# ---- design 1 ----
$ cat config.mk
export PLATFORM = sky130hd
export DESIGN_NAME = uparc_imuldiv_seq
export DESIGN_NICKNAME = d
export VERILOG_FILES = /design/src/rtl/uparc_imuldiv_seq.sv
export SDC_FILE = /design/constraint.sdc
export NUM_CORES = 1
export LEC_CHECK = 0
export ABC_AREA = 0
export CORE_MARGIN = 5
export CORE_UTILIZATION = 49
export CTS_CLUSTER_DIAMETER = 200
export CTS_CLUSTER_SIZE = 8
export DETAILED_ROUTE_END_ITERATION = 10
export GPL_TIMING_DRIVEN = 0
export PLACE_DENSITY = 0.66
export REMOVE_ABC_BUFFERS = 1
export SLEW_MARGIN = 20
export SYNTH_ARGS = -nofsm -noshare
export SYNTH_HDL_FRONTEND = slang
export SYNTH_SLANG_ARGS = --single-unit
export TNS_END_PERCENT = 30
$ cat constraint.sdc
create_clock -name clk -period 3.8 [get_ports clk]
set_clock_uncertainty 0.05 [all_clocks]
set_input_delay 0.76 -clock clk [delete_from_list [all_inputs] [get_ports clk]]
set_output_delay 0.76 -clock clk [all_outputs]
set_load 0.02 [all_outputs]
$ cat src/rtl/uparc_imuldiv_seq.sv
// Integer multiply/divide sequencer: owns HI/LO, runs 32-step shift-add multiply
// and restoring divide, and raises a stall when an issued op finds the unit busy.
`ifndef UPARC_DATA_WIDTH
`define UPARC_DATA_WIDTH 32
`endif
`ifndef UPARC_IMDOP_WIDTH
`define UPARC_IMDOP_WIDTH 4
`endif
`ifndef UPARC_IMDOP_IDLE
`define UPARC_IMDOP_IDLE  4'd0
`define UPARC_IMDOP_MULT  4'd1
`define UPARC_IMDOP_MULTU 4'd2
`define UPARC_IMDOP_DIV   4'd3
`define UPARC_IMDOP_DIVU  4'd4
`define UPARC_IMDOP_MFHI  4'd5
`define UPARC_IMDOP_MFLO  4'd6
`define UPARC_IMDOP_MTHI  4'd7
`define UPARC_IMDOP_MTLO  4'd8
`endif

// state | meaning
// IDLE  | no iterative op; MT/MF ops serviced here
// MUL   | shift-add multiply iteration
// DIV   | restoring divide iteration
// FIX   | sign fixup and HI/LO commit
module uparc_imuldiv_seq #(
  parameter int ITER = 32
) (
  input  logic                          clk,
  input  logic                          nrst,
  input  logic [`UPARC_IMDOP_WIDTH-1:0] i_imuldiv_op,
  input  logic [`UPARC_DATA_WIDTH-1:0]  i_rs_val,
  input  logic [`UPARC_DATA_WIDTH-1:0]  i_rt_val,
  input  logic                          i_core_stall,
  input  logic                          i_nullify,
  output logic                          o_stall,
  output logic                          o_busy,
  output logic [`UPARC_DATA_WIDTH-1:0]  o_result
);
  localparam int DW = `UPARC_DATA_WIDTH;
  localparam int CW = $clog2(ITER);

  typedef enum logic [1:0] {S_IDLE, S_MUL, S_DIV, S_FIX} state_t;

  state_t          state;
  logic [CW-1:0]   cnt;
  logic [DW-1:0]   hi, lo, opnd_b;
  logic [2*DW-1:0] acc;
  logic            neg_q, neg_r, is_div, div_zero, busy;

  logic            op_idle, accept, is_signed;
  logic [DW-1:0]   rs_abs, rt_abs;
  logic [DW:0]     mul_sum, rem_sh, rem_sub;
  logic [2*DW-1:0] mul_next, div_next, prod_fix;

  assign op_idle   = (i_imuldiv_op == `UPARC_IMDOP_IDLE);
  assign accept    = !op_idle && !busy && !i_core_stall && !i_nullify;
  assign is_signed = (i_imuldiv_op == `UPARC_IMDOP_MULT) || (i_imuldiv_op == `UPARC_IMDOP_DIV);
  assign rs_abs    = (is_signed && i_rs_val[DW-1]) ? -i_rs_val : i_rs_val;
  assign rt_abs    = (is_signed && i_rt_val[DW-1]) ? -i_rt_val : i_rt_val;

  // Multiply: acc = {partial product, remaining multiplier bits}
  assign mul_sum  = {1'b0, acc[2*DW-1:DW]} + (acc[0] ? {1'b0, opnd_b} : {(DW+1){1'b0}});
  assign mul_next = {mul_sum, acc[DW-1:1]};

  // Divide: acc = {remainder, quotient/dividend}; 33-bit compare avoids overflow
  assign rem_sh   = {acc[2*DW-1:DW], acc[DW-1]};
  assign rem_sub  = rem_sh - {1'b0, opnd_b};
  assign div_next = (rem_sh >= {1'b0, opnd_b}) ? {rem_sub[DW-1:0], acc[DW-2:0], 1'b1}
                                               : {rem_sh[DW-1:0],  acc[DW-2:0], 1'b0};

  assign prod_fix = neg_q ? -acc : acc;

  assign o_busy  = busy;
  assign o_stall = busy && !op_idle && !i_nullify;

  always_comb begin
    o_result = '0;
    if (!busy && i_imuldiv_op == `UPARC_IMDOP_MFHI) o_result = hi;
    else if (!busy && i_imuldiv_op == `UPARC_IMDOP_MFLO) o_result = lo;
  end

  always_ff @(posedge clk or negedge nrst) begin
    if (!nrst) begin
      state    <= S_IDLE;
      busy     <= 1'b0;
      cnt      <= '0;
      hi       <= '0;
      lo       <= '0;
      acc      <= '0;
      opnd_b   <= '0;
      neg_q    <= 1'b0;
      neg_r    <= 1'b0;
      is_div   <= 1'b0;
      div_zero <= 1'b0;
    end else begin
      case (state)
        S_IDLE: begin
          if (accept) begin
            case (i_imuldiv_op)
              `UPARC_IMDOP_MULT, `UPARC_IMDOP_MULTU: begin
                state  <= S_MUL;
                busy   <= 1'b1;
                cnt    <= CW'(ITER-1);
                acc    <= {{DW{1'b0}}, rt_abs};
                opnd_b <= rs_abs;
                neg_q  <= is_signed && (i_rs_val[DW-1] ^ i_rt_val[DW-1]);
                neg_r  <= is_signed && i_rs_val[DW-1];
                is_div <= 1'b0;
              end
              `UPARC_IMDOP_DIV, `UPARC_IMDOP_DIVU: begin
                state    <= S_DIV;
                busy     <= 1'b1;
                cnt      <= CW'(ITER-1);
                acc      <= {{DW{1'b0}}, rs_abs};
                opnd_b   <= rt_abs;
                neg_q    <= is_signed && (i_rs_val[DW-1] ^ i_rt_val[DW-1]);
                neg_r    <= is_signed && i_rs_val[DW-1];
                is_div   <= 1'b1;
                div_zero <= (i_rt_val == '0);
              end
              `UPARC_IMDOP_MTHI: hi <= i_rs_val;
              `UPARC_IMDOP_MTLO: lo <= i_rs_val;
              default: ;
            endcase
          end
        end
        S_MUL, S_DIV: begin
          acc <= (state == S_DIV) ? div_next : mul_next;
          if (cnt == '0) state <= S_FIX;
          else           cnt   <= cnt - 1'b1;
        end
        S_FIX: begin
          if (is_div) begin
            // Divide by zero reports all-ones quotient; remainder fixup restores the dividend
            lo <= div_zero ? {DW{1'b1}} : (neg_q ? -acc[DW-1:0] : acc[DW-1:0]);
            hi <= neg_r ? -acc[2*DW-1:DW] : acc[2*DW-1:DW];
          end else begin
            hi <= prod_fix[2*DW-1:DW];
            lo <= prod_fix[DW-1:0];
          end
          state <= S_IDLE;
          busy  <= 1'b0;
        end
        default: state <= S_IDLE;
      endcase
    end
  end
endmodule

# ---- design 2 ----
**src/rtl/bcd_counter.sv**
```systemverilog
// -----------------------------------------------------------------------------
// bcd_counter
//
// Multi-digit up/down BCD counter with synchronous clear, validated
// synchronous load, and selectable wrap or saturate behaviour at the limits.
//
// Parameters
//   DIGITS : number of BCD digits (1..8)
//   WRAP   : 1 = roll over at all-9 / all-0, 0 = saturate at those limits
//
// Ports
//   clk        in   rising-edge clock for all state
//   reset      in   asynchronous, active-high reset (count/carry/load_err -> 0)
//   clear      in   synchronous clear to zero (highest priority)
//   load       in   synchronous load of load_value (second priority)
//   load_value in   BCD value, digit k at [4k+3:4k], digit 0 least significant
//   en         in   count enable, one decimal step per enabled cycle
//   up         in   direction, 1 = increment, 0 = decrement
//   count      out  registered BCD count
//   carry      out  registered one-cycle pulse when a step is attempted at a
//                   limit (all-9 going up, all-0 going down), in either mode
//   at_max     out  count register is all 9s
//   at_zero    out  count register is all 0s
//   load_err   out  registered one-cycle pulse when a load is rejected
//                   because some digit of load_value is 10..15
//
// Control interface: there is no valid/ready handshake. clear, load and en
// are level-sampled on every rising clk edge; at most one action is taken
// per edge with priority clear > load > en, and all results (count, carry,
// load_err) appear one edge later. at_max/at_zero are decoded from the count
// register only, so no output depends combinationally on any input.
// -----------------------------------------------------------------------------
module bcd_counter #(
  parameter int DIGITS = 3,
  parameter int WRAP   = 1
) (
  input  logic                  clk,
  input  logic                  reset,
  input  logic                  clear,
  input  logic                  load,
  input  logic [4*DIGITS-1:0]   load_value,
  input  logic                  en,
  input  logic                  up,
  output logic [4*DIGITS-1:0]   count,
  output logic                  carry,
  output logic                  at_max,
  output logic                  at_zero,
  output logic                  load_err
);

  localparam int W = 4 * DIGITS;

  // Registered state
  logic [W-1:0] count_q;
  logic         carry_q;
  logic         load_err_q;

  // Next-state and decode signals
  logic [W-1:0] count_d;
  logic         carry_d;
  logic         load_err_d;
  logic [W-1:0] inc_val;
  logic [W-1:0] dec_val;
  logic         is_max;
  logic         is_zero;
  logic         load_ok;
  logic         inc_ripple;
  logic         dec_ripple;

  // ---------------------------------------------------------------------------
  // Limit decode of the count register and BCD validity of the load value.
  // ---------------------------------------------------------------------------
  always_comb begin : digit_decode
    is_max  = 1'b1;
    is_zero = 1'b1;
    load_ok = 1'b1;
    for (int k = 0; k < DIGITS; k++) begin
      if (count_q[4*k +: 4] != 4'd9) is_max  = 1'b0;
      if (count_q[4*k +: 4] != 4'd0) is_zero = 1'b0;
      if (load_value[4*k +: 4] > 4'd9) load_ok = 1'b0;
    end
  end

  // ---------------------------------------------------------------------------
  // Decimal increment. inc_ripple is true while every lower digit is 9, which
  // is exactly when the current digit must move. A moving 9 becomes 0 and
  // keeps the ripple going; any other digit adds one and stops it. Each digit
  // is handled as its own 4-bit field so nothing overflows into a neighbour.
  // From all-9 this naturally yields all-0.
  // ---------------------------------------------------------------------------
  always_comb begin : inc_chain
    inc_val    = count_q;
    inc_ripple = 1'b1;
    for (int k = 0; k < DIGITS; k++) begin
      if (inc_ripple) begin
        if (count_q[4*k +: 4] == 4'd9) begin
          inc_val[4*k +: 4] = 4'd0;
        end else begin
          inc_val[4*k +: 4] = count_q[4*k +: 4] + 4'd1;
          inc_ripple        = 1'b0;
        end
      end
    end
  end

  // ---------------------------------------------------------------------------
  // Decimal decrement, mirror image of the increment: a moving 0 becomes 9
  // and borrows from the next digit. From all-0 this yields all-9.
  // ---------------------------------------------------------------------------
  always_comb begin : dec_chain
    dec_val    = count_q;
    dec_ripple = 1'b1;
    for (int k = 0; k < DIGITS; k++) begin
      if (dec_ripple) begin
        if (count_q[4*k +: 4] == 4'd0) begin
          dec_val[4*k +: 4] = 4'd9;
        end else begin
          dec_val[4*k +: 4] = count_q[4*k +: 4] - 4'd1;
          dec_ripple        = 1'b0;
        end
      end
    end
  end

  // ---------------------------------------------------------------------------
  // Action select: clear > load > en. A rejected load holds the count, so the
  // register can only ever receive zero, a validated load value, or the BCD
  // arithmetic results above.
  // ---------------------------------------------------------------------------
  always_comb begin : next_state
    count_d    = count_q;
    carry_d    = 1'b0;
    load_err_d = 1'b0;
    if (clear) begin
      count_d = '0;
    end else if (load) begin
      if (load_ok) begin
        count_d = load_value;
      end else begin
        load_err_d = 1'b1;
      end
    end else if (en) begin
      if (up) begin
        if (is_max) begin
          // Limit reached: flag it, then either roll over or stay at all-9.
          carry_d = 1'b1;
          count_d = (WRAP != 0) ? inc_val : count_q;
        end else begin
          count_d = inc_val;
        end
      end else begin
        if (is_zero) begin
          carry_d = 1'b1;
          count_d = (WRAP != 0) ? dec_val : count_q;
        end else begin
          count_d = dec_val;
        end
      end
    end
  end

  always_ff @(posedge clk or posedge reset) begin
    if (reset) begin
      count_q    <= '0;
      carry_q    <= 1'b0;
      load_err_q <= 1'b0;
    end else begin
      count_q    <= count_d;
      carry_q    <= carry_d;
      load_err_q <= load_err_d;
    end
  end

  assign count    = count_q;
  assign carry    = carry_q;
  assign load_err = load_err_q;
  assign at_max   = is_max;
  assign at_zero  = is_zero;

endmodule

```
**config.mk**
```make
export PLATFORM = sky130hd
export DESIGN_NAME = bcd_counter
export DESIGN_NICKNAME = d
export VERILOG_FILES = /design/src/rtl/bcd_counter.sv
export SDC_FILE = /design/constraint.sdc
export NUM_CORES = 1
export LEC_CHECK = 0
export CAP_MARGIN = 20
export CORE_AREA = 2 2 71 53
export CTS_BUF_LIST = sky130_fd_sc_hd__clkbuf_2 sky130_fd_sc_hd__clkbuf_4 sky130_fd_sc_hd__clkbuf_8
export DETAILED_ROUTE_END_ITERATION = 16
export DIE_AREA = 0 0 73 55
export PLACE_DENSITY = 0.71
export SLEW_MARGIN = 20
export SYNTH_ARGS = -nofsm -noshare
export SYNTH_HDL_FRONTEND = slang
export SYNTH_SLANG_ARGS = --single-unit
```
**constraint.sdc**
```tcl
create_clock -name clk -period 4.5 [get_ports clk]
set_input_delay 1.35 -clock clk [delete_from_list [all_inputs] [get_ports clk]]
set_output_delay 1.35 -clock clk [all_outputs]
set_load 0.005 [all_outputs]
```
# ---- design 3 ----
`config.mk`:
```
export PLATFORM = sky130hd
export DESIGN_NAME = vcd_change_serializer
export DESIGN_NICKNAME = d
export VERILOG_FILES = /design/src/rtl/vcd_change_serializer.sv
export SDC_FILE = /design/constraint.sdc
export NUM_CORES = 2
export LEC_CHECK = 0
export ABC_AREA = 0
export CAP_MARGIN = 15
export CORE_MARGIN = 10
export CORE_UTILIZATION = 35
export DETAILED_ROUTE_END_ITERATION = 12
export GPL_TIMING_DRIVEN = 0
export RECOVER_POWER = 25
export SETUP_SLACK_MARGIN = 0.5
export SLEW_MARGIN = 30
export SYNTH_ARGS = -nofsm -noshare
export SYNTH_HDL_FRONTEND = slang
export SYNTH_SLANG_ARGS = --single-unit
```
`constraint.sdc`:
```
create_clock -name clk -period 5.3 [get_ports clk]
set_clock_uncertainty 0.05 [all_clocks]
set_input_delay 1.06 -clock clk [delete_from_list [all_inputs] [get_ports clk]]
set_output_delay 1.06 -clock clk [all_outputs]
set_load 0.005 [all_outputs]
```
`src/rtl/vcd_change_serializer.sv`:
```
// Snapshots NUM_SIG wide signals on a sample strobe and streams every changed signal,
// lowest id first, as one timestamp header beat followed by MSB-first CHUNK_W data beats.
module vcd_change_serializer #(
  parameter int NUM_SIG = 3,
  parameter int SIG_W   = 128,
  parameter int CHUNK_W = 32,
  parameter int TIME_W  = 32,
  parameter int ID_W    = 2
) (
  input  logic                     clk,
  input  logic                     rst_n,
  input  logic                     sample_i,
  input  logic [TIME_W-1:0]        time_i,
  input  logic [NUM_SIG*SIG_W-1:0] sig_i,
  output logic                     out_valid,
  input  logic                     out_ready,
  output logic [CHUNK_W-1:0]       out_data,
  output logic                     out_first,
  output logic                     out_last,
  output logic [ID_W-1:0]          out_id,
  output logic                     busy_o,
  output logic                     overrun_o,
  input  logic                     clr_overrun
);
  localparam int NBEAT  = (SIG_W + CHUNK_W - 1) / CHUNK_W;
  localparam int PAD_W  = NBEAT * CHUNK_W;
  localparam int BEAT_W = (NBEAT > 1) ? $clog2(NBEAT) : 1;

  // CMP compares the fresh snapshot against the last dumped values before scheduling.
  typedef enum logic [2:0] {IDLE, CMP, SCAN, HDR, DATA} state_t;

  state_t             state, state_next;
  logic [SIG_W-1:0]   snap [NUM_SIG];
  logic [SIG_W-1:0]   prev [NUM_SIG];
  logic [NUM_SIG-1:0] pending, changed;
  logic               first_f;
  logic [TIME_W-1:0]  t;
  logic [ID_W-1:0]    id, low_id;
  logic [BEAT_W-1:0]  beat;
  logic               last_beat;
  logic [PAD_W-1:0]   cur;
  logic [CHUNK_W-1:0] chunk, t_chunk;

  generate
    if (TIME_W >= CHUNK_W) begin : g_time_trunc
      assign t_chunk = t[CHUNK_W-1:0];
    end else begin : g_time_ext
      assign t_chunk = {{(CHUNK_W-TIME_W){1'b0}}, t};
    end
  endgenerate

  assign last_beat = (beat == BEAT_W'(NBEAT - 1));
  assign busy_o    = (state != IDLE);

  always_comb begin
    changed = '0;
    low_id  = '0;
    for (int k = 0; k < NUM_SIG; k++) begin
      changed[k] = first_f | (snap[k] != prev[k]);
    end
    for (int k = NUM_SIG - 1; k >= 0; k--) begin
      if (pending[k]) low_id = ID_W'(k);
    end
  end

  // Current signal zero-padded to a whole number of chunks, then the beat's chunk picked MSB first.
  always_comb begin
    cur   = '0;
    chunk = '0;
    for (int k = 0; k < NUM_SIG; k++) begin
      if (id == ID_W'(k)) cur[SIG_W-1:0] = snap[k];
    end
    for (int j = 0; j < NBEAT; j++) begin
      if (beat == BEAT_W'(j)) chunk = cur[(NBEAT-1-j)*CHUNK_W +: CHUNK_W];
    end
  end

  always_ff @(posedge clk or negedge rst_n) begin
    if (!rst_n) state <= IDLE;
    else        state <= state_next;
  end

  always_comb begin
    state_next = state;
    out_valid  = 1'b0;
    out_first  = 1'b0;
    out_last   = 1'b0;
    out_data   = '0;
    out_id     = '0;
    case (state)
      IDLE: if (sample_i) state_next = CMP;
      CMP:  state_next = SCAN;
      SCAN: state_next = (pending == '0) ? IDLE : HDR;
      HDR: begin
        out_valid = 1'b1;
        out_first = 1'b1;
        out_id    = id;
        out_data  = t_chunk;
        if (out_ready) state_next = DATA;
      end
      DATA: begin
        out_valid = 1'b1;
        out_id    = id;
        out_data  = chunk;
        out_last  = last_beat;
        if (out_ready && last_beat) state_next = SCAN;
      end
      default: state_next = IDLE;
    endcase
  end

  always_ff @(posedge clk or negedge rst_n) begin
    if (!rst_n) begin
      for (int k = 0; k < NUM_SIG; k++) begin
        snap[k] <= '0;
        prev[k] <= '0;
      end
      pending   <= '0;
      first_f   <= 1'b1;
      t         <= '0;
      id        <= '0;
      beat      <= '0;
      overrun_o <= 1'b0;
    end else begin
      if (sample_i && state != IDLE) overrun_o <= 1'b1;
      else if (clr_overrun)          overrun_o <= 1'b0;

      case (state)
        IDLE: begin
          if (sample_i) begin
            for (int k = 0; k < NUM_SIG; k++) snap[k] <= sig_i[k*SIG_W +: SIG_W];
            t <= time_i;
          end
        end
        CMP: begin
          pending <= changed;
          first_f <= 1'b0;
        end
        SCAN: id <= low_id;
        HDR:  if (out_ready) beat <= '0;
        DATA: begin
          if (out_ready) begin
            if (last_beat) begin
              for (int k = 0; k < NUM_SIG; k++) begin
                if (id == ID_W'(k)) begin
                  prev[k]    <= snap[k];
                  pending[k] <= 1'b0;
                end
              end
            end else begin
              beat <= beat + BEAT_W'(1);
            end
          end
        end
        default: ;
      endcase
    end
  end
endmodule

```
design_3/clk_routes.png
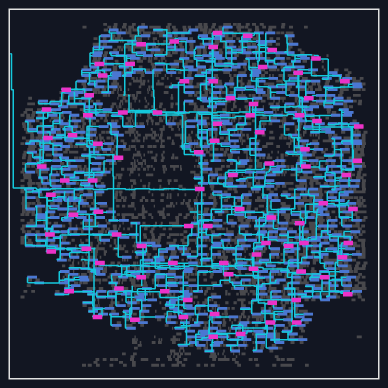
legend:
  magenta:
    item: clock drivers
    count: 90
  cyan:
    item: clock wires
    length: 11,500 um
  blue:
    item: flip-flops
    count: 812
flops lie: widely spread
routed clock nets: 91
fraction of power consumed by the clock network: 23.4%
Insertion Delay late pin: 0.70 ns

design_3/power_grid.png
The bar under the picture is 100 um long. Pins as bars on the die edge.
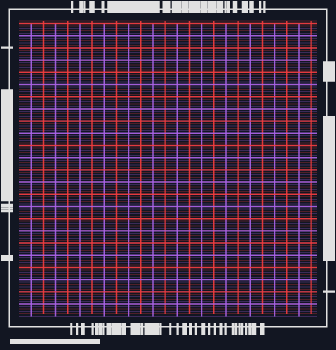
legend:
  purple:
    net: VSS
  red:
    net: VDD
signal pins: 460
met4 straps: 24
met1 rails: 122
rows: 121
met5 straps: 24
Floorplan Core Area: 0.109 mm2
die outline height: 352 um
die width: 352 um
worst voltage drop across the vdd grid: 0.257 mV

==> flow_results.xml, design 3 <==
<?xml version="1.0" encoding="UTF-8"?>
<metrics>
  <group name="grt">
    <metric name="grt_first_pass_wirelength" unit="um">243000</metric>
    <metric name="largest_net_degree_at_the_start_of_global_routing" unit="">126</metric>
  </group>
  <group name="synthesis">
    <metric name="ys_types" unit="">55</metric>
    <metric name="mappedNetlistArea" unit="mm2">0.0387</metric>
  </group>
  <group name="cells_and_area">
    <metric name="final_nets" unit="">4213</metric>
  </group>
  <group name="clock_tree">
    <metric name="clk_path_buf_depth" unit="">3</metric>
    <metric name="cts.repair_timing.setup_buffer_count" unit="">0</metric>
  </group>
  <group name="run">
    <metric name="number_of_maximum_capacitance_constraint_violations" unit="">1</metric>
  </group>
  <group name="timing">
    <metric name="drv_slew" unit="">70</metric>
    <metric name="setup_viol" unit="">0</metric>
  </group>
  <group name="floorplan">
    <metric name="die_area" unit="mm2">0.124</metric>
  </group>
  <group name="status">
    <metric name="violations" unit="">max-capacitance violations, max-slew violations</metric>
    <metric name="outcome" unit="">complete, but fails checks</metric>
  </group>
  <group name="critical_path">
    <metric name="cpMostUsedCell" unit="">o21ai_1</metric>
  </group>
  <group name="hold_path">
    <metric name="hold_startpoint" unit="">prev[347]</metric>
  </group>
</metrics>
==> design 3: cell type report <==
| type | instances | area [um2] |
|---|---|---|
| fill | 10400 | 60300 |
| sequential | 812 | 20300 |
| multi-input combinational | 2071 | 17400 |
| timing repair buffer | 466 | 4790 |
| clock buffer | 135 | 2610 |
| tap | 1476 | 1850 |
| buffer | 184 | 986 |
| inverter | 163 | 612 |
| clock inverter | 33 | 403 |
| antenna | 3 | 7.51 |
==> design 3: layout by cell type, fill, tap and decap left out, types with 11 or more instances in the layout <==
master           instances
dfrtp_1                811
mux2_2                 551
clkdlybuf4s50_1        458
nand2_1                271
o21ai_0                227
inv_1                  163
xnor2_1                107
xor2_1                 104
clkbuf_1                92
clkbuf_16               91
mux2i_1                 81
mux2_4                  77
o2bb2ai_1               76
buf_2                   69
a21oi_1                 57
o22ai_1                 54
nor4_1                  50
nand4_1                 42
nor2b_1                 40
o211ai_1                39
nor2_1                  31
nand2b_1                29
mux2i_2                 26
mux2i_4                 21
a22o_1                  20
a221oi_1                19
clkbuf_8                18
clkbuf_2                17
o21ai_1                 15
a2111oi_0               15
clkinv_2                15
buf_4                   11
buf_6                   11
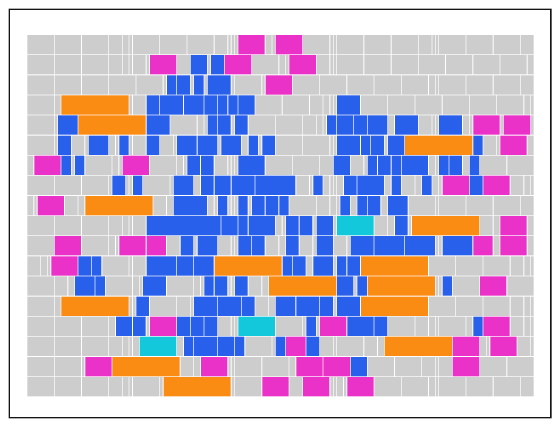
design_2/placement_by_type.png
Fill, decap, tap and diode cells in gray.
legend:
  orange:
    class: sequential cells
    cells: 14
    share_of_their_area: 22%
  magenta:
    class: remaining buffers and delay cells
    cells: 36
    share_of_their_area: 22%
  blue:
    class: combinational and other logic
    cells: 136
    share_of_their_area: 53%
  cyan:
    class: clock drivers
    cells: 3
    share_of_their_area: 2.6%
Floorplan Core Area: 0.00336 mm2
sequential portion of the cell area: 21.5%
# rows: 18

design_2/clocks.png
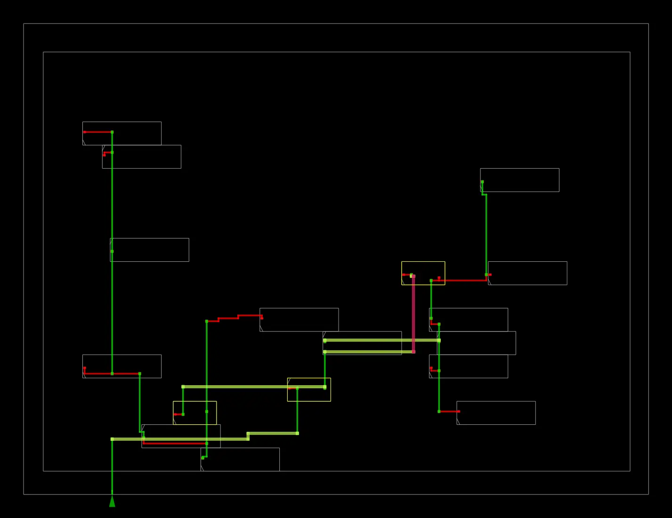
sink count of the clock tree: 14
Num CTS Buffers: 3

==> flow_results.xml, design 2 <==
<?xml version="1.0" encoding="UTF-8"?>
<metrics>
  <group name="status">
    <metric name="outcome" unit="">finished clean</metric>
  </group>
  <group name="clock_tree">
    <metric name="path_clk_slew" unit="ns">0.06</metric>
    <metric name="tritoncts_clock_tree" unit="">yes</metric>
  </group>
  <group name="place">
    <metric name="dp_cells" unit="">226</metric>
    <metric name="place_area" unit="mm2">0.00159</metric>
    <metric name="quantity_of_i_o_buffers_inserted_on_ports" unit="">33</metric>
    <metric name="pre_cts_setup_slack" unit="ns">0.842</metric>
  </group>
  <group name="floorplan">
    <metric name="die_area" unit="mm2">0.00402</metric>
  </group>
  <group name="drt">
    <metric name="wire_length_after_detailed_routing" unit="um">3490</metric>
    <metric name="drt-initial-drc-count" unit="">136</metric>
    <metric name="met2WireLength" unit="um">1620</metric>
  </group>
  <group name="critical_path">
    <metric name="cp_top_family" unit="">buffers and inverters</metric>
    <metric name="critical_path.cell_chain" unit="">clkdlybuf4s50_1, nor2_1, a2bb2o_1, a311oi_2, or2_4, mux2_2</metric>
  </group>
  <group name="run">
    <metric name="number_of_maximum_capacitance_constraint_violations" unit="">0</metric>
  </group>
  <group name="power_and_ir_drop">
    <metric name="combPwrFrac" unit="%">37.1</metric>
    <metric name="powerDensity" unit="mW/mm2">285</metric>
  </group>
  <group name="cells_and_area">
    <metric name="layout_cell_share_with_drive_strength_beyond_1" unit="%">6.88</metric>
    <metric name="area_share_nonclk_buffers" unit="%">21.7</metric>
    <metric name="inverters" unit="">8</metric>
  </group>
</metrics>
-- design 2: flip-flops by register name, summed over array words and instances, names as in the netlist --
name,flops
carry,1
count,12
load_err,1
-- design 2: worst paths after layout --
path,cells past startpoint,from,end
max,6,up,count[11]
max reg2reg,5,count[4],count[11]
max in group asynchronous,2,reset,count[2]
min in group asynchronous,2,reset,count[7]
min,2,count[3],count[3]
min reg2reg,2,count[3],count[3]
-- design 2: synthesized netlist by cell type (3+ instances only) --
| cell | n | share of area (%) |
|---|---|---|
| inv_1 | 7 | 2.1 |
| a211oi_1 | 3 | 1.8 |
| nand2_1 | 14 | 4.2 |
| o31ai_1 | 5 | 3.0 |
| xnor2_1 | 3 | 2.1 |
| dfrtp_1 | 14 | 28 |
| a21oi_1 | 16 | 6.3 |
| nor2_1 | 16 | 4.8 |
| clkbuf_1 | 10 | 3.0 |
| buf_2 | 4 | 1.6 |
| o21ai_0 | 8 | 3.2 |
| nand3_1 | 8 | 3.2 |
| nor3_1 | 11 | 4.4 |
-- design 2: worst min-delay path, stage by stage (launching register included) --
cell     delay, ns
dfrtp_1       0.47
nand2_1       0.09
o41ai_1       0.06
design_1/clk_routes.png
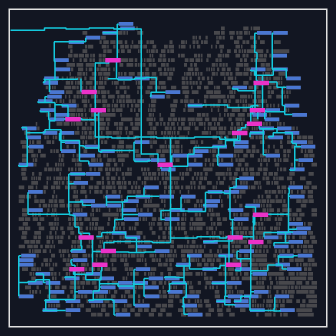
legend:
  cyan:
    item: clock wires
    length: 2,700 um
  magenta:
    item: clock drivers
    count: 17
  blue:
    item: flip-flops
    count: 172
flops lie: widely spread
routed clock nets: 18
power dissipated in the clock network: 1.75 mW
fraction of power consumed by the clock network: 41.4%
Insertion Delay late pin: 0.46 ns

==> flow_results.xml, design 1 <==
<?xml version="1.0" encoding="UTF-8"?>
<metrics>
  <group name="floorplan">
    <metric name="floorplan.core_util" unit="%">49.7</metric>
    <metric name="pin_count" unit="">106</metric>
  </group>
  <group name="status">
    <metric name="violations" unit="">negative setup slack</metric>
    <metric name="outcome" unit="">complete, but fails checks</metric>
  </group>
  <group name="grt">
    <metric name="antenna_violations_before_repair" unit="">0</metric>
  </group>
  <group name="cells_and_area">
    <metric name="nFlopsAndLatches" unit="">172</metric>
    <metric name="area_share_nonclk_buffers" unit="%">8.75</metric>
    <metric name="p_r_area_growth_vs_syn" unit="%">15.2</metric>
    <metric name="clockBufferCount" unit="">21</metric>
    <metric name="multi_input_comb_area" unit="mm2">0.0109</metric>
    <metric name="inverters" unit="">65</metric>
  </group>
  <group name="power_and_ir_drop">
    <metric name="p_leak" unit="nW">7.86</metric>
  </group>
  <group name="timing">
    <metric name="tightest_slew" unit="ns">1.15</metric>
    <metric name="finalCritPeriodShare" unit="%">101</metric>
    <metric name="timing.final.ws_setup" unit="ns">-0.0340</metric>
    <metric name="drv_slew" unit="">0</metric>
    <metric name="setup_viol" unit="">3</metric>
  </group>
  <group name="clock_tree">
    <metric name="clock_tree.htree_level_count" unit="">4</metric>
  </group>
  <group name="run">
    <metric name="number_of_maximum_capacitance_constraint_violations" unit="">0</metric>
    <metric name="warning_count" unit="">30</metric>
  </group>
  <group name="synthesis">
    <metric name="syn-mean-instance-area" unit="um2">7.79</metric>
    <metric name="yosys_warnings" unit="">0</metric>
  </group>
  <group name="drt">
    <metric name="detail_route.first_pass.iterations" unit="">6</metric>
    <metric name="detail-route-antenna-nets" unit="">0</metric>
  </group>
  <group name="critical_path">
    <metric name="cp_endpoint" unit="">acc[29]</metric>
  </group>
</metrics>
[design 1: worst max-delay path, stage by stage]
cell,delay (ns)
clkdlybuf4s50_1,0.49
or4_1,0.64
nor4_2,0.78
nand4_1,0.33
o41ai_1,0.42
xnor2_1,0.20
nor2_1,0.06
nor3_1,0.29
a21oi_1,0.07
o21ai_1,0.12
[design 1: flip-flops by register name, summed over array words and instances (netlist names)]
name	cells
state	2
neg_q	1
cnt	5
neg_r	1
div_zero	1
hi	32
lo	32
is_div	1
acc	64
opnd_b	32
o_busy	1
[design 1: logic make-up after synthesis]
group	share of synthesized area, %
and+or+nand+nor	19.2
DFF	27.4
buffers and inverters	4.71
AOI/OAI and AO/OA	27.3
adders and majority gates	6.14
muxes	5.74
xor gates and xnor gates	9.52
[design 1: report_power, final]
part	internal, mW	switching, mW	total (mW)
combinational	0.238	0.306	0.544
sequential	1.86	0.0651	1.93
clock	0.913	0.836	1.75
[design 1: routing by layer]
| metal | GRT usage, % | routed length, um |
|---|---|---|
| met5 | 0 | 0 |
| met1 | 38.9 | 22900 |
| met4 | 11.3 | 1940 |
| met2 | 47.5 | 24300 |
| met3 | 4.35 | 3120 |

# ---- design 4 ----
design_4/clk_routes.png
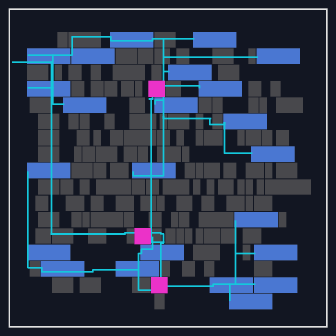

$ cat src/rtl/fsm_traffic_param.sv
// Two-road traffic light controller with pedestrian walk phase, side-road sensor
// extension and a flashing night/fault mode. All outputs are registered.
module fsm_traffic_param #(
  parameter int TICK_DIV = 4,
  parameter int G_T      = 6,
  parameter int SIDE_T   = 3,
  parameter int EXT_T    = 3,
  parameter int Y_T      = 2,
  parameter int W_T      = 3,
  parameter int CNT_W    = 8
) (
  input  logic       clock,
  input  logic       rst,
  input  logic       walk,
  input  logic       sensor,
  input  logic       flash,
  output logic [2:0] main_light,
  output logic [2:0] side_light,
  output logic       walk_light,
  output logic [2:0] phase
);

  typedef enum logic [2:0] {
    S_MAIN_G = 3'd0,
    S_MAIN_Y = 3'd1,
    S_WALK   = 3'd2,
    S_SIDE_G = 3'd3,
    S_SIDE_Y = 3'd4,
    S_FLASH  = 3'd5
  } state_t;

  localparam int TW = (TICK_DIV > 1) ? $clog2(TICK_DIV) : 1;
  localparam logic [TW-1:0]    TICK_LAST = TW'(TICK_DIV - 1);
  localparam logic [CNT_W-1:0] G_LOAD    = CNT_W'(G_T - 1);
  localparam logic [CNT_W-1:0] S_LOAD    = CNT_W'(SIDE_T - 1);
  localparam logic [CNT_W-1:0] Y_LOAD    = CNT_W'(Y_T - 1);
  localparam logic [CNT_W-1:0] W_LOAD    = CNT_W'(W_T - 1);
  localparam logic [CNT_W-1:0] E_LOAD    = CNT_W'((EXT_T > 0) ? EXT_T - 1 : 0);
  localparam logic             EXT_EN    = (EXT_T > 0);

  function automatic logic [CNT_W-1:0] load_for(input state_t s);
    case (s)
      S_MAIN_G: load_for = G_LOAD;
      S_MAIN_Y: load_for = Y_LOAD;
      S_WALK:   load_for = W_LOAD;
      S_SIDE_G: load_for = S_LOAD;
      S_SIDE_Y: load_for = Y_LOAD;
      default:  load_for = G_LOAD;
    endcase
  endfunction

  function automatic state_t next_phase(input state_t s, input logic want_walk);
    case (s)
      S_MAIN_G: next_phase = S_MAIN_Y;
      S_MAIN_Y: next_phase = want_walk ? S_WALK : S_SIDE_G;
      S_WALK:   next_phase = S_SIDE_G;
      S_SIDE_G: next_phase = S_SIDE_Y;
      S_SIDE_Y: next_phase = S_MAIN_G;
      default:  next_phase = S_MAIN_G;
    endcase
  endfunction

  // Main road is red whenever the side road or pedestrians may move.
  function automatic logic [2:0] main_of(input state_t s, input logic b);
    case (s)
      S_MAIN_G: main_of = 3'b001;
      S_MAIN_Y: main_of = 3'b010;
      S_FLASH:  main_of = b ? 3'b010 : 3'b000;
      default:  main_of = 3'b100;
    endcase
  endfunction

  function automatic logic [2:0] side_of(input state_t s, input logic b);
    case (s)
      S_SIDE_G: side_of = 3'b001;
      S_SIDE_Y: side_of = 3'b010;
      S_FLASH:  side_of = b ? 3'b100 : 3'b000;
      default:  side_of = 3'b100;
    endcase
  endfunction

  state_t            state_r, state_s;
  logic [TW-1:0]     tick_cnt_r, tick_cnt_s;
  logic [CNT_W-1:0]  timer_r, timer_s;
  logic              walk_req_r, walk_req_s;
  logic              ext_r, ext_s;
  logic              blink_r, blink_s;
  logic              tick_s, phase_end_s, may_extend_s, clear_req_s;

  // Next-state, timer, tick and request bookkeeping.
  always_comb begin
    tick_s       = (tick_cnt_r == TICK_LAST);
    phase_end_s  = tick_s && (timer_r == '0);
    may_extend_s = sensor && !ext_r && EXT_EN &&
                   ((state_r == S_MAIN_G) || (state_r == S_SIDE_G));
    state_s      = state_r;
    timer_s      = timer_r;
    ext_s        = ext_r;
    blink_s      = blink_r;
    tick_cnt_s   = tick_s ? '0 : tick_cnt_r + TW'(1);
    if (flash) begin
      if (state_r != S_FLASH) begin
        state_s = S_FLASH;
        blink_s = 1'b1;
        ext_s   = 1'b0;
      end else if (tick_s) begin
        blink_s = ~blink_r;
      end else begin
        blink_s = blink_r;
      end
    end else if (state_r == S_FLASH) begin
      state_s    = S_MAIN_G;
      tick_cnt_s = '0;
      timer_s    = G_LOAD;
      ext_s      = 1'b0;
    end else if (phase_end_s) begin
      if (may_extend_s) begin
        timer_s = E_LOAD;
        ext_s   = 1'b1;
      end else begin
        state_s = next_phase(state_r, walk_req_r || walk);
        timer_s = load_for(next_phase(state_r, walk_req_r || walk));
        ext_s   = 1'b0;
      end
    end else if (tick_s) begin
      timer_s = timer_r - CNT_W'(1);
    end else begin
      timer_s = timer_r;
    end
    // A request is consumed by entering WALK and discarded by entering FLASH.
    clear_req_s = ((state_s == S_WALK) && (state_r != S_WALK)) ||
                  ((state_s == S_FLASH) && (state_r != S_FLASH));
    walk_req_s  = clear_req_s ? 1'b0 : (walk_req_r || (walk && (state_r != S_WALK)));
  end

  // State, timers and registered light outputs.
  always_ff @(posedge clock) begin
    if (!rst) begin
      state_r    <= S_MAIN_G;
      tick_cnt_r <= '0;
      timer_r    <= G_LOAD;
      walk_req_r <= 1'b0;
      ext_r      <= 1'b0;
      blink_r    <= 1'b1;
      main_light <= 3'b001;
      side_light <= 3'b100;
      walk_light <= 1'b0;
      phase      <= 3'd0;
    end else begin
      state_r    <= state_s;
      tick_cnt_r <= tick_cnt_s;
      timer_r    <= timer_s;
      walk_req_r <= walk_req_s;
      ext_r      <= ext_s;
      blink_r    <= blink_s;
      main_light <= main_of(state_s, blink_s);
      side_light <= side_of(state_s, blink_s);
      walk_light <= (state_s == S_WALK);
      phase      <= state_s;
    end
  end

endmodule

$ cat config.mk
export PLATFORM = sky130hd
export DESIGN_NAME = fsm_traffic_param
export DESIGN_NICKNAME = d
export VERILOG_FILES = /design/src/rtl/fsm_traffic_param.sv
export SDC_FILE = /design/constraint.sdc
export NUM_CORES = 1
export LEC_CHECK = 0
export CORE_MARGIN = 2
export CORE_UTILIZATION = 54
export DETAILED_ROUTE_END_ITERATION = 10
export PLACE_DENSITY = 0.85
export SLEW_MARGIN = 0
export SYNTH_ARGS = -nofsm -noshare
export SYNTH_HDL_FRONTEND = slang
export SYNTH_SLANG_ARGS = --single-unit
$ cat constraint.sdc
create_clock -name clock -period 5.2 [get_ports clock]
set_input_delay 1.04 -clock clock [delete_from_list [all_inputs] [get_ports clock]]
set_output_delay 1.04 -clock clock [all_outputs]
set_load 0.01 [all_outputs]
# ---- design 5 ----
## config.mk

```make
export PLATFORM = sky130hd
export DESIGN_NAME = srt4_div_iter
export DESIGN_NICKNAME = d
export VERILOG_FILES = /design/src/rtl/srt4_div_iter.sv
export SDC_FILE = /design/constraint.sdc
export NUM_CORES = 1
export LEC_CHECK = 0
export CORE_MARGIN = 2
export CORE_UTILIZATION = 60
export CTS_BUF_LIST = sky130_fd_sc_hd__clkbuf_4
export DETAILED_ROUTE_END_ITERATION = 12
export PLACE_DENSITY_LB_ADDON = 0.05
export SLEW_MARGIN = 20
export SYNTH_ARGS = -nofsm -noshare
export SYNTH_HDL_FRONTEND = slang
export SYNTH_SLANG_ARGS = --single-unit
export TNS_END_PERCENT = 1
```

## constraint.sdc

```tcl
create_clock -name clk -period 12.4 [get_ports clk]
set_input_delay 1.86 -clock clk [delete_from_list [all_inputs] [get_ports clk]]
set_output_delay 1.86 -clock clk [all_outputs]
set_load 0.005 [all_outputs]
```

## src/rtl/srt4_div_iter.sv

```systemverilog
// ---------------------------------------------------------------------------
// srt4_div_iter
//
// Radix-4 SRT mantissa divider iteration core for the FP32 divider. It sits
// between operand unpack/normalise and round/pack. One quotient digit in
// {-2..+2} is retired per cycle. Digits are accumulated by on-the-fly
// conversion, and a final correction cycle produces the truncated quotient
// and a sticky bit.
//
// Result: quo * 2^-(2*ITER) = mant_a / (4*mant_b), truncated. sticky is set
// when the exact remainder is nonzero.
//
// Ports:
//   clk        in   clock
//   rst        in   asynchronous reset, active-high
//   in_valid   in   operand pair valid
//   in_ready   out  core idle, can accept operands
//   mant_a     in   dividend mantissa (1.23 format, msb=1)
//   mant_b     in   divisor mantissa (1.23 format, msb=1)
//   out_valid  out  result valid
//   out_ready  in   downstream accepts result
//   quo        out  truncated quotient, 2*ITER fraction bits
//   sticky     out  final remainder nonzero
//
// Optional feature (macro SRT_DIV_EARLY_TERM_EN):
//   When defined, an iteration that leaves an exactly zero remainder ends
//   the division early. The remaining digits are known to be zero, so Q and
//   QM are shifted into final position and the core goes straight to the
//   correction cycle. Results are bit-identical, and only latency changes.
// ---------------------------------------------------------------------------
module srt4_div_iter #(
   parameter int MANT_W = 24,
   parameter int ITER   = 14
) (
   input  logic                clk,
   input  logic                rst,
   input  logic                in_valid,
   output logic                in_ready,
   input  logic [MANT_W-1:0]   mant_a,
   input  logic [MANT_W-1:0]   mant_b,
   output logic                out_valid,
   input  logic                out_ready,
   output logic [2*ITER-1:0]   quo,
   output logic                sticky
);

   // Remainder format: sign, two integer bits, WF fraction bits.
   localparam int WF    = MANT_W + 3;
   localparam int WW    = WF + 3;
   localparam int QW    = 2 * ITER;
   localparam int CNT_W = (ITER > 1) ? $clog2(ITER) : 1;
   localparam logic [CNT_W-1:0] CNT_LAST = CNT_W'(ITER - 1);

   typedef enum logic [1:0] {
      S_IDLE,
      S_ITER,
      S_FIX,
      S_DONE
   } state_t;

   state_t             state_q, state_d;
   logic [WF-1:0]      d_q, d_d;
   logic [WW-1:0]      w_q, w_d;
   logic [QW-1:0]      qAcc_q, qAcc_d;
   logic [QW-1:0]      qmAcc_q, qmAcc_d;
   logic [CNT_W-1:0]   cnt_q, cnt_d;
   logic [QW-1:0]      quo_q, quo_d;
   logic               sticky_q, sticky_d;

   logic [WW-1:0]      dExt;
   logic [WW-1:0]      w4;
   logic [4:0]         rIdx;
   logic [4:0]         dIdx;
   logic [2:0]         qCode;
   logic [WW-1:0]      mult;
   logic               subMult;
   logic [WW-1:0]      wNext;
   logic [QW-1:0]      qNext, qmNext;
   logic               lastIter;

   // Quotient digit selection table. The remainder estimate y is in units of
   // 1/8 (signed), the divisor estimate is 1xxx in units of 1/16. Each digit
   // boundary m_k is the smallest multiple of 1/8 at or above the lower bound
   // (k-2/3)*d over the whole divisor interval; such a point always lies
   // below the upper bound of digit k-1, which keeps |w| <= 2/3*d.
   // Codes: 000=0, 001=+1, 010=+2, 111=-1, 110=-2.
   function automatic logic [2:0] qds(input logic [4:0] rIdxIn, input logic [4:0] dIdxIn);
      logic signed [5:0] y;
      logic signed [5:0] m1;
      logic signed [5:0] m2;
      y  = 6'(signed'(rIdxIn));
      m1 = 6'sd2;
      m2 = 6'sd6;
      case (dIdxIn[3:0])
         4'd8:    begin m1 = 6'sd2; m2 = 6'sd6;  end
         4'd9:    begin m1 = 6'sd2; m2 = 6'sd7;  end
         4'd10:   begin m1 = 6'sd2; m2 = 6'sd8;  end
         4'd11:   begin m1 = 6'sd2; m2 = 6'sd8;  end
         4'd12:   begin m1 = 6'sd3; m2 = 6'sd9;  end
         4'd13:   begin m1 = 6'sd3; m2 = 6'sd10; end
         4'd14:   begin m1 = 6'sd3; m2 = 6'sd10; end
         4'd15:   begin m1 = 6'sd3; m2 = 6'sd11; end
         default: begin m1 = 6'sd2; m2 = 6'sd6;  end
      endcase
      if (y >= m2)
         qds = 3'b010;
      else if (y >= m1)
         qds = 3'b001;
      else if (y >= -m1)
         qds = 3'b000;
      else if (y >= -m2)
         qds = 3'b111;
      else
         qds = 3'b110;
   endfunction

   // Index formation and remainder update. 4w drops the top two bits of w,
   // which are pure sign extension because |w| < 1. The r index is 4w
   // truncated to 1/8 and saturated to +/-1.875 outside [-2, 2), so the
   // table only ever sees a 5-bit estimate. The new remainder is a single
   // full-width add of +/-d or +/-2d.
   always_comb begin
      dExt     = {3'b000, d_q};
      w4       = {w_q[WW-3:0], 2'b00};
      dIdx     = {1'b0, d_q[WF-1:WF-4]};
      rIdx     = {w4[WW-1], w4[WW-3:WW-6]};
      if (!w4[WW-1] && w4[WW-2])
         rIdx = 5'b01111;
      else if (w4[WW-1] && !w4[WW-2])
         rIdx = 5'b10001;
      qCode    = qds(rIdx, dIdx);
      mult     = '0;
      subMult  = 1'b0;
      case (qCode)
         3'b001:  begin mult = dExt;        subMult = 1'b1; end
         3'b010:  begin mult = dExt << 1;   subMult = 1'b1; end
         3'b111:  begin mult = dExt;        subMult = 1'b0; end
         3'b110:  begin mult = dExt << 1;   subMult = 1'b0; end
         default: begin mult = '0;          subMult = 1'b0; end
      endcase
      wNext    = w4 + (subMult ? ~mult : mult) + WW'(subMult);
   end

   // On-the-fly conversion. Q holds the digits so far, QM holds Q minus one
   // unit in the last place, so a negative digit never needs a carry chain.
   always_comb begin
      qNext  = {qAcc_q[QW-3:0], 2'b00};
      qmNext = {qmAcc_q[QW-3:0], 2'b11};
      case (qCode)
         3'b001: begin
            qNext  = {qAcc_q[QW-3:0], 2'b01};
            qmNext = {qAcc_q[QW-3:0], 2'b00};
         end
         3'b010: begin
            qNext  = {qAcc_q[QW-3:0], 2'b10};
            qmNext = {qAcc_q[QW-3:0], 2'b01};
         end
         3'b111: begin
            qNext  = {qmAcc_q[QW-3:0], 2'b11};
            qmNext = {qmAcc_q[QW-3:0], 2'b10};
         end
         3'b110: begin
            qNext  = {qmAcc_q[QW-3:0], 2'b10};
            qmNext = {qmAcc_q[QW-3:0], 2'b01};
         end
         default: begin
            qNext  = {qAcc_q[QW-3:0], 2'b00};
            qmNext = {qmAcc_q[QW-3:0], 2'b11};
         end
      endcase
   end

   // Next-state and datapath control. Defaults hold every register, so only
   // the state that owns a register ever changes it.
   always_comb begin
      state_d  = state_q;
      d_d      = d_q;
      w_d      = w_q;
      qAcc_d   = qAcc_q;
      qmAcc_d  = qmAcc_q;
      cnt_d    = cnt_q;
      quo_d    = quo_q;
      sticky_d = sticky_q;
      lastIter = (cnt_q == CNT_LAST);
      case (state_q)
         S_IDLE: begin
            if (in_valid) begin
               d_d     = {mant_b, 3'b000};
               w_d     = WW'(mant_a) << 1;
               qAcc_d  = '0;
               qmAcc_d = '0;
               cnt_d   = '0;
               state_d = S_ITER;
            end
         end
         S_ITER: begin
            w_d     = wNext;
            qAcc_d  = qNext;
            qmAcc_d = qmNext;
            cnt_d   = cnt_q + CNT_W'(1);
`ifdef SRT_DIV_EARLY_TERM_EN
            // Zero remainder: all later digits are zero, so place the digits
            // at their final weight now (QM gets the matching trailing ones).
            if (wNext == '0 && !lastIter) begin
               qAcc_d  = qNext << (2 * (ITER - 1 - int'(cnt_q)));
               qmAcc_d = (qmNext << (2 * (ITER - 1 - int'(cnt_q))))
                       | ~({QW{1'b1}} << (2 * (ITER - 1 - int'(cnt_q))));
               state_d = S_FIX;
            end
`endif
            if (lastIter)
               state_d = S_FIX;
         end
         S_FIX: begin
            // A negative final remainder means the last digit overshot: the
            // true quotient is QM and the corrected remainder w+d is nonzero.
            if (w_q[WW-1]) begin
               quo_d    = qmAcc_q;
               sticky_d = 1'b1;
            end else begin
               quo_d    = qAcc_q;
               sticky_d = (w_q != '0);
            end
            state_d = S_DONE;
         end
         S_DONE: begin
            if (out_ready)
               state_d = S_IDLE;
         end
         default: begin
            state_d = S_IDLE;
         end
      endcase
   end

   // State and datapath registers. Reset discards any operation in flight.
   always_ff @(posedge clk or posedge rst) begin
      if (rst) begin
         state_q  <= S_IDLE;
         d_q      <= '0;
         w_q      <= '0;
         qAcc_q   <= '0;
         qmAcc_q  <= '0;
         cnt_q    <= '0;
         quo_q    <= '0;
         sticky_q <= 1'b0;
      end else begin
         state_q  <= state_d;
         d_q      <= d_d;
         w_q      <= w_d;
         qAcc_q   <= qAcc_d;
         qmAcc_q  <= qmAcc_d;
         cnt_q    <= cnt_d;
         quo_q    <= quo_d;
         sticky_q <= sticky_d;
      end
   end

   assign in_ready  = (state_q == S_IDLE);
   assign out_valid = (state_q == S_DONE);
   assign quo       = quo_q;
   assign sticky    = sticky_q;

   // Convergence checks: the digit code must be one the table defines, and
   // the remainder must stay inside the redundancy bound |w| <= 2/3*d.
   logic [WW-1:0]   absW;
   logic [WW+1:0]   absW3;
   logic [WW+1:0]   dTwice;

   always_comb begin
      absW   = w_q[WW-1] ? (~w_q + WW'(1)) : w_q;
      absW3  = (WW+2)'(absW) * (WW+2)'(3);
      dTwice = (WW+2)'(dExt) << 1;
   end

   always_ff @(posedge clk) begin
      if (!rst && state_q == S_ITER) begin
         assert (qCode == 3'b000 || qCode == 3'b001 || qCode == 3'b010 ||
                 qCode == 3'b111 || qCode == 3'b110)
            else $error("srt4_div_iter: illegal quotient digit code %b", qCode);
      end
      if (!rst && (state_q == S_ITER || state_q == S_FIX)) begin
         assert (absW3 <= dTwice)
            else $error("srt4_div_iter: remainder bound violated");
      end
   end

endmodule

```

# ---- design 6 ----
--- src/rtl/fetch_unit.sv ---
// Instruction fetch front end: PC select (exception > redirect > interrupt > stall > sequential), IF/ID register, EPC and interrupt pending.
// One-cycle ROM-to-IF/ID latency; stall holds PC and IF/ID, but an exception or a redirect still overrides it.
module fetch_unit #(
    parameter logic [31:0] RESET_VEC = 32'h00000000,
    parameter logic [31:0] IRQ_VEC   = 32'h80000004,
    parameter logic [31:0] EXC_VEC   = 32'h80000008,
    parameter logic [31:0] NOP_WORD  = 32'h00000000,
    parameter logic [31:0] EPC_ADJ   = 32'd0
) (
    input  logic        clk,
    input  logic        reset,
    input  logic        stall,
    input  logic        redir_en,
    input  logic [31:0] redir_pc,
    input  logic        exc_req,
    input  logic        irq,
    output logic [31:0] imem_addr,
    input  logic [31:0] imem_data,
    output logic [31:0] pc,
    output logic        kernel,
    output logic        ifid_valid,
    output logic [31:0] ifid_instr,
    output logic [31:0] ifid_pc,
    output logic [31:0] ifid_pcp4,
    output logic [31:0] epc,
    output logic        irq_taken,
    output logic        exc_taken
);

    logic        irq_pending;
    logic        take_exc;
    logic        take_irq;
    logic [31:0] pc_p4;

    always_comb begin
        take_exc = exc_req && ifid_valid;
        take_irq = irq_pending && !kernel && !stall && !take_exc && !redir_en;
        pc_p4    = pc + 32'd4;
    end

    assign kernel    = pc[31];
    assign imem_addr = {1'b0, pc[30:0]};
    assign ifid_pcp4 = ifid_pc + 32'd4;

    always_ff @(posedge clk or negedge reset) begin
        if (!reset) begin
            pc          <= RESET_VEC;
            ifid_valid  <= 1'b0;
            ifid_instr  <= NOP_WORD;
            ifid_pc     <= 32'd0;
            epc         <= 32'd0;
            irq_pending <= 1'b0;
            irq_taken   <= 1'b0;
            exc_taken   <= 1'b0;
        end else begin
            irq_taken <= 1'b0;
            exc_taken <= 1'b0;
            if (take_exc) begin
                pc         <= EXC_VEC;
                epc        <= ifid_pc + EPC_ADJ;
                ifid_valid <= 1'b0;
                ifid_instr <= NOP_WORD;
                exc_taken  <= 1'b1;
            end else if (redir_en) begin
                pc         <= redir_pc;
                ifid_valid <= 1'b0;
                ifid_instr <= NOP_WORD;
            end else if (take_irq) begin
                // The word fetched at pc is dropped, so pc itself is the return address.
                pc         <= IRQ_VEC;
                epc        <= pc;
                ifid_valid <= 1'b0;
                ifid_instr <= NOP_WORD;
                irq_taken  <= 1'b1;
            end else if (!stall) begin
                pc         <= pc_p4;
                ifid_valid <= 1'b1;
                ifid_instr <= imem_data;
                ifid_pc    <= pc;
            end

            // Kernel mode masks rather than queues; entering a handler also drops it.
            if (kernel || take_exc || take_irq)
                irq_pending <= 1'b0;
            else if (irq)
                irq_pending <= 1'b1;
        end
    end

endmodule

--- config.mk ---
export PLATFORM = sky130hd
export DESIGN_NAME = fetch_unit
export DESIGN_NICKNAME = d
export VERILOG_FILES = /design/src/rtl/fetch_unit.sv
export SDC_FILE = /design/constraint.sdc
export NUM_CORES = 1
export LEC_CHECK = 0
export CAP_MARGIN = 15
export CORE_MARGIN = 3
export CORE_UTILIZATION = 38
export DETAILED_ROUTE_END_ITERATION = 10
export GPL_TIMING_DRIVEN = 0
export PLACE_DENSITY = 0.71
export SYNTH_ARGS = -nofsm -noshare
export SYNTH_HDL_FRONTEND = slang
export SYNTH_SLANG_ARGS = --single-unit
--- constraint.sdc ---
create_clock -name clk -period 6.67 [get_ports clk]
set_input_delay 2.001 -clock clk [delete_from_list [all_inputs] [get_ports clk]]
set_output_delay 2.001 -clock clk [all_outputs]
set_load 0.01 [all_outputs]
design_4/wires.png
The bar under the picture is 20 um long. Two of the layers only.
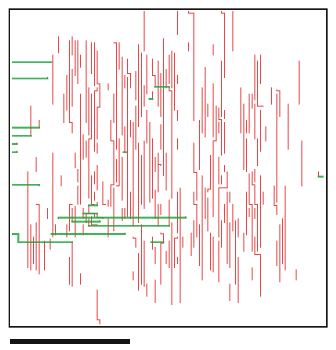
legend:
  green:
    layer: metal 3
    wire_length: 97.0 um
  red:
    layer: metal 2
    wire_length: 1,330 um
wire length after detailed routing: 2760 um
routed vias: 1,066
routed length per instance: 15.0 um

About design_4/clk_routes.png:
legend:
  cyan:
    item: clock wires
    length: 294 um
  blue:
    item: flip-flops
    count: 23
  magenta:
    item: clock drivers
    count: 3
flops lie: widely spread
Insertion Delay late pin: 0.32 ns
Setup Skew: 0.0153 ns

==> flow_results.xml, design 4 <==
<?xml version="1.0" encoding="UTF-8"?>
<metrics>
  <group name="synthesis">
    <metric name="yosysTopAreaCellShare" unit="%">36.2</metric>
    <metric name="mappedNetlistArea" unit="mm2">0.00127</metric>
    <metric name="floorplan.nets" unit="">153</metric>
    <metric name="common_cells" unit="">dfxtp_1 (23), nor2_1 (12), nand2_1 (11)</metric>
  </group>
  <group name="status">
    <metric name="outcome" unit="">finished clean</metric>
  </group>
  <group name="drt">
    <metric name="drt-initial-drc-count" unit="">14</metric>
    <metric name="detail_route.first_pass.iterations" unit="">4</metric>
  </group>
  <group name="cells_and_area">
    <metric name="p_r_area_growth_vs_syn" unit="%">12.7</metric>
    <metric name="lay_top_count" unit="">dfxtp_1</metric>
  </group>
  <group name="clock_tree">
    <metric name="hold_buffers" unit="">0</metric>
    <metric name="path_clk_slew" unit="ns">0.13</metric>
  </group>
  <group name="critical_path">
    <metric name="cp_top_family" unit="">flip-flops</metric>
    <metric name="crit_path_end_kind" unit="">output pin</metric>
  </group>
  <group name="place">
    <metric name="place_area" unit="mm2">0.00141</metric>
  </group>
  <group name="hold_path">
    <metric name="min-delay-path-class" unit="">reg -&gt; reg</metric>
  </group>
  <group name="grt">
    <metric name="use_met2" unit="%">37.7</metric>
  </group>
  <group name="timing">
    <metric name="setup_viol" unit="">0</metric>
  </group>
  <group name="floorplan">
    <metric name="die_width" unit="um">52.5</metric>
  </group>
</metrics>
## design 4: logic make-up (layout without fill, tap and decap cells)
logic type,after synthesis,after routing
and+or+nand+nor,59,59
DFF,23,23
adders and majority gates,3,3
buffers and inverters,14,25
AOI/OAI and AO/OA,37,37
muxes,3,3
xor gates and xnor gates,6,6
## design 4: final cells by class
class	instances	share of cell area (%)
tap	28	2.44
clock buffer	3	1.57
timing repair buffer	14	9.77
sequential	23	32.1
inverter	7	1.83
clock inverter	1	0.349
multi-input combinational	108	51.9
## design 4: final timing paths
| kind | startpoint | to | slack, ns | cells past startpoint |
|---|---|---|---|---|
| setup / recovery | state_r[1] | phase[1] | 2.50 | 1 |
| hold / removal | tick_cnt_r[0] | tick_cnt_r[0] | 0.44 | 1 |
| setup reg to reg | state_r[1] | walk_req_r | 3.03 | 5 |
| hold reg to reg | tick_cnt_r[0] | tick_cnt_r[0] | 0.44 | 1 |
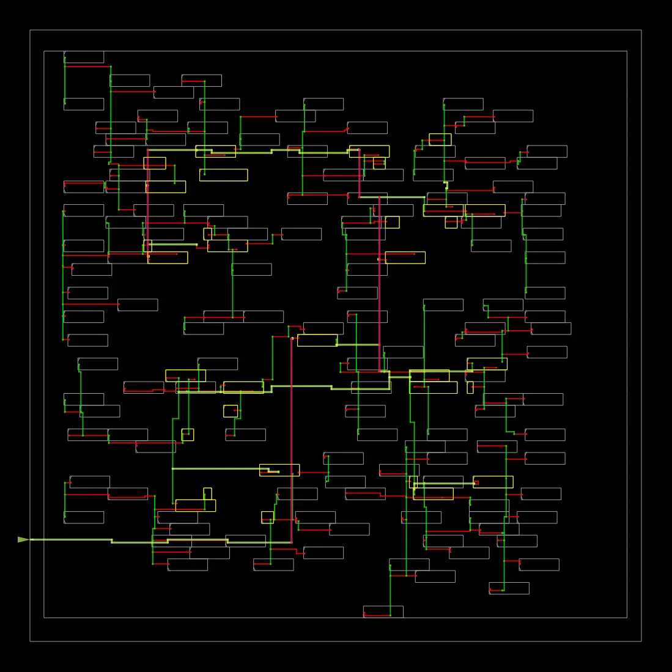
design_6/clocks.png
Insertion Delay late pin: 0.42 ns
flip-flops: 132

==> flow_results.xml, design 6 <==
<?xml version="1.0" encoding="UTF-8"?>
<metrics>
  <group name="critical_path">
    <metric name="slowest_stage" unit="">dfrtp_1</metric>
    <metric name="crit_cells" unit="">7</metric>
    <metric name="reg2regPathDepth" unit="">8</metric>
  </group>
  <group name="timing">
    <metric name="hold_slack" unit="ns">0.500</metric>
  </group>
  <group name="cells_and_area">
    <metric name="insertedDiodeCount" unit="">0</metric>
  </group>
  <group name="hold_path">
    <metric name="timing.hold.worst_path_depth" unit="">1</metric>
    <metric name="destination_of_the_worst_hold_path" unit="">ifid_instr[4]</metric>
  </group>
  <group name="clock_tree">
    <metric name="clock_tree.htree_level_count" unit="">4</metric>
    <metric name="tritoncts_clock_tree" unit="">yes</metric>
    <metric name="num_cts_buffers" unit="">17</metric>
  </group>
  <group name="grt">
    <metric name="grt_first_pass_wirelength" unit="um">37700</metric>
  </group>
  <group name="drt">
    <metric name="drt-initial-drc-count" unit="">547</metric>
    <metric name="dr_total_vias" unit="">6841</metric>
    <metric name="wire_length_after_detailed_routing" unit="um">24200</metric>
  </group>
  <group name="status">
    <metric name="outcome" unit="">finished clean</metric>
  </group>
  <group name="synthesis">
    <metric name="floorplan.nets" unit="">836</metric>
  </group>
</metrics>
[design 6: Yosys cell counts, types with 5 or more instances]
cell and n:
inv_1 8, xor2_1 11, xnor2_1 24, nand4_1 17, nand3_1 26, nor4_1 5
a21oi_1 18, buf_2 11, nand2_1 196, nor3_1 12, o21ai_0 23, buf_4 41
clkbuf_1 26, a31oi_1 37, buf_6 5, nor2_1 55, and3_1 7, dfrtp_1 132
a22o_1 33, a22oi_1 8
[design 6: worst register-to-register path: cells and delay by family (launching register included)]
| family | cells | cell delay, ns |
|---|---|---|
| flops | 1 | 0.40 |
| simple gates | 4 | 0.89 |
| buf+inv | 4 | 0.99 |
[design 6: per-layer routing]
layer | wire [um] | GRT usage (%) | part of all wire, %
met1 | 10100 | 32.0 | 42
met2 | 11400 | 38.7 | 47
met3 | 2300 | 7.50 | 9.5
met5 | 18 | 0 | 0.074
met4 | 375 | 6.32 | 1.6
[design 6: cells by family after synthesis]
group	share of synthesized area [%]
buffers and inverters	8.76
other	0.0543
AND-OR/OR-AND	14.3
AND/OR/NAND/NOR	23.5
multiplexers	0.796
flip-flops	47.8
adder cells (fa/ha/maj)	0.362
XOR/XNOR	4.44
design_5/clk_routes.png
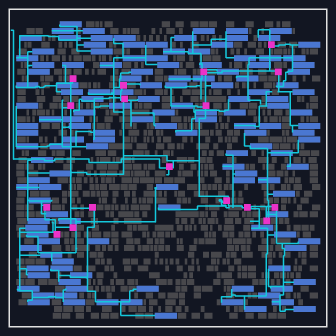
legend:
  blue:
    item: flip-flops
    count: 144
  magenta:
    item: clock drivers
    count: 17
  cyan:
    item: clock wires
    length: 1,870 um
routed clock nets: 18
flops lie: widely spread
Insertion Delay late pin: 0.58 ns

design_5/clocks.png
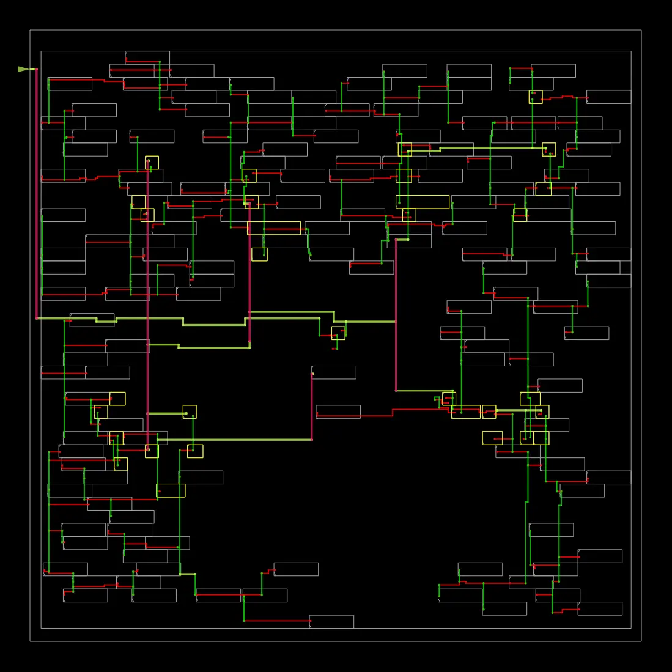
sink count of the clock tree: 144
flip-flops: 144

==> flow_results.xml, design 5 <==
<?xml version="1.0" encoding="UTF-8"?>
<metrics>
  <group name="status">
    <metric name="outcome" unit="">finished clean</metric>
  </group>
  <group name="critical_path">
    <metric name="worstPathArrival" unit="ns">6.55</metric>
    <metric name="slowest_stage" unit="">dfrtp_1</metric>
    <metric name="critical_path.cell_chain" unit="">inv_1, maj3_1, ha_1, o211ai_1, o211a_1, a221oi_4, a21oi_1, nor2_1, buf_4, a21oi_1, xnor2_1, ha_1, a21oi_1, o21ai_0, or4_1, a221oi_2, o31ai_2, a221oi_2, mux2i_1, nand3_1</metric>
  </group>
  <group name="synthesis">
    <metric name="yosys-dominant-comb-family" unit="">AND-OR/OR-AND gates</metric>
    <metric name="synth.ff_latch_count" unit="">144</metric>
    <metric name="ys_top_cells_by_area" unit="">dfrtp_1 (40%), mux2i_1 (10%), ha_1 (6.5%), a21oi_1 (5.3%), o21ai_0 (4.9%)</metric>
    <metric name="yosys.area_share.aoi" unit="%">18.7</metric>
  </group>
  <group name="cells_and_area">
    <metric name="top_register" unit="">w_q</metric>
    <metric name="layout_cell_share_with_drive_strength_beyond_1" unit="%">8.62</metric>
    <metric name="layout_top_cells_excl_fill_tap" unit="">dfrtp_1 (144), a21oi_1 (96), nand2_1 (95)</metric>
    <metric name="final_nets" unit="">1119</metric>
  </group>
  <group name="place">
    <metric name="detailedPlacementHpwl" unit="um">15000</metric>
  </group>
  <group name="drt">
    <metric name="met1Wirelength" unit="um">10800</metric>
  </group>
  <group name="clock_tree">
    <metric name="num_cts_buffers" unit="">17</metric>
  </group>
</metrics>
design 5: metrics by stage:
| stage | std cells | util (%) |
|---|---|---|
| after floorplan | 969 | - |
| after global placement | 1185 | 68.0 |
| after detailed placement | 1185 | 68.0 |
| after CTS | 1217 | 70.2 |
| after global routing | 1219 | 70.2 |
| final | 1219 | 70.2 |
design 5: cell type report:
| class | instances | area [um2] | area share, % |
|---|---|---|---|
| inverter | 25 | 101 | 0.985 |
| tap | 184 | 230 | 2.24 |
| sequential | 144 | 3600 | 35.0 |
| multi-input combinational | 741 | 5140 | 50.0 |
| antenna | 2 | 5.00 | 0.0486 |
| clock inverter | 15 | 190 | 1.85 |
| clock buffer | 17 | 128 | 1.24 |
| timing repair buffer | 91 | 888 | 8.64 |

## Gallery

Cell classes on the final placement.
Fill, decap, tap and diode cells in gray.
image #1
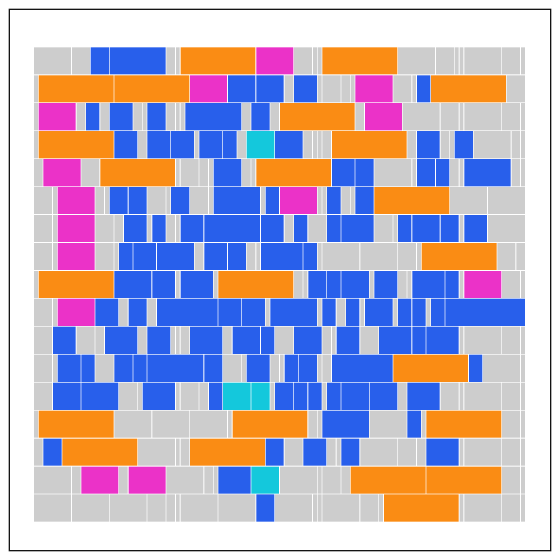
image #2
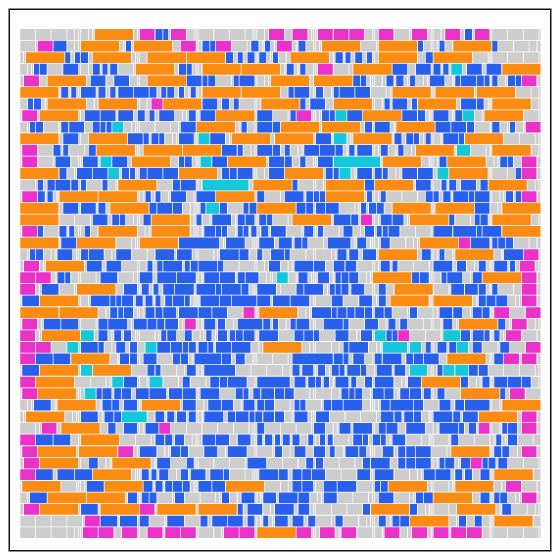
image #3
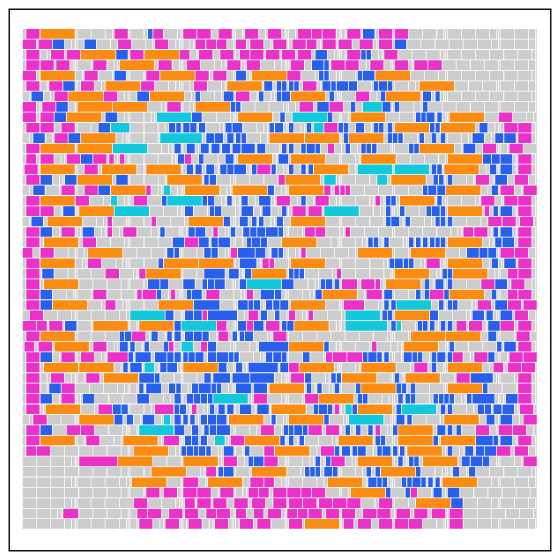
design 5: image #2
design 4: image #1
design 6: image #3
- fewest cells: image #1

Key to image #1:
legend:
  magenta:
    class: remaining buffers and delay cells
    cells: 14
    share_of_their_area: 10%
  orange:
    class: sequential cells
    cells: 23
    share_of_their_area: 33%
  cyan:
    class: clock drivers and dummy loads
    cells: 4
    share_of_their_area: 2.0%
  blue:
    class: combinational and other logic
    cells: 115
    share_of_their_area: 55%


# ---- design 7 ----
design_7/power_grid.png
The bar under the picture is 50 um long. Pins as bars on the die edge.
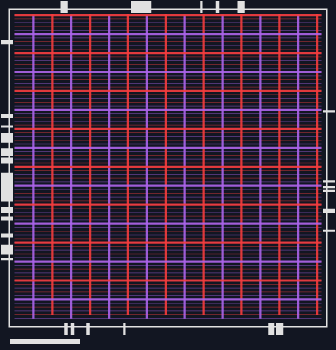

==> src/rtl/oam_line_scanner_pkg.sv <==
// oam_line_scanner_pkg: OAM entry/result types, scanner FSM states and default sizing.
package oam_line_scanner_pkg;
    localparam int NUM_OAM_SPRITES      = 40;
    localparam int MAX_SPRITES_PER_LINE = 10;
    localparam int OAM_Y_OFFSET         = 16;
    localparam int OAM_AW               = $clog2(NUM_OAM_SPRITES);

    typedef enum logic [1:0] {IDLE, SCAN, DRAIN, DONE} scan_state_e;

    typedef struct packed {
        logic       bg_priority;
        logic       y_flip;
        logic       x_flip;
        logic       dmg_palette;
        logic       vram_bank;
        logic [2:0] cgb_palette;
    } SpriteAttributeFlags;

    typedef struct packed {
        logic [7:0]          y;
        logic [7:0]          x;
        logic [7:0]          tile;
        SpriteAttributeFlags flags;
    } OamEntry;

    typedef struct packed {
        logic [OAM_AW-1:0]   index;
        logic [7:0]          x;
        logic [7:0]          tile;
        SpriteAttributeFlags flags;
        logic [3:0]          row;
    } SelectedSprite;
endpackage

==> src/rtl/oam_line_scanner_if.sv <==
// oam_line_scanner_if: scan control, OAM read port and result-buffer read port.
interface oam_line_scanner_if
    import oam_line_scanner_pkg::*;
#(
    parameter int NUM_SPRITES  = NUM_OAM_SPRITES,
    parameter int MAX_PER_LINE = MAX_SPRITES_PER_LINE
);
    localparam int AW = $clog2(NUM_SPRITES);
    localparam int CW = $clog2(MAX_PER_LINE + 1);
    localparam int SW = $clog2(MAX_PER_LINE);

    logic          start;
    logic          abort;
    logic [7:0]    line_y;
    logic          tall_sprites;
    logic          oam_rd_en;
    logic [AW-1:0] oam_addr;
    logic [31:0]   oam_data;
    logic          busy;
    logic          done;
    logic [CW-1:0] sel_count;
    logic [SW-1:0] sel_rd_idx;
    logic [AW+27:0] sel_rd_data;

    modport master (
        output start, abort, line_y, tall_sprites, oam_data, sel_rd_idx,
        input  oam_rd_en, oam_addr, busy, done, sel_count, sel_rd_data
    );
    modport slave (
        input  start, abort, line_y, tall_sprites, oam_data, sel_rd_idx,
        output oam_rd_en, oam_addr, busy, done, sel_count, sel_rd_data
    );
endinterface

==> src/rtl/oam_line_scanner_y_match.sv <==
// oam_y_match: does a sprite with OAM Y cover line_y, and which sprite row lands on it.
module oam_y_match
    import oam_line_scanner_pkg::*;
#(
    parameter int Y_OFFSET = OAM_Y_OFFSET
) (
    input  logic [7:0] line_y_i,
    input  logic [7:0] y_i,
    input  logic       tall_i,
    output logic       hit_o,
    output logic [3:0] row_o
);
    logic [8:0] d;

    assign d     = {1'b0, line_y_i} + 9'(Y_OFFSET) - {1'b0, y_i};
    assign hit_o = !d[8] && d < (tall_i ? 9'd16 : 9'd8);
    assign row_o = d[3:0];
endmodule

==> src/rtl/oam_line_scanner.sv <==
// oam_line_scanner: mode-2 OAM search; walks OAM in index order and buffers up to
// MAX_PER_LINE sprites whose vertical span covers the latched line.
module oam_line_scanner
    import oam_line_scanner_pkg::*;
#(
    parameter int NUM_SPRITES  = NUM_OAM_SPRITES,
    parameter int MAX_PER_LINE = MAX_SPRITES_PER_LINE,
    parameter int Y_OFFSET     = OAM_Y_OFFSET
) (
    input logic clk,
    input logic reset_n,
    oam_line_scanner_if.slave bus
);
    localparam int AW = $clog2(NUM_SPRITES);
    localparam int CW = $clog2(MAX_PER_LINE + 1);

    scan_state_e    state_q;
    logic [7:0]     line_q;
    logic           tall_q, rd_en_q, pend_q, busy_q, done_q;
    logic [AW-1:0]  addr_q, pend_idx_q;
    logic [CW-1:0]  count_q, count_d;
    logic [AW+27:0] slot_q [MAX_PER_LINE];
    OamEntry        entry;
    logic           hit, take, filled, last;
    logic [3:0]     row;

    assign entry = bus.oam_data;

    oam_y_match #(.Y_OFFSET(Y_OFFSET)) u_match (
        .line_y_i(line_q),
        .y_i     (entry.y),
        .tall_i  (tall_q),
        .hit_o   (hit),
        .row_o   (row)
    );

    // pend_q marks the cycle an issued read returns; only SCAN/DRAIN consume it
    always_comb begin
        take    = pend_q && hit && busy_q && !bus.abort && count_q < CW'(MAX_PER_LINE);
        count_d = count_q + CW'(take);
        filled  = take && count_q == CW'(MAX_PER_LINE - 1);
        last    = addr_q == AW'(NUM_SPRITES - 1);
    end

    always_ff @(posedge clk or negedge reset_n) begin
        if (!reset_n) begin
            state_q    <= IDLE;
            line_q     <= '0;
            tall_q     <= 1'b0;
            rd_en_q    <= 1'b0;
            pend_q     <= 1'b0;
            busy_q     <= 1'b0;
            done_q     <= 1'b0;
            addr_q     <= '0;
            pend_idx_q <= '0;
            count_q    <= '0;
            for (int k = 0; k < MAX_PER_LINE; k++) slot_q[k] <= '0;
        end else begin
            pend_q     <= rd_en_q;
            pend_idx_q <= addr_q;
            done_q     <= 1'b0;
            count_q    <= count_d;
            if (take) slot_q[count_q] <= {pend_idx_q, entry.x, entry.tile, entry.flags, row};
            if (bus.abort && busy_q) begin
                state_q <= IDLE;
                busy_q  <= 1'b0;
                rd_en_q <= 1'b0;
                count_q <= '0;
            end else begin
                case (state_q)
                    IDLE, DONE: begin
                        state_q <= IDLE;
                        if (bus.start && !bus.abort) begin
                            state_q <= SCAN;
                            busy_q  <= 1'b1;
                            rd_en_q <= 1'b1;
                            addr_q  <= '0;
                            line_q  <= bus.line_y;
                            tall_q  <= bus.tall_sprites;
                            count_q <= '0;
                        end
                    end
                    SCAN: begin
                        // a fill here means the read issued this cycle is the in-flight
                        // one, so it plays the role of DRAIN and we finish right away
                        if (filled) begin
                            state_q <= DONE;
                            busy_q  <= 1'b0;
                            rd_en_q <= 1'b0;
                            done_q  <= 1'b1;
                        end else if (last) begin
                            state_q <= DRAIN;
                            rd_en_q <= 1'b0;
                        end else begin
                            addr_q <= addr_q + AW'(1);
                        end
                    end
                    DRAIN: begin
                        state_q <= DONE;
                        busy_q  <= 1'b0;
                        done_q  <= 1'b1;
                    end
                endcase
            end
        end
    end

    assign bus.oam_rd_en   = rd_en_q;
    assign bus.oam_addr    = addr_q;
    assign bus.busy        = busy_q;
    assign bus.done        = done_q;
    assign bus.sel_count   = count_q;
    assign bus.sel_rd_data = slot_q[bus.sel_rd_idx];
endmodule

==> src/flat_wrapper.sv <==
// flat-port wrapper written by rule: the top's interface ports become plain ports
module oam_line_scanner_flat import oam_line_scanner_pkg::*;
#(
    parameter int NUM_SPRITES  = NUM_OAM_SPRITES,
    parameter int MAX_PER_LINE = MAX_SPRITES_PER_LINE,
    parameter int Y_OFFSET     = OAM_Y_OFFSET
)
  (clk, reset_n, bus_start, bus_abort, bus_line_y, bus_tall_sprites, bus_oam_data, bus_sel_rd_idx, bus_oam_rd_en, bus_oam_addr, bus_busy, bus_done, bus_sel_count, bus_sel_rd_data);
  oam_line_scanner_if #(.NUM_SPRITES(NUM_SPRITES), .MAX_PER_LINE(MAX_PER_LINE)) bus_i ();
  input logic clk;
  input logic reset_n;
  input wire logic [$bits(bus_i.start)-1:0] bus_start;
  input wire logic [$bits(bus_i.abort)-1:0] bus_abort;
  input wire logic [$bits(bus_i.line_y)-1:0] bus_line_y;
  input wire logic [$bits(bus_i.tall_sprites)-1:0] bus_tall_sprites;
  input wire logic [$bits(bus_i.oam_data)-1:0] bus_oam_data;
  input wire logic [$bits(bus_i.sel_rd_idx)-1:0] bus_sel_rd_idx;
  output wire logic [$bits(bus_i.oam_rd_en)-1:0] bus_oam_rd_en;
  output wire logic [$bits(bus_i.oam_addr)-1:0] bus_oam_addr;
  output wire logic [$bits(bus_i.busy)-1:0] bus_busy;
  output wire logic [$bits(bus_i.done)-1:0] bus_done;
  output wire logic [$bits(bus_i.sel_count)-1:0] bus_sel_count;
  output wire logic [$bits(bus_i.sel_rd_data)-1:0] bus_sel_rd_data;
  assign bus_i.start = bus_start;
  assign bus_i.abort = bus_abort;
  assign bus_i.line_y = bus_line_y;
  assign bus_i.tall_sprites = bus_tall_sprites;
  assign bus_i.oam_data = bus_oam_data;
  assign bus_i.sel_rd_idx = bus_sel_rd_idx;
  assign bus_oam_rd_en = bus_i.oam_rd_en;
  assign bus_oam_addr = bus_i.oam_addr;
  assign bus_busy = bus_i.busy;
  assign bus_done = bus_i.done;
  assign bus_sel_count = bus_i.sel_count;
  assign bus_sel_rd_data = bus_i.sel_rd_data;
  oam_line_scanner #(.NUM_SPRITES(NUM_SPRITES), .MAX_PER_LINE(MAX_PER_LINE), .Y_OFFSET(Y_OFFSET)) u_core (.clk(clk), .reset_n(reset_n), .bus(bus_i));
endmodule
==> config.mk <==
export PLATFORM = sky130hd
export DESIGN_NAME = oam_line_scanner_flat
export DESIGN_NICKNAME = d
export VERILOG_FILES = /design/src/rtl/oam_line_scanner_pkg.sv /design/src/rtl/oam_line_scanner_if.sv /design/src/rtl/oam_line_scanner_y_match.sv /design/src/rtl/oam_line_scanner.sv /design/src/flat_wrapper.sv
export SDC_FILE = /design/constraint.sdc
export NUM_CORES = 1
export LEC_CHECK = 0
export ABC_AREA = 1
export CORE_MARGIN = 3
export CORE_UTILIZATION = 35
export DETAILED_ROUTE_END_ITERATION = 7
export SYNTH_ARGS = -nofsm -noshare
export SYNTH_HDL_FRONTEND = slang
export SYNTH_HIERARCHICAL = 1
export SYNTH_SLANG_ARGS = --single-unit
==> constraint.sdc <==
create_clock -name clk -period 6.1 [get_ports clk]
set_input_delay 1.22 -clock clk [delete_from_list [all_inputs] [get_ports clk]]
set_output_delay 1.22 -clock clk [all_outputs]
set_load 0.05 [all_outputs]
# ---- design 8 ----
===== src/rtl/mio_bus_hs.sv =====
// CPU-side bus handshake bridge: decodes each request to data RAM or to a 64-byte IO window.
// Optional macro MIO_TIMEOUT_EN adds an IO wait limit that ends the access with an error.
module mio_bus_hs #(
    parameter int unsigned RAM_AW  = 7,
    parameter int unsigned NUM_IO  = 4,
    parameter logic [31:0] IO_BASE = 32'hffff0000,
    parameter int unsigned TIMEOUT = 15
) (
    input  logic                 clk,
    input  logic                 rstn,
    input  logic                 cpu_req,
    input  logic [1:0]           cpu_we,
    input  logic [31:0]          cpu_addr,
    input  logic [31:0]          cpu_wdata,
    output logic [31:0]          cpu_rdata,
    output logic                 cpu_ready,
    output logic                 cpu_err,
    output logic [RAM_AW-1:0]    ram_addr,
    output logic [31:0]          ram_wdata,
    output logic [1:0]           ram_we,
    input  logic [31:0]          ram_rdata,
    output logic [NUM_IO-1:0]    io_sel,
    output logic [1:0]           io_we,
    output logic [31:0]          io_wdata,
    input  logic [32*NUM_IO-1:0] io_rdata,
    input  logic [NUM_IO-1:0]    io_ack
);

    localparam int unsigned DW = 32;

    if (NUM_IO < 1 || NUM_IO > 16 || TIMEOUT < 1 || TIMEOUT > 255) begin : g_param_check
        $error("mio_bus_hs: NUM_IO or TIMEOUT out of range");
    end

    typedef enum logic [1:0] {IDLE, RAM_RD, IO_WAIT, DONE} state_t;

    state_t        state;
    logic [DW-1:0] wdata_q;

    logic          is_io_c;
    logic          io_mapped_c;
    logic [3:0]    ch_idx_c;
    logic          sel_ack_c;
    logic [DW-1:0] sel_rdata_c;
    logic          unused_addr_c;

`ifdef MIO_TIMEOUT_EN
    localparam logic [7:0] TO_LAST = 8'(TIMEOUT - 1);
    logic [7:0] wait_cnt;
`endif

    assign is_io_c       = (cpu_addr[31:6] == IO_BASE[31:6]);
    assign ch_idx_c      = cpu_addr[5:2];
    assign io_mapped_c   = (32'(ch_idx_c) < NUM_IO);
    assign unused_addr_c = ^cpu_addr[1:0];

    assign ram_wdata = wdata_q;
    assign io_wdata  = wdata_q;

    // Ack and read data of the currently selected channel; others are ignored.
    always_comb begin
        sel_ack_c   = 1'b0;
        sel_rdata_c = '0;
        for (int k = 0; k < NUM_IO; k++) begin
            if (io_sel[k]) begin
                sel_ack_c   = io_ack[k];
                sel_rdata_c = io_rdata[k*DW +: DW];
            end
        end
    end

    always_ff @(posedge clk or negedge rstn) begin
        if (!rstn) begin
            state     <= IDLE;
            wdata_q   <= '0;
            cpu_rdata <= '0;
            cpu_ready <= 1'b0;
            cpu_err   <= 1'b0;
            ram_addr  <= '0;
            ram_we    <= '0;
            io_sel    <= '0;
            io_we     <= '0;
`ifdef MIO_TIMEOUT_EN
            wait_cnt  <= '0;
`endif
        end else begin
            cpu_ready <= 1'b0;
            cpu_err   <= 1'b0;
            ram_we    <= '0;
            case (state)
                IDLE: begin
                    if (cpu_req) begin
                        if (is_io_c) begin
                            if (io_mapped_c) begin
                                wdata_q <= cpu_wdata;
                                io_sel  <= NUM_IO'(1) << ch_idx_c;
                                io_we   <= cpu_we;
                                state   <= IO_WAIT;
                            end else begin
                                // Unmapped channel: error completion, nothing else touched
                                cpu_ready <= 1'b1;
                                cpu_err   <= 1'b1;
                            end
                        end else if (cpu_we != 2'b00) begin
                            wdata_q   <= cpu_wdata;
                            ram_addr  <= cpu_addr[RAM_AW+1:2];
                            ram_we    <= cpu_we;
                            cpu_ready <= 1'b1;
                        end else begin
                            ram_addr <= cpu_addr[RAM_AW+1:2];
                            state    <= RAM_RD;
                        end
                    end
                end
                RAM_RD: begin
                    cpu_rdata <= ram_rdata;
                    cpu_ready <= 1'b1;
                    state     <= DONE;
                end
                IO_WAIT: begin
                    if (sel_ack_c) begin
                        if (io_we == 2'b00) begin
                            cpu_rdata <= sel_rdata_c;
                        end
                        io_sel    <= '0;
                        io_we     <= '0;
                        cpu_ready <= 1'b1;
                        state     <= DONE;
`ifdef MIO_TIMEOUT_EN
                        wait_cnt  <= '0;
                    end else if (wait_cnt == TO_LAST) begin
                        io_sel    <= '0;
                        io_we     <= '0;
                        cpu_ready <= 1'b1;
                        cpu_err   <= 1'b1;
                        wait_cnt  <= '0;
                        state     <= DONE;
                    end else begin
                        wait_cnt  <= wait_cnt + 8'd1;
`endif
                    end
                end
                DONE: begin
                    state <= IDLE;
                end
                default: begin
                    state <= IDLE;
                end
            endcase
        end
    end

endmodule


===== config.mk =====
export PLATFORM = sky130hd
export DESIGN_NAME = mio_bus_hs
export DESIGN_NICKNAME = d
export VERILOG_FILES = /design/src/rtl/mio_bus_hs.sv
export SDC_FILE = /design/constraint.sdc
export NUM_CORES = 1
export LEC_CHECK = 0
export ABC_AREA = 1
export CAP_MARGIN = 20
export CELL_PAD_IN_SITES_DETAIL_PLACEMENT = 1
export CELL_PAD_IN_SITES_GLOBAL_PLACEMENT = 2
export CORE_AREA = 2 2 195 149
export DETAILED_ROUTE_END_ITERATION = 12
export DIE_AREA = 0 0 197 151
export GPL_TIMING_DRIVEN = 0
export PLACE_DENSITY = 0.9
export SLEW_MARGIN = 10
export SYNTH_ARGS = -nofsm -noshare
export SYNTH_HDL_FRONTEND = slang
export SYNTH_SLANG_ARGS = --single-unit

===== constraint.sdc =====
create_clock -name clk -period 4.81 [get_ports clk]
set_input_delay 1.2025 -clock clk [delete_from_list [all_inputs] [get_ports clk]]
set_output_delay 1.2025 -clock clk [all_outputs]
set_load 0.01 [all_outputs]

# ---- design 9 ----
**config.mk**
```make
export PLATFORM = sky130hd
export DESIGN_NAME = switch_capture_flat
export DESIGN_NICKNAME = d
export VERILOG_FILES = /design/src/rtl/capture_pkg.sv /design/src/rtl/switch_capture_if.sv /design/src/rtl/switch_capture_debounce.sv /design/src/rtl/switch_capture.sv /design/src/flat_wrapper.sv
export SDC_FILE = /design/constraint.sdc
export NUM_CORES = 1
export LEC_CHECK = 0
export CAP_MARGIN = 20
export CORE_MARGIN = 2
export CORE_UTILIZATION = 40
export DETAILED_ROUTE_END_ITERATION = 12
export PLACE_DENSITY = 0.61
export SLEW_MARGIN = 20
export SYNTH_ARGS = -nofsm -noshare
export SYNTH_HDL_FRONTEND = slang
export SYNTH_SLANG_ARGS = --single-unit
export TNS_END_PERCENT = 50
```
**constraint.sdc**
```tcl
create_clock -name clk -period 2.4 [get_ports clk]
set_input_delay 0.48 -clock clk [delete_from_list [all_inputs] [get_ports clk]]
set_output_delay 0.48 -clock clk [all_outputs]
set_load 0.05 [all_outputs]
```
**src/rtl/capture_pkg.sv**
```systemverilog
// rtl/capture_pkg.sv - shared types and constants for the switch capture stage
// Purpose: FSM state type, debounce length defaults and the sw-bit to A..D mapping.
// Ports: none (package).
package capture_pkg;

  typedef enum logic {
    EMPTY = 1'b0,
    VALID = 1'b1
  } state_t;

  // 10 ms at 50 MHz for hardware; benches use the short value.
  localparam int DEFAULT_DEBOUNCE_CYCLES = 500000;
  localparam int SIM_DEBOUNCE_CYCLES     = 4;

  // sw bit positions feeding each held code output.
  localparam int IDX_A = 3;
  localparam int IDX_B = 2;
  localparam int IDX_C = 1;
  localparam int IDX_D = 0;

endpackage

```
**src/rtl/switch_capture_if.sv**
```systemverilog
// rtl/switch_capture_if.sv - switch/button inputs and held-code outputs of the capture stage
// Purpose: groups the raw user inputs and the held code handed to the converter.
// Ports: sw[3:0], load_btn, clear (towards capture); A, B, C, D, ready, busy (from capture).
// Modports: master = stimulus/consumer side, slave = capture stage.
interface switch_capture_if;
  logic [3:0] sw;
  logic       load_btn;
  logic       clear;
  logic       A;
  logic       B;
  logic       C;
  logic       D;
  logic       ready;
  logic       busy;

  modport master (
    output sw, load_btn, clear,
    input  A, B, C, D, ready, busy
  );

  modport slave (
    input  sw, load_btn, clear,
    output A, B, C, D, ready, busy
  );
endinterface

```
**src/rtl/switch_capture_debounce.sv**
```systemverilog
// rtl/switch_capture_debounce.sv - synchronizer and button debouncer
// Purpose: brings sw and load_btn into the clk domain and debounces the button.
// Ports: clk, reset (async, active-high), sw[3:0], load_btn in;
//        sw_s[3:0] (synchronized switches), busy (timing a transition),
//        press (one-cycle pulse on each debounced rising edge) out.
module debounce
  import capture_pkg::*;
#(
  parameter int DEBOUNCE_CYCLES = DEFAULT_DEBOUNCE_CYCLES,
  parameter int SYNC_STAGES     = 2,
  parameter int CNT_W           = 24
) (
  input  logic       clk,
  input  logic       reset,
  input  logic [3:0] sw,
  input  logic       load_btn,
  output logic [3:0] sw_s,
  output logic       busy,
  output logic       press
);

  localparam logic [CNT_W-1:0] LAST = CNT_W'(DEBOUNCE_CYCLES - 1);

  logic [SYNC_STAGES-1:0] btn_sync;
  logic [3:0]             sw_sync [SYNC_STAGES];
  logic [CNT_W-1:0]       count;
  logic                   btn_s;
  logic                   btn_db;
  logic                   btn_db_q;

  assign btn_s = btn_sync[SYNC_STAGES-1];
  assign sw_s  = sw_sync[SYNC_STAGES-1];

  always_ff @(posedge clk or posedge reset) begin
    if (reset) begin
      btn_sync <= '0;
      for (int i = 0; i < SYNC_STAGES; i++) sw_sync[i] <= '0;
    end else begin
      btn_sync   <= {btn_sync[SYNC_STAGES-2:0], load_btn};
      sw_sync[0] <= sw;
      for (int i = 1; i < SYNC_STAGES; i++) sw_sync[i] <= sw_sync[i-1];
    end
  end

  // Counter measures the run of samples disagreeing with btn_db; any
  // agreeing sample restarts it, so it never passes LAST.
  always_ff @(posedge clk or posedge reset) begin
    if (reset) begin
      count    <= '0;
      btn_db   <= 1'b0;
      btn_db_q <= 1'b0;
    end else begin
      btn_db_q <= btn_db;
      if (btn_s == btn_db) begin
        count <= '0;
      end else if (count == LAST) begin
        btn_db <= btn_s;
        count  <= '0;
      end else begin
        count <= count + 1'b1;
      end
    end
  end

  assign busy  = (count != '0);
  assign press = btn_db & ~btn_db_q;

endmodule

```
**src/rtl/switch_capture.sv**
```systemverilog
// rtl/switch_capture.sv - latches the switch code on each clean button press
// Purpose: holds A..D and ready for the code converter; clear drops ready.
// Ports: clk, reset (async assert, active-high), bus (switch_capture_if.slave:
//        sw, load_btn, clear in; A, B, C, D, ready, busy out).
module switch_capture
  import capture_pkg::*;
#(
  parameter int DEBOUNCE_CYCLES = DEFAULT_DEBOUNCE_CYCLES,
  parameter int SYNC_STAGES     = 2,
  parameter int CNT_W           = 24
) (
  input  logic              clk,
  input  logic              reset,
  switch_capture_if.slave   bus
);

  logic [3:0] sw_s;
  logic       busy;
  logic       press;
  state_t     state;
  logic [3:0] code;
  logic       ready_r;

  debounce #(
    .DEBOUNCE_CYCLES (DEBOUNCE_CYCLES),
    .SYNC_STAGES     (SYNC_STAGES),
    .CNT_W           (CNT_W)
  ) u_debounce (
    .clk      (clk),
    .reset    (reset),
    .sw       (bus.sw),
    .load_btn (bus.load_btn),
    .sw_s     (sw_s),
    .busy     (busy),
    .press    (press)
  );

  // clear has priority over press; A..D keep their value when leaving VALID.
  always_ff @(posedge clk or posedge reset) begin
    if (reset) begin
      state   <= EMPTY;
      code    <= '0;
      ready_r <= 1'b0;
    end else begin
      case (state)
        EMPTY: begin
          if (!bus.clear && press) begin
            code    <= sw_s;
            state   <= VALID;
            ready_r <= 1'b1;
          end
        end
        VALID: begin
          if (bus.clear) begin
            state   <= EMPTY;
            ready_r <= 1'b0;
          end else if (press) begin
            code <= sw_s;
          end
        end
        default: begin
          state   <= EMPTY;
          ready_r <= 1'b0;
        end
      endcase
    end
  end

  assign bus.A     = code[IDX_A];
  assign bus.B     = code[IDX_B];
  assign bus.C     = code[IDX_C];
  assign bus.D     = code[IDX_D];
  assign bus.ready = ready_r;
  assign bus.busy  = busy;

endmodule

```
**src/flat_wrapper.sv**
```systemverilog
// flat-port wrapper written by rule: the top's interface ports become plain ports
module switch_capture_flat import capture_pkg::*;
#(
  parameter int DEBOUNCE_CYCLES = DEFAULT_DEBOUNCE_CYCLES,
  parameter int SYNC_STAGES     = 2,
  parameter int CNT_W           = 24
)
  (clk, reset, bus_sw, bus_load_btn, bus_clear, bus_A, bus_B, bus_C, bus_D, bus_ready, bus_busy);
  switch_capture_if bus_i ();
  input  logic clk;
  input  logic reset;
  input wire logic [$bits(bus_i.sw)-1:0] bus_sw;
  input wire logic [$bits(bus_i.load_btn)-1:0] bus_load_btn;
  input wire logic [$bits(bus_i.clear)-1:0] bus_clear;
  output wire logic [$bits(bus_i.A)-1:0] bus_A;
  output wire logic [$bits(bus_i.B)-1:0] bus_B;
  output wire logic [$bits(bus_i.C)-1:0] bus_C;
  output wire logic [$bits(bus_i.D)-1:0] bus_D;
  output wire logic [$bits(bus_i.ready)-1:0] bus_ready;
  output wire logic [$bits(bus_i.busy)-1:0] bus_busy;
  assign bus_i.sw = bus_sw;
  assign bus_i.load_btn = bus_load_btn;
  assign bus_i.clear = bus_clear;
  assign bus_A = bus_i.A;
  assign bus_B = bus_i.B;
  assign bus_C = bus_i.C;
  assign bus_D = bus_i.D;
  assign bus_ready = bus_i.ready;
  assign bus_busy = bus_i.busy;
  switch_capture #(.DEBOUNCE_CYCLES(DEBOUNCE_CYCLES), .SYNC_STAGES(SYNC_STAGES), .CNT_W(CNT_W)) u_core (.clk(clk), .reset(reset), .bus(bus_i));
endmodule
```
# ---- design 10 ----
[src/rtl/wheel_encoder_counter_pkg.sv]
`default_nettype none
// ============================================================================
// Module      : wheel_encoder_counter_pkg
// Description : Shared types and constants for the wheel encoder counter and
//               the downstream PID stage (count width, direction encoding,
//               quadrature Gray states, step decode helper).
// Revision    : 1.0 - initial release
// ============================================================================
package wheel_encoder_counter_pkg;

  localparam int CNT_W = 24;
  localparam logic [CNT_W-1:0] CNT_MAX = {CNT_W{1'b1}};

  // Direction states double as the wheel_dir encoding seen by the PID stage.
  typedef enum logic {
    DIR_FWD = 1'b0,
    DIR_REV = 1'b1
  } dir_state_e;

  // Quadrature Gray states in forward order {A,B}.
  localparam logic [1:0] GRAY_S0 = 2'b00;
  localparam logic [1:0] GRAY_S1 = 2'b01;
  localparam logic [1:0] GRAY_S2 = 2'b11;
  localparam logic [1:0] GRAY_S3 = 2'b10;

  typedef enum logic [1:0] {
    STEP_NONE = 2'd0,
    STEP_FWD  = 2'd1,
    STEP_REV  = 2'd2,
    STEP_ERR  = 2'd3
  } step_e;

  // Next Gray state in the forward direction.
  function automatic logic [1:0] gray_next(input logic [1:0] s);
    logic [1:0] n;
    n = GRAY_S0;
    case (s)
      GRAY_S0: n = GRAY_S1;
      GRAY_S1: n = GRAY_S2;
      GRAY_S2: n = GRAY_S3;
      default: n = GRAY_S0;
    endcase
    return n;
  endfunction

  // Classify a transition between two filtered {A,B} samples.
  function automatic step_e decode_step(input logic [1:0] prev, input logic [1:0] cur);
    step_e r;
    r = STEP_NONE;
    if ((prev ^ cur) == 2'b11)
      r = STEP_ERR;
    else if (cur == gray_next(prev))
      r = STEP_FWD;
    else if (prev == gray_next(cur))
      r = STEP_REV;
    return r;
  endfunction

endpackage
`default_nettype wire

[src/rtl/wheel_encoder_counter_input_filter.sv]
`default_nettype none
// ============================================================================
// Module      : enc_input_filter
// Description : One-bit conditioner for a raw encoder channel: 2-flop
//               synchronizer followed by a glitch filter that accepts a new
//               level only after FILTER_LEN consecutive differing cycles.
// Revision    : 1.0 - initial release
// ============================================================================
module enc_input_filter #(
  parameter int FILTER_LEN = 4
) (
  input  logic clk,
  input  logic rst_n,
  input  logic din,
  output logic dout
);

  logic       sync1_q, sync1_d;
  logic       sync2_q, sync2_d;
  logic       filt_q,  filt_d;
  logic [3:0] run_q,   run_d;

  // Synchronizer stages, filtered level and stability run counter.
  always_ff @(posedge clk or negedge rst_n) begin
    if (!rst_n) begin
      sync1_q <= 1'b0;
      sync2_q <= 1'b0;
      filt_q  <= 1'b0;
      run_q   <= 4'd0;
    end else begin
      sync1_q <= sync1_d;
      sync2_q <= sync2_d;
      filt_q  <= filt_d;
      run_q   <= run_d;
    end
  end

  // Count cycles the synchronized level disagrees with the filtered level;
  // the FILTER_LEN-th such cycle commits the new level.
  always_comb begin
    sync1_d = din;
    sync2_d = sync1_q;
    filt_d  = filt_q;
    run_d   = 4'd0;
    if (sync2_q != filt_q) begin
      if (run_q == 4'(FILTER_LEN - 1)) begin
        filt_d = sync2_q;
        run_d  = 4'd0;
      end else begin
        run_d = run_q + 4'd1;
      end
    end
  end

  assign dout = filt_q;

endmodule
`default_nettype wire

[src/rtl/wheel_encoder_counter.sv]
`default_nettype none
// ============================================================================
// Module      : wheel_encoder_counter
// Description : Quadrature decoder, saturating tick counter and hysteretic
//               direction tracker for one wheel encoder feeding the PID stage.
// Revision    : 1.0 - initial release
// ============================================================================
module wheel_encoder_counter
  import wheel_encoder_counter_pkg::*;
#(
  parameter int FILTER_LEN = 4,
  parameter int DIR_HYST   = 2,
  parameter bit SWAP_AB    = 1'b0
) (
  input  logic             clk,
  input  logic             rst_n,
  input  logic             enc_a,
  input  logic             enc_b,
  input  logic             count_en,
  input  logic             zero_cnt,
  output logic [CNT_W-1:0] feedback_cnt,
  output logic             wheel_dir,
  output logic             step_pulse,
  output logic             quad_err,
  output logic             cnt_sat
);

  logic       chan_a, chan_b;
  logic       filt_a, filt_b;
  logic [1:0] cur_ab;
  step_e      step_kind;
  logic       step_valid;
  logic       step_opp;

  logic [1:0]       prev_ab_q, prev_ab_d;
  logic [CNT_W-1:0] cnt_q,     cnt_d;
  logic             sat_q,     sat_d;
  logic             pulse_q,   pulse_d;
  logic             err_q,     err_d;
  dir_state_e       dir_q,     dir_d;
  logic [2:0]       pend_q,    pend_d;

  // Mirrored wheels swap channels so both sides count forward together.
  assign chan_a = SWAP_AB ? enc_b : enc_a;
  assign chan_b = SWAP_AB ? enc_a : enc_b;

  enc_input_filter #(.FILTER_LEN(FILTER_LEN)) u_filt_a (
    .clk  (clk),
    .rst_n(rst_n),
    .din  (chan_a),
    .dout (filt_a)
  );

  enc_input_filter #(.FILTER_LEN(FILTER_LEN)) u_filt_b (
    .clk  (clk),
    .rst_n(rst_n),
    .din  (chan_b),
    .dout (filt_b)
  );

  assign cur_ab     = {filt_a, filt_b};
  assign step_kind  = decode_step(prev_ab_q, cur_ab);
  assign step_valid = count_en && ((step_kind == STEP_FWD) || (step_kind == STEP_REV));
  assign step_opp   = (dir_q == DIR_FWD) ? (step_kind == STEP_REV) : (step_kind == STEP_FWD);

  // State register for decoder history, counter, pulses and direction FSM.
  always_ff @(posedge clk or negedge rst_n) begin
    if (!rst_n) begin
      prev_ab_q <= GRAY_S0;
      cnt_q     <= '0;
      sat_q     <= 1'b0;
      pulse_q   <= 1'b0;
      err_q     <= 1'b0;
      dir_q     <= DIR_FWD;
      pend_q    <= 3'd0;
    end else begin
      prev_ab_q <= prev_ab_d;
      cnt_q     <= cnt_d;
      sat_q     <= sat_d;
      pulse_q   <= pulse_d;
      err_q     <= err_d;
      dir_q     <= dir_d;
      pend_q    <= pend_d;
    end
  end

  // Next-state logic: counting with zero priority, saturation, and the
  // direction FSM with opposite-step hysteresis.
  always_comb begin
    // History tracks every cycle so re-enabling counting sees no stale step.
    prev_ab_d = cur_ab;
    cnt_d     = cnt_q;
    sat_d     = sat_q;
    pulse_d   = 1'b0;
    err_d     = (step_kind == STEP_ERR);
    dir_d     = dir_q;
    pend_d    = pend_q;

    if (zero_cnt) begin
      cnt_d = '0;
      sat_d = 1'b0;
    end else if (step_valid) begin
      pulse_d = 1'b1;
      if (cnt_q != CNT_MAX)
        cnt_d = cnt_q + 1'b1;
      if (cnt_q >= CNT_MAX - 1'b1)
        sat_d = 1'b1;
    end

    if (step_kind == STEP_ERR) begin
      pend_d = 3'd0;
    end else if (step_valid) begin
      if (!step_opp) begin
        pend_d = 3'd0;
      end else if (pend_q + 3'd1 >= 3'(DIR_HYST)) begin
        pend_d = 3'd0;
        dir_d  = (dir_q == DIR_FWD) ? DIR_REV : DIR_FWD;
      end else begin
        pend_d = pend_q + 3'd1;
      end
    end
  end

  assign feedback_cnt = cnt_q;
  assign wheel_dir    = dir_q;
  assign step_pulse   = pulse_q;
  assign quad_err     = err_q;
  assign cnt_sat      = sat_q;

endmodule
`default_nettype wire

[config.mk]
export PLATFORM = sky130hd
export DESIGN_NAME = wheel_encoder_counter
export DESIGN_NICKNAME = d
export VERILOG_FILES = /design/src/rtl/wheel_encoder_counter_pkg.sv /design/src/rtl/wheel_encoder_counter_input_filter.sv /design/src/rtl/wheel_encoder_counter.sv
export SDC_FILE = /design/constraint.sdc
export NUM_CORES = 1
export LEC_CHECK = 0
export ABC_AREA = 1
export CAP_MARGIN = 20
export CORE_UTILIZATION = 50
export DETAILED_ROUTE_END_ITERATION = 7
export MAX_ROUTING_LAYER = met4
export PLACE_DENSITY_LB_ADDON = 0.3
export SYNTH_ARGS = -nofsm -noshare
export SYNTH_HDL_FRONTEND = slang
export SYNTH_SLANG_ARGS = --single-unit
[constraint.sdc]
create_clock -name clk -period 2 [get_ports clk]
set_input_delay 0.3 -clock clk [delete_from_list [all_inputs] [get_ports clk]]
set_output_delay 0.3 -clock clk [all_outputs]
set_load 0.05 [all_outputs]
design_10/placement_by_type.png
Fill, decap, tap and diode cells in gray.
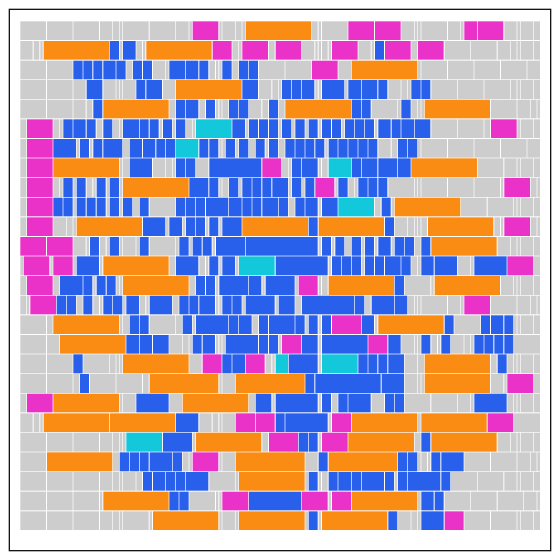
legend:
  orange:
    class: sequential cells
    cells: 47
    share_of_their_area: 36%
  blue:
    class: combinational and other logic
    cells: 298
    share_of_their_area: 48%
  cyan:
    class: clock drivers and dummy loads
    cells: 8
    share_of_their_area: 2.8%
  magenta:
    class: remaining buffers and delay cells
    cells: 50
    share_of_their_area: 14%
sequential portion of the cell area: 34.8%
post-route cell area: 0.00339 mm2

==> flow_results.xml, design 10 <==
<?xml version="1.0" encoding="UTF-8"?>
<metrics>
  <group name="hold_path">
    <metric name="min-delay-path-class" unit="">reg -&gt; reg</metric>
  </group>
  <group name="grt">
    <metric name="antenna_violations_before_repair" unit="">0</metric>
    <metric name="global_route.usage.total" unit="%">26.0</metric>
  </group>
  <group name="power_and_ir_drop">
    <metric name="power_top_consumer" unit="">combinational cells</metric>
    <metric name="p_seq_share" unit="%">31.5</metric>
    <metric name="powerDensity" unit="mW/mm2">1130</metric>
  </group>
  <group name="clock_tree">
    <metric name="cts-resized-gates" unit="">7</metric>
    <metric name="insertion_delay" unit="ns">0.31</metric>
  </group>
  <group name="floorplan">
    <metric name="floorplan.core_util" unit="%">52.1</metric>
    <metric name="die_area" unit="mm2">0.00562</metric>
  </group>
  <group name="timing">
    <metric name="timing.final.ws_setup" unit="ns">-0.0384</metric>
    <metric name="drv_slew" unit="">0</metric>
    <metric name="setup_viol" unit="">3</metric>
  </group>
  <group name="drt">
    <metric name="met1Wirelength" unit="um">2980</metric>
    <metric name="dr_total_vias" unit="">2508</metric>
  </group>
  <group name="synthesis">
    <metric name="yosysTopAreaCell" unit="">dfrtp_1</metric>
    <metric name="common_cells" unit="">nand2_1 (125), nor2_1 (48), dfrtp_1 (47)</metric>
  </group>
  <group name="critical_path">
    <metric name="critPathMaxStageDelay" unit="ns">0.41</metric>
    <metric name="worstPathBufferInverterCount" unit="">3</metric>
  </group>
  <group name="status">
    <metric name="outcome" unit="">complete, but fails checks</metric>
    <metric name="violations" unit="">negative setup slack</metric>
  </group>
  <group name="place">
    <metric name="detailedPlacementHpwl" unit="um">4320</metric>
  </group>
</metrics>
==> design 10: path summary, 6_finish.rpt <==
path | from | end | slack (ns) | cells after the start
worst min register to register | u_filt_a.sync1_q | u_filt_a.sync2_q | 0.36 | 0
min in group asynchronous | rst_n | feedback_cnt[22] | 0.47 | 2
worst max register to register | u_filt_a.dout | cnt_sat | -0.04 | 12
max in group asynchronous | rst_n | u_filt_b.dout | 0.94 | 3
worst min-delay path | u_filt_a.sync1_q | u_filt_a.sync2_q | 0.36 | 0
worst max-delay path | u_filt_a.dout | cnt_sat | -0.04 | 12
==> design 10: registers in the layout (all words and copies together), names as in the netlist, 2 cells and up <==
register / flops
feedback_cnt: 24
u_filt_a.run_q: 4
u_filt_b.run_q: 4
pend_q: 3
prev_ab_q: 2
==> design 10: cell type report <==
class | instances | area (um2) | area share (%)
multi-input combinational | 266 | 1440 | 42.5
tap | 70 | 87.6 | 2.58
timing repair buffer | 50 | 463 | 13.6
clock inverter | 3 | 22.5 | 0.664
clock buffer | 5 | 68.8 | 2.03
sequential | 47 | 1180 | 34.8
inverter | 32 | 128 | 3.76
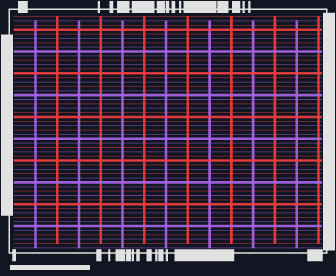
design_8/power_grid.png
The bar under the picture is 50 um long. Pins as bars on the die edge.
legend:
  purple:
    net: VSS
  red:
    net: VDD
signal pins: 346
met1 rails: 54
rows: 53
met4 straps: 14
met5 straps: 10
die width: 197 um
die outline height: 151 um

==> flow_results.xml, design 8 <==
<?xml version="1.0" encoding="UTF-8"?>
<metrics>
  <group name="status">
    <metric name="outcome" unit="">finished clean</metric>
  </group>
  <group name="synthesis">
    <metric name="yosys_warnings" unit="">0</metric>
    <metric name="synth_stat.cells" unit="">720</metric>
    <metric name="number_of_enable_type_register_cells_in_the_synthesized_netlist" unit="">0</metric>
  </group>
  <group name="run">
    <metric name="warning_count" unit="">31</metric>
  </group>
  <group name="critical_path">
    <metric name="cp_top_family" unit="">simple AND/OR/NAND/NOR gates</metric>
    <metric name="slowest_stage" unit="">clkdlybuf4s50_1</metric>
    <metric name="worst_setup_startpoint" unit="">cpu_addr[24]</metric>
  </group>
  <group name="grt">
    <metric name="largest_net_degree_at_the_start_of_global_routing" unit="">45</metric>
    <metric name="antenna_violations_before_repair" unit="">0</metric>
    <metric name="global_route_track_usage_on_met1" unit="%">22.6</metric>
    <metric name="use_met2" unit="%">27.4</metric>
  </group>
  <group name="timing">
    <metric name="finalCritPeriodShare" unit="%">56.0</metric>
    <metric name="setup_viol" unit="">0</metric>
  </group>
  <group name="cells_and_area">
    <metric name="stdcell_area" unit="mm2">0.00945</metric>
    <metric name="final_core_utilization" unit="%">34.1</metric>
    <metric name="p_r_area_growth_vs_syn" unit="%">80.4</metric>
  </group>
  <group name="floorplan">
    <metric name="pin_count" unit="">346</metric>
    <metric name="rows" unit="">53</metric>
  </group>
  <group name="power_and_ir_drop">
    <metric name="pg_seq" unit="mW">1.28</metric>
  </group>
  <group name="clock_tree">
    <metric name="insertion_delay" unit="ns">0.35</metric>
  </group>
  <group name="place">
    <metric name="place_area" unit="mm2">0.00914</metric>
  </group>
</metrics>
design 8: cell type report:
cell class / instances / area [um2]
plain buffers: 77 / 502
clock buffers: 9 / 225
clock inverters: 7 / 82.6
fillers: 3330 / 18300
inverters: 33 / 124
multi-input cells: 527 / 2530
flip-flops and latches: 83 / 2080
well taps: 357 / 447
repair buffers: 344 / 3460
design 8: final timing paths:
check / endpoint / cells after the start
worst max-delay path: io_wdata[0] / 11
min in group asynchronous: ram_addr[6] / 1
worst min-delay path: cpu_rdata[5] / 2
worst max register to register: cpu_rdata[19] / 10
worst min register to register: cpu_rdata[5] / 2
max in group asynchronous: cpu_rdata[19] / 2
design 8: through the flow:
stage | hold slack [ns] | TNS (ns) | setup slack (ns)
3_5_place_dp | 0.467 | 0 | 1.70
2_1_floorplan | 0.491 | 0 | 2.56
6_report | 0.482 | 0 | 2.12
3_3_place_gp | 0.466 | -76.88 | -0.938
4_1_cts | 0.485 | 0 | 2.09
5_1_grt | 0.517 | 0 | 1.95
design 8: routing by layer:
| metal | vias to the layer above | wire [um] |
|---|---|---|
| li1 | 3055 | - |
| met1 | 2938 | 11700 |
| met2 | 225 | 11500 |
| met3 | 15 | 1840 |
| met4 | 0 | 244 |
| met5 | - | 0 |
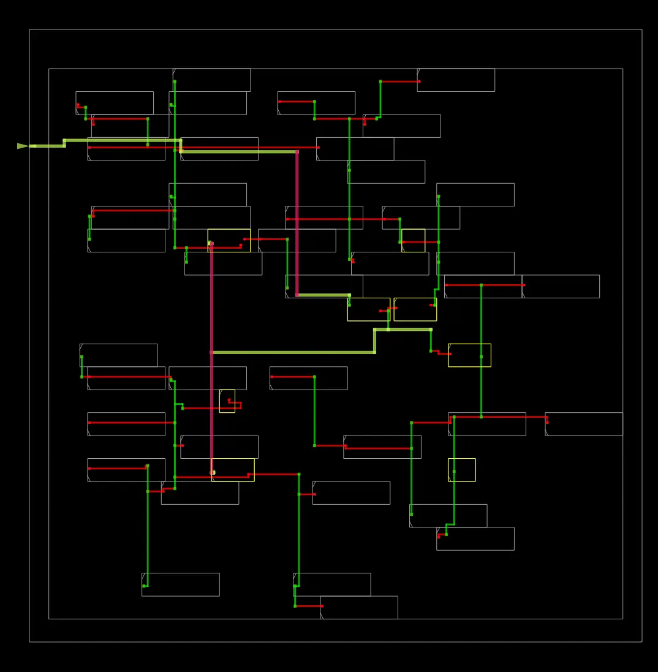
design_9/clocks.png
sink count of the clock tree: 42
Num CTS Buffers: 5

==> flow_results.xml, design 9 <==
<?xml version="1.0" encoding="UTF-8"?>
<metrics>
  <group name="critical_path">
    <metric name="crit_path_end_kind" unit="">output pin</metric>
    <metric name="reg2regPathDepth" unit="">5</metric>
    <metric name="slowest_stage" unit="">dfrtp_1</metric>
    <metric name="critPathMaxStageDelay" unit="ns">0.43</metric>
  </group>
  <group name="synthesis">
    <metric name="yosysTopAreaCellShare" unit="%">55.7</metric>
    <metric name="mappedNetlistArea" unit="mm2">0.00189</metric>
    <metric name="syn-mean-instance-area" unit="um2">11.2</metric>
  </group>
  <group name="run">
    <metric name="warning_count" unit="">27</metric>
  </group>
  <group name="clock_tree">
    <metric name="path_clk_slew" unit="ns">0.08</metric>
  </group>
  <group name="power_and_ir_drop">
    <metric name="vdd_drop_max" unit="mV">0.372</metric>
  </group>
  <group name="timing">
    <metric name="final.min_clock_period" unit="ns">2.25</metric>
    <metric name="skew" unit="ns">0.00795</metric>
    <metric name="drv_slew" unit="">0</metric>
  </group>
  <group name="grt">
    <metric name="largest_net_degree_at_the_start_of_global_routing" unit="">43</metric>
  </group>
  <group name="cells_and_area">
    <metric name="insertedDiodeCount" unit="">0</metric>
    <metric name="clock_cell_area_share" unit="%">4.17</metric>
    <metric name="nFlopsAndLatches" unit="">42</metric>
    <metric name="layout_cell_share_with_drive_strength_beyond_1" unit="%">14.5</metric>
  </group>
  <group name="place">
    <metric name="detailedPlacementHpwl" unit="um">2390</metric>
    <metric name="place_area" unit="mm2">0.00206</metric>
  </group>
  <group name="drt">
    <metric name="drt-initial-drc-count" unit="">99</metric>
    <metric name="post-route-drc-count" unit="">0</metric>
    <metric name="detail-route-antenna-nets" unit="">0</metric>
  </group>
  <group name="status">
    <metric name="outcome" unit="">finished clean</metric>
  </group>
</metrics>
-- design 9: routing by layer --
metal	wire, um	up-vias	GRT usage [%]
met2	1690	14	22.4
met5	0	-	0
li1	-	648	-
met4	44	0	4.94
met1	1650	662	20.5
met3	91	5	3.73
-- design 9: cell families after synthesis --
kind of cell / share of synthesized area (%)
simple gates: 22.9
fa+ha+maj: 1.33
compound gates: 8.10
buf+inv: 3.38
xor+xnor: 5.57
flops: 55.7
mux: 2.99
-- design 9: worst paths after layout --
path	endpoint	from
setup / recovery	bus_busy	u_core.u_debounce.count[19]
hold / removal	u_core.u_debounce.sw_s[0]	u_core.u_debounce.sw_sync[4]
setup reg to reg	u_core.u_debounce.count[22]	u_core.u_debounce.count[0]
hold reg to reg	u_core.u_debounce.sw_s[0]	u_core.u_debounce.sw_sync[4]
max in group asynchronous	u_core.u_debounce.count[21]	reset
min in group asynchronous	u_core.u_debounce.count[12]	reset
-- design 9: power by group --
part | leakage [nW] | internal [mW] | switching [mW]
sequential | 0.561 | 0.719 | 0.00803
combinational | 0.325 | 0.0246 | 0.0385
clock | 0.0441 | 0.204 | 0.251
design_7/clocks.png
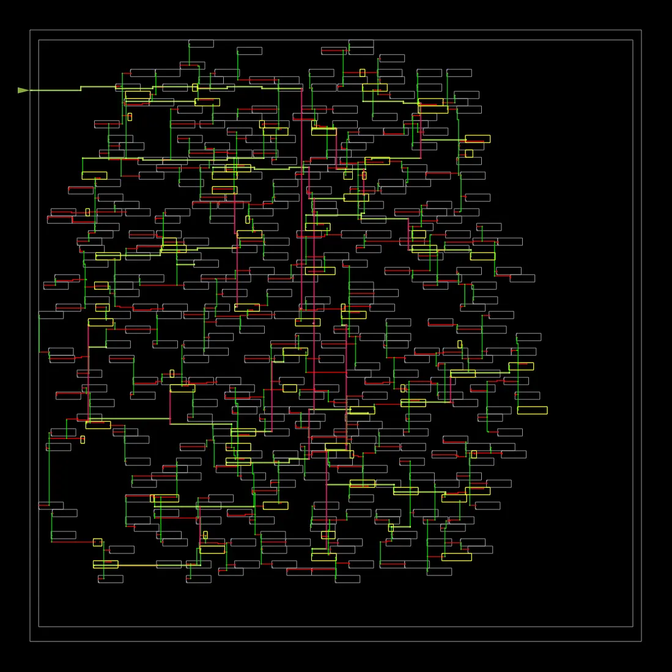
Setup Skew: 0.0160 ns
flip-flops: 371
sink count of the clock tree: 371
final-layout clock buffer total: 61

design_7/wires.png
The bar under the picture is 50 um long. Two of the layers only.
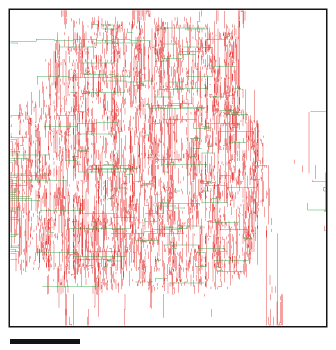
legend:
  green:
    layer: metal 3
    wire_length: 2,530 um
  red:
    layer: metal 2
    wire_length: 22.4 mm
routed length per instance: 17.7 um
routed vias: 14,300
wire length after detailed routing: 48,600 um
GRT Total Usage: 19.2%

About design_7/power_grid.png:
legend:
  purple:
    net: VSS
  red:
    net: VDD
rows: 80
signal pins: 96
met4 straps: 16
met5 straps: 16
met1 rails: 81
die width: 227 um
die outline height: 227 um
worst voltage drop across the vdd grid: 0.197 mV

==> flow_results.xml, design 7 <==
<?xml version="1.0" encoding="UTF-8"?>
<metrics>
  <group name="drt">
    <metric name="met2WireLength" unit="um">22400</metric>
    <metric name="detail-route-antenna-nets" unit="">0</metric>
    <metric name="drt-initial-drc-count" unit="">1352</metric>
    <metric name="route.top_layer_used" unit="">met4</metric>
  </group>
  <group name="synthesis">
    <metric name="synth_xor_xnor_area_share" unit="%">0.257</metric>
    <metric name="synth.ff_latch_count" unit="">371</metric>
    <metric name="synth_top_flop_cell" unit="">dfrtp_1</metric>
    <metric name="postSynth.asyncResetShare" unit="%">100</metric>
    <metric name="mux_cell_area_share" unit="%">0.594</metric>
    <metric name="syn-mean-instance-area" unit="um2">8.26</metric>
    <metric name="yosysTopAreaCellShare" unit="%">54.4</metric>
  </group>
  <group name="critical_path">
    <metric name="reg2regPathDepth" unit="">17</metric>
    <metric name="r2r-start" unit="">u_core/line_q[3]</metric>
  </group>
  <group name="hold_path">
    <metric name="timing.hold.worst_path_depth" unit="">0</metric>
    <metric name="hold_startpoint" unit="">u_core/bus.oam_rd_en</metric>
  </group>
  <group name="timing">
    <metric name="hold_slack" unit="ns">0.430</metric>
    <metric name="timing.final.ws_setup" unit="ns">1.36</metric>
    <metric name="drv_slew" unit="">0</metric>
  </group>
  <group name="clock_tree">
    <metric name="insertion_delay" unit="ns">0.54</metric>
  </group>
  <group name="status">
    <metric name="outcome" unit="">finished clean</metric>
  </group>
</metrics>
==> design 7: registers in the layout (all words and copies together), names as in the netlist, 2 cells and up <==
register	cells
u_core/line_q	8
u_core/bus.sel_count	4
u_core/state_q	2
u_core/slot_q	340
u_core/pend_idx_q	6
u_core/bus.oam_addr	6
==> design 7: final cells by class <==
class | instances | area, um2
clock inverter | 13 | 175
timing repair buffer | 128 | 1300
clock buffer | 61 | 1200
sequential | 371 | 9280
multi-input combinational | 1472 | 6860
fill | 4710 | 28000
inverter | 85 | 322
tap | 615 | 769
==> design 7: power by group <==
part | total, mW | internal [mW] | leakage, nW | switching, mW
Combinational | 1.09 | 0.361 | 3.41 | 0.733
Sequential | 2.65 | 2.58 | 5.16 | 0.0678
Clock | 2.53 | 1.54 | 0.676 | 0.992
Total | 6.27 | 4.48 | 9.24 | 1.79
==> design 7: worst reg2reg max path: cells and delay by family (launching register included) <==
family,cells,cell delay [ns]
and+or+nand+nor,11,1.72
AOI/OAI and AO/OA,1,0.09
buffers and inverters,1,0.52
adders and majority gates,3,0.93
xor gates and xnor gates,1,0.15
DFF,1,0.38


==> screenshots <==
Cell classes on the final placement.
Fill, decap, tap and diode cells in gray.
Plate I
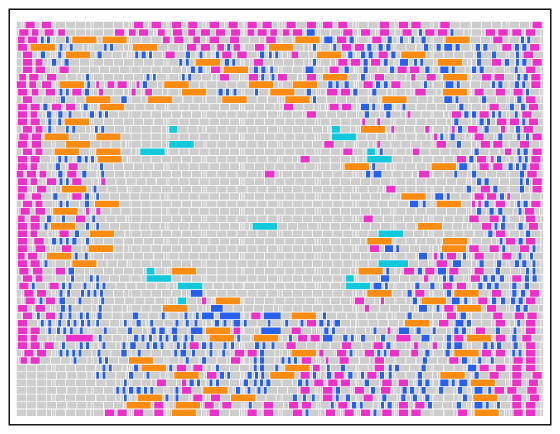
Plate II
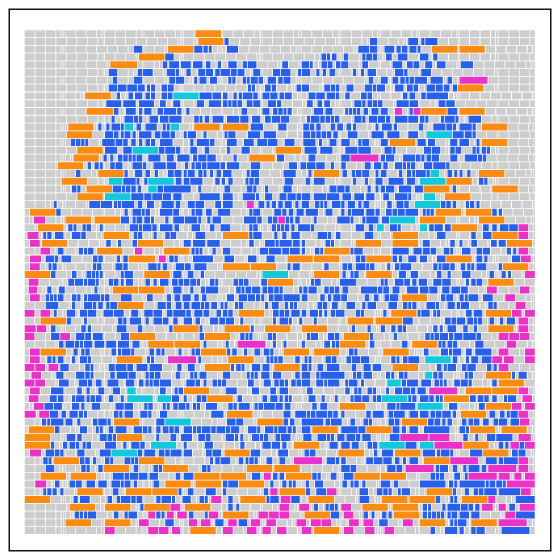
Plate III
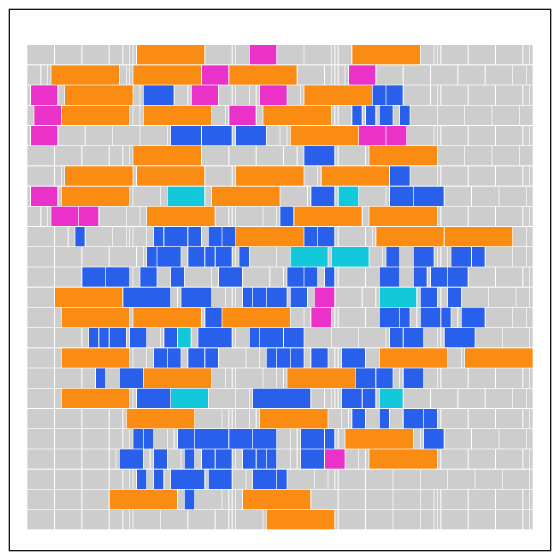
Plate IV
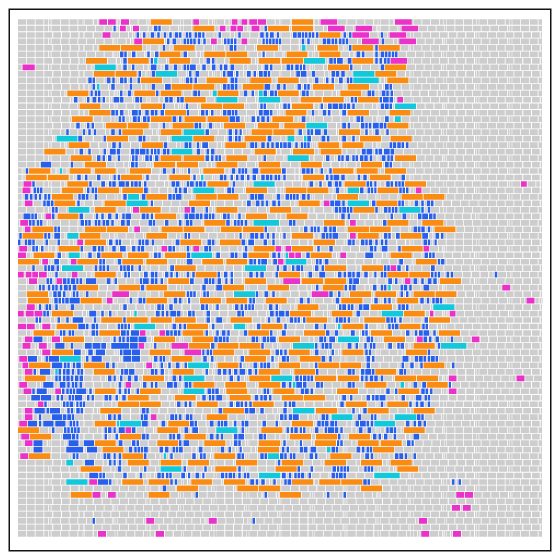
Plate V
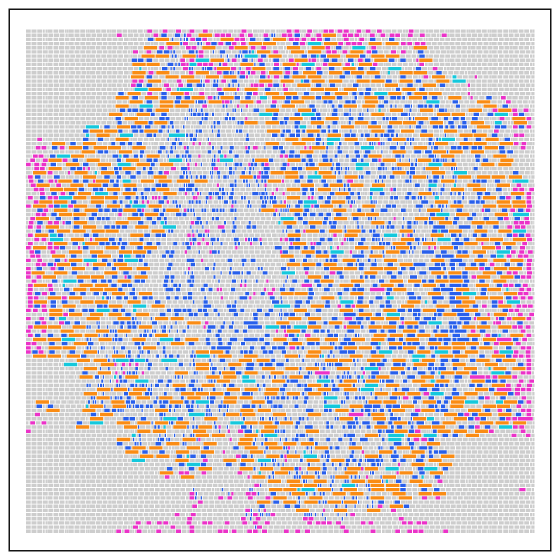
Plate II: design 1
Plate V: design 3
Plate III: design 9
Plate IV: design 7
Plate I: design 8
- fewest cells: Plate III
- fewest sequential cells: Plate III


## Gallery

Wiring by layer.
picture 1
The bar under the picture is 20 um long. Two of the layers only.
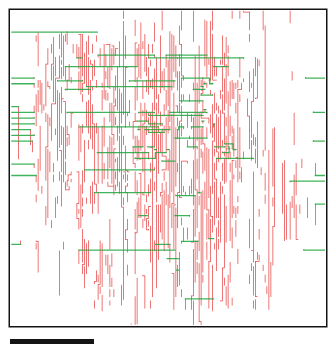
picture 2
The bar under the picture is 50 um long. Two of the layers only.
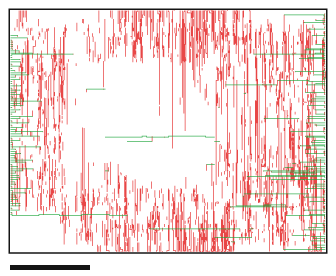
picture 3
The bar under the picture is 50 um long. Two of the layers only.
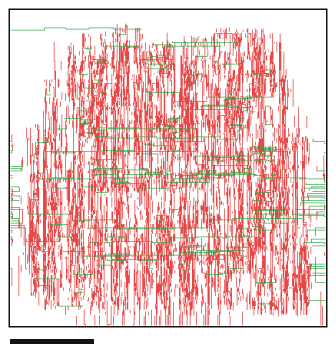
picture 4
The bar under the picture is 20 um long. Two of the layers only.
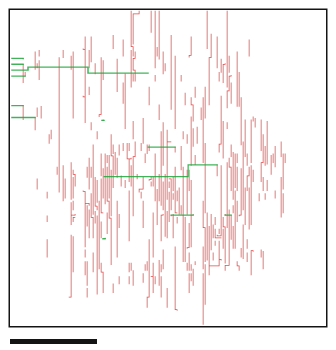
picture 5
The bar under the picture is 50 um long. Two of the layers only.
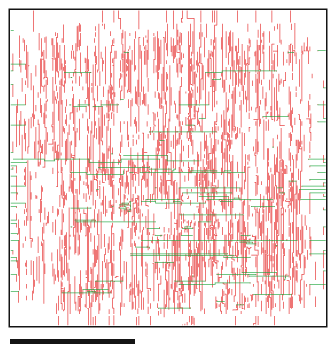
picture 6
The bar under the picture is 100 um long. Two of the layers only.
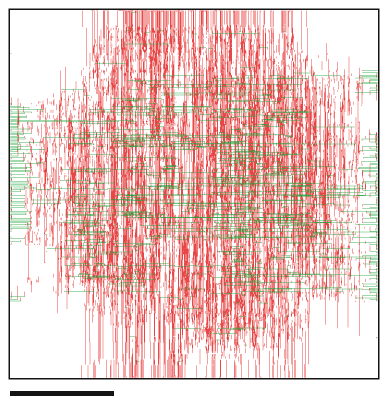
- most wire: picture 6
- least wire: picture 4
| picture | from |
|---|---|
| picture 1 | design 10 |
| picture 4 | design 9 |
| picture 6 | design 3 |
| picture 3 | design 1 |
| picture 2 | design 8 |
| picture 5 | design 5 |

Power and IR drop assume default switching activity.
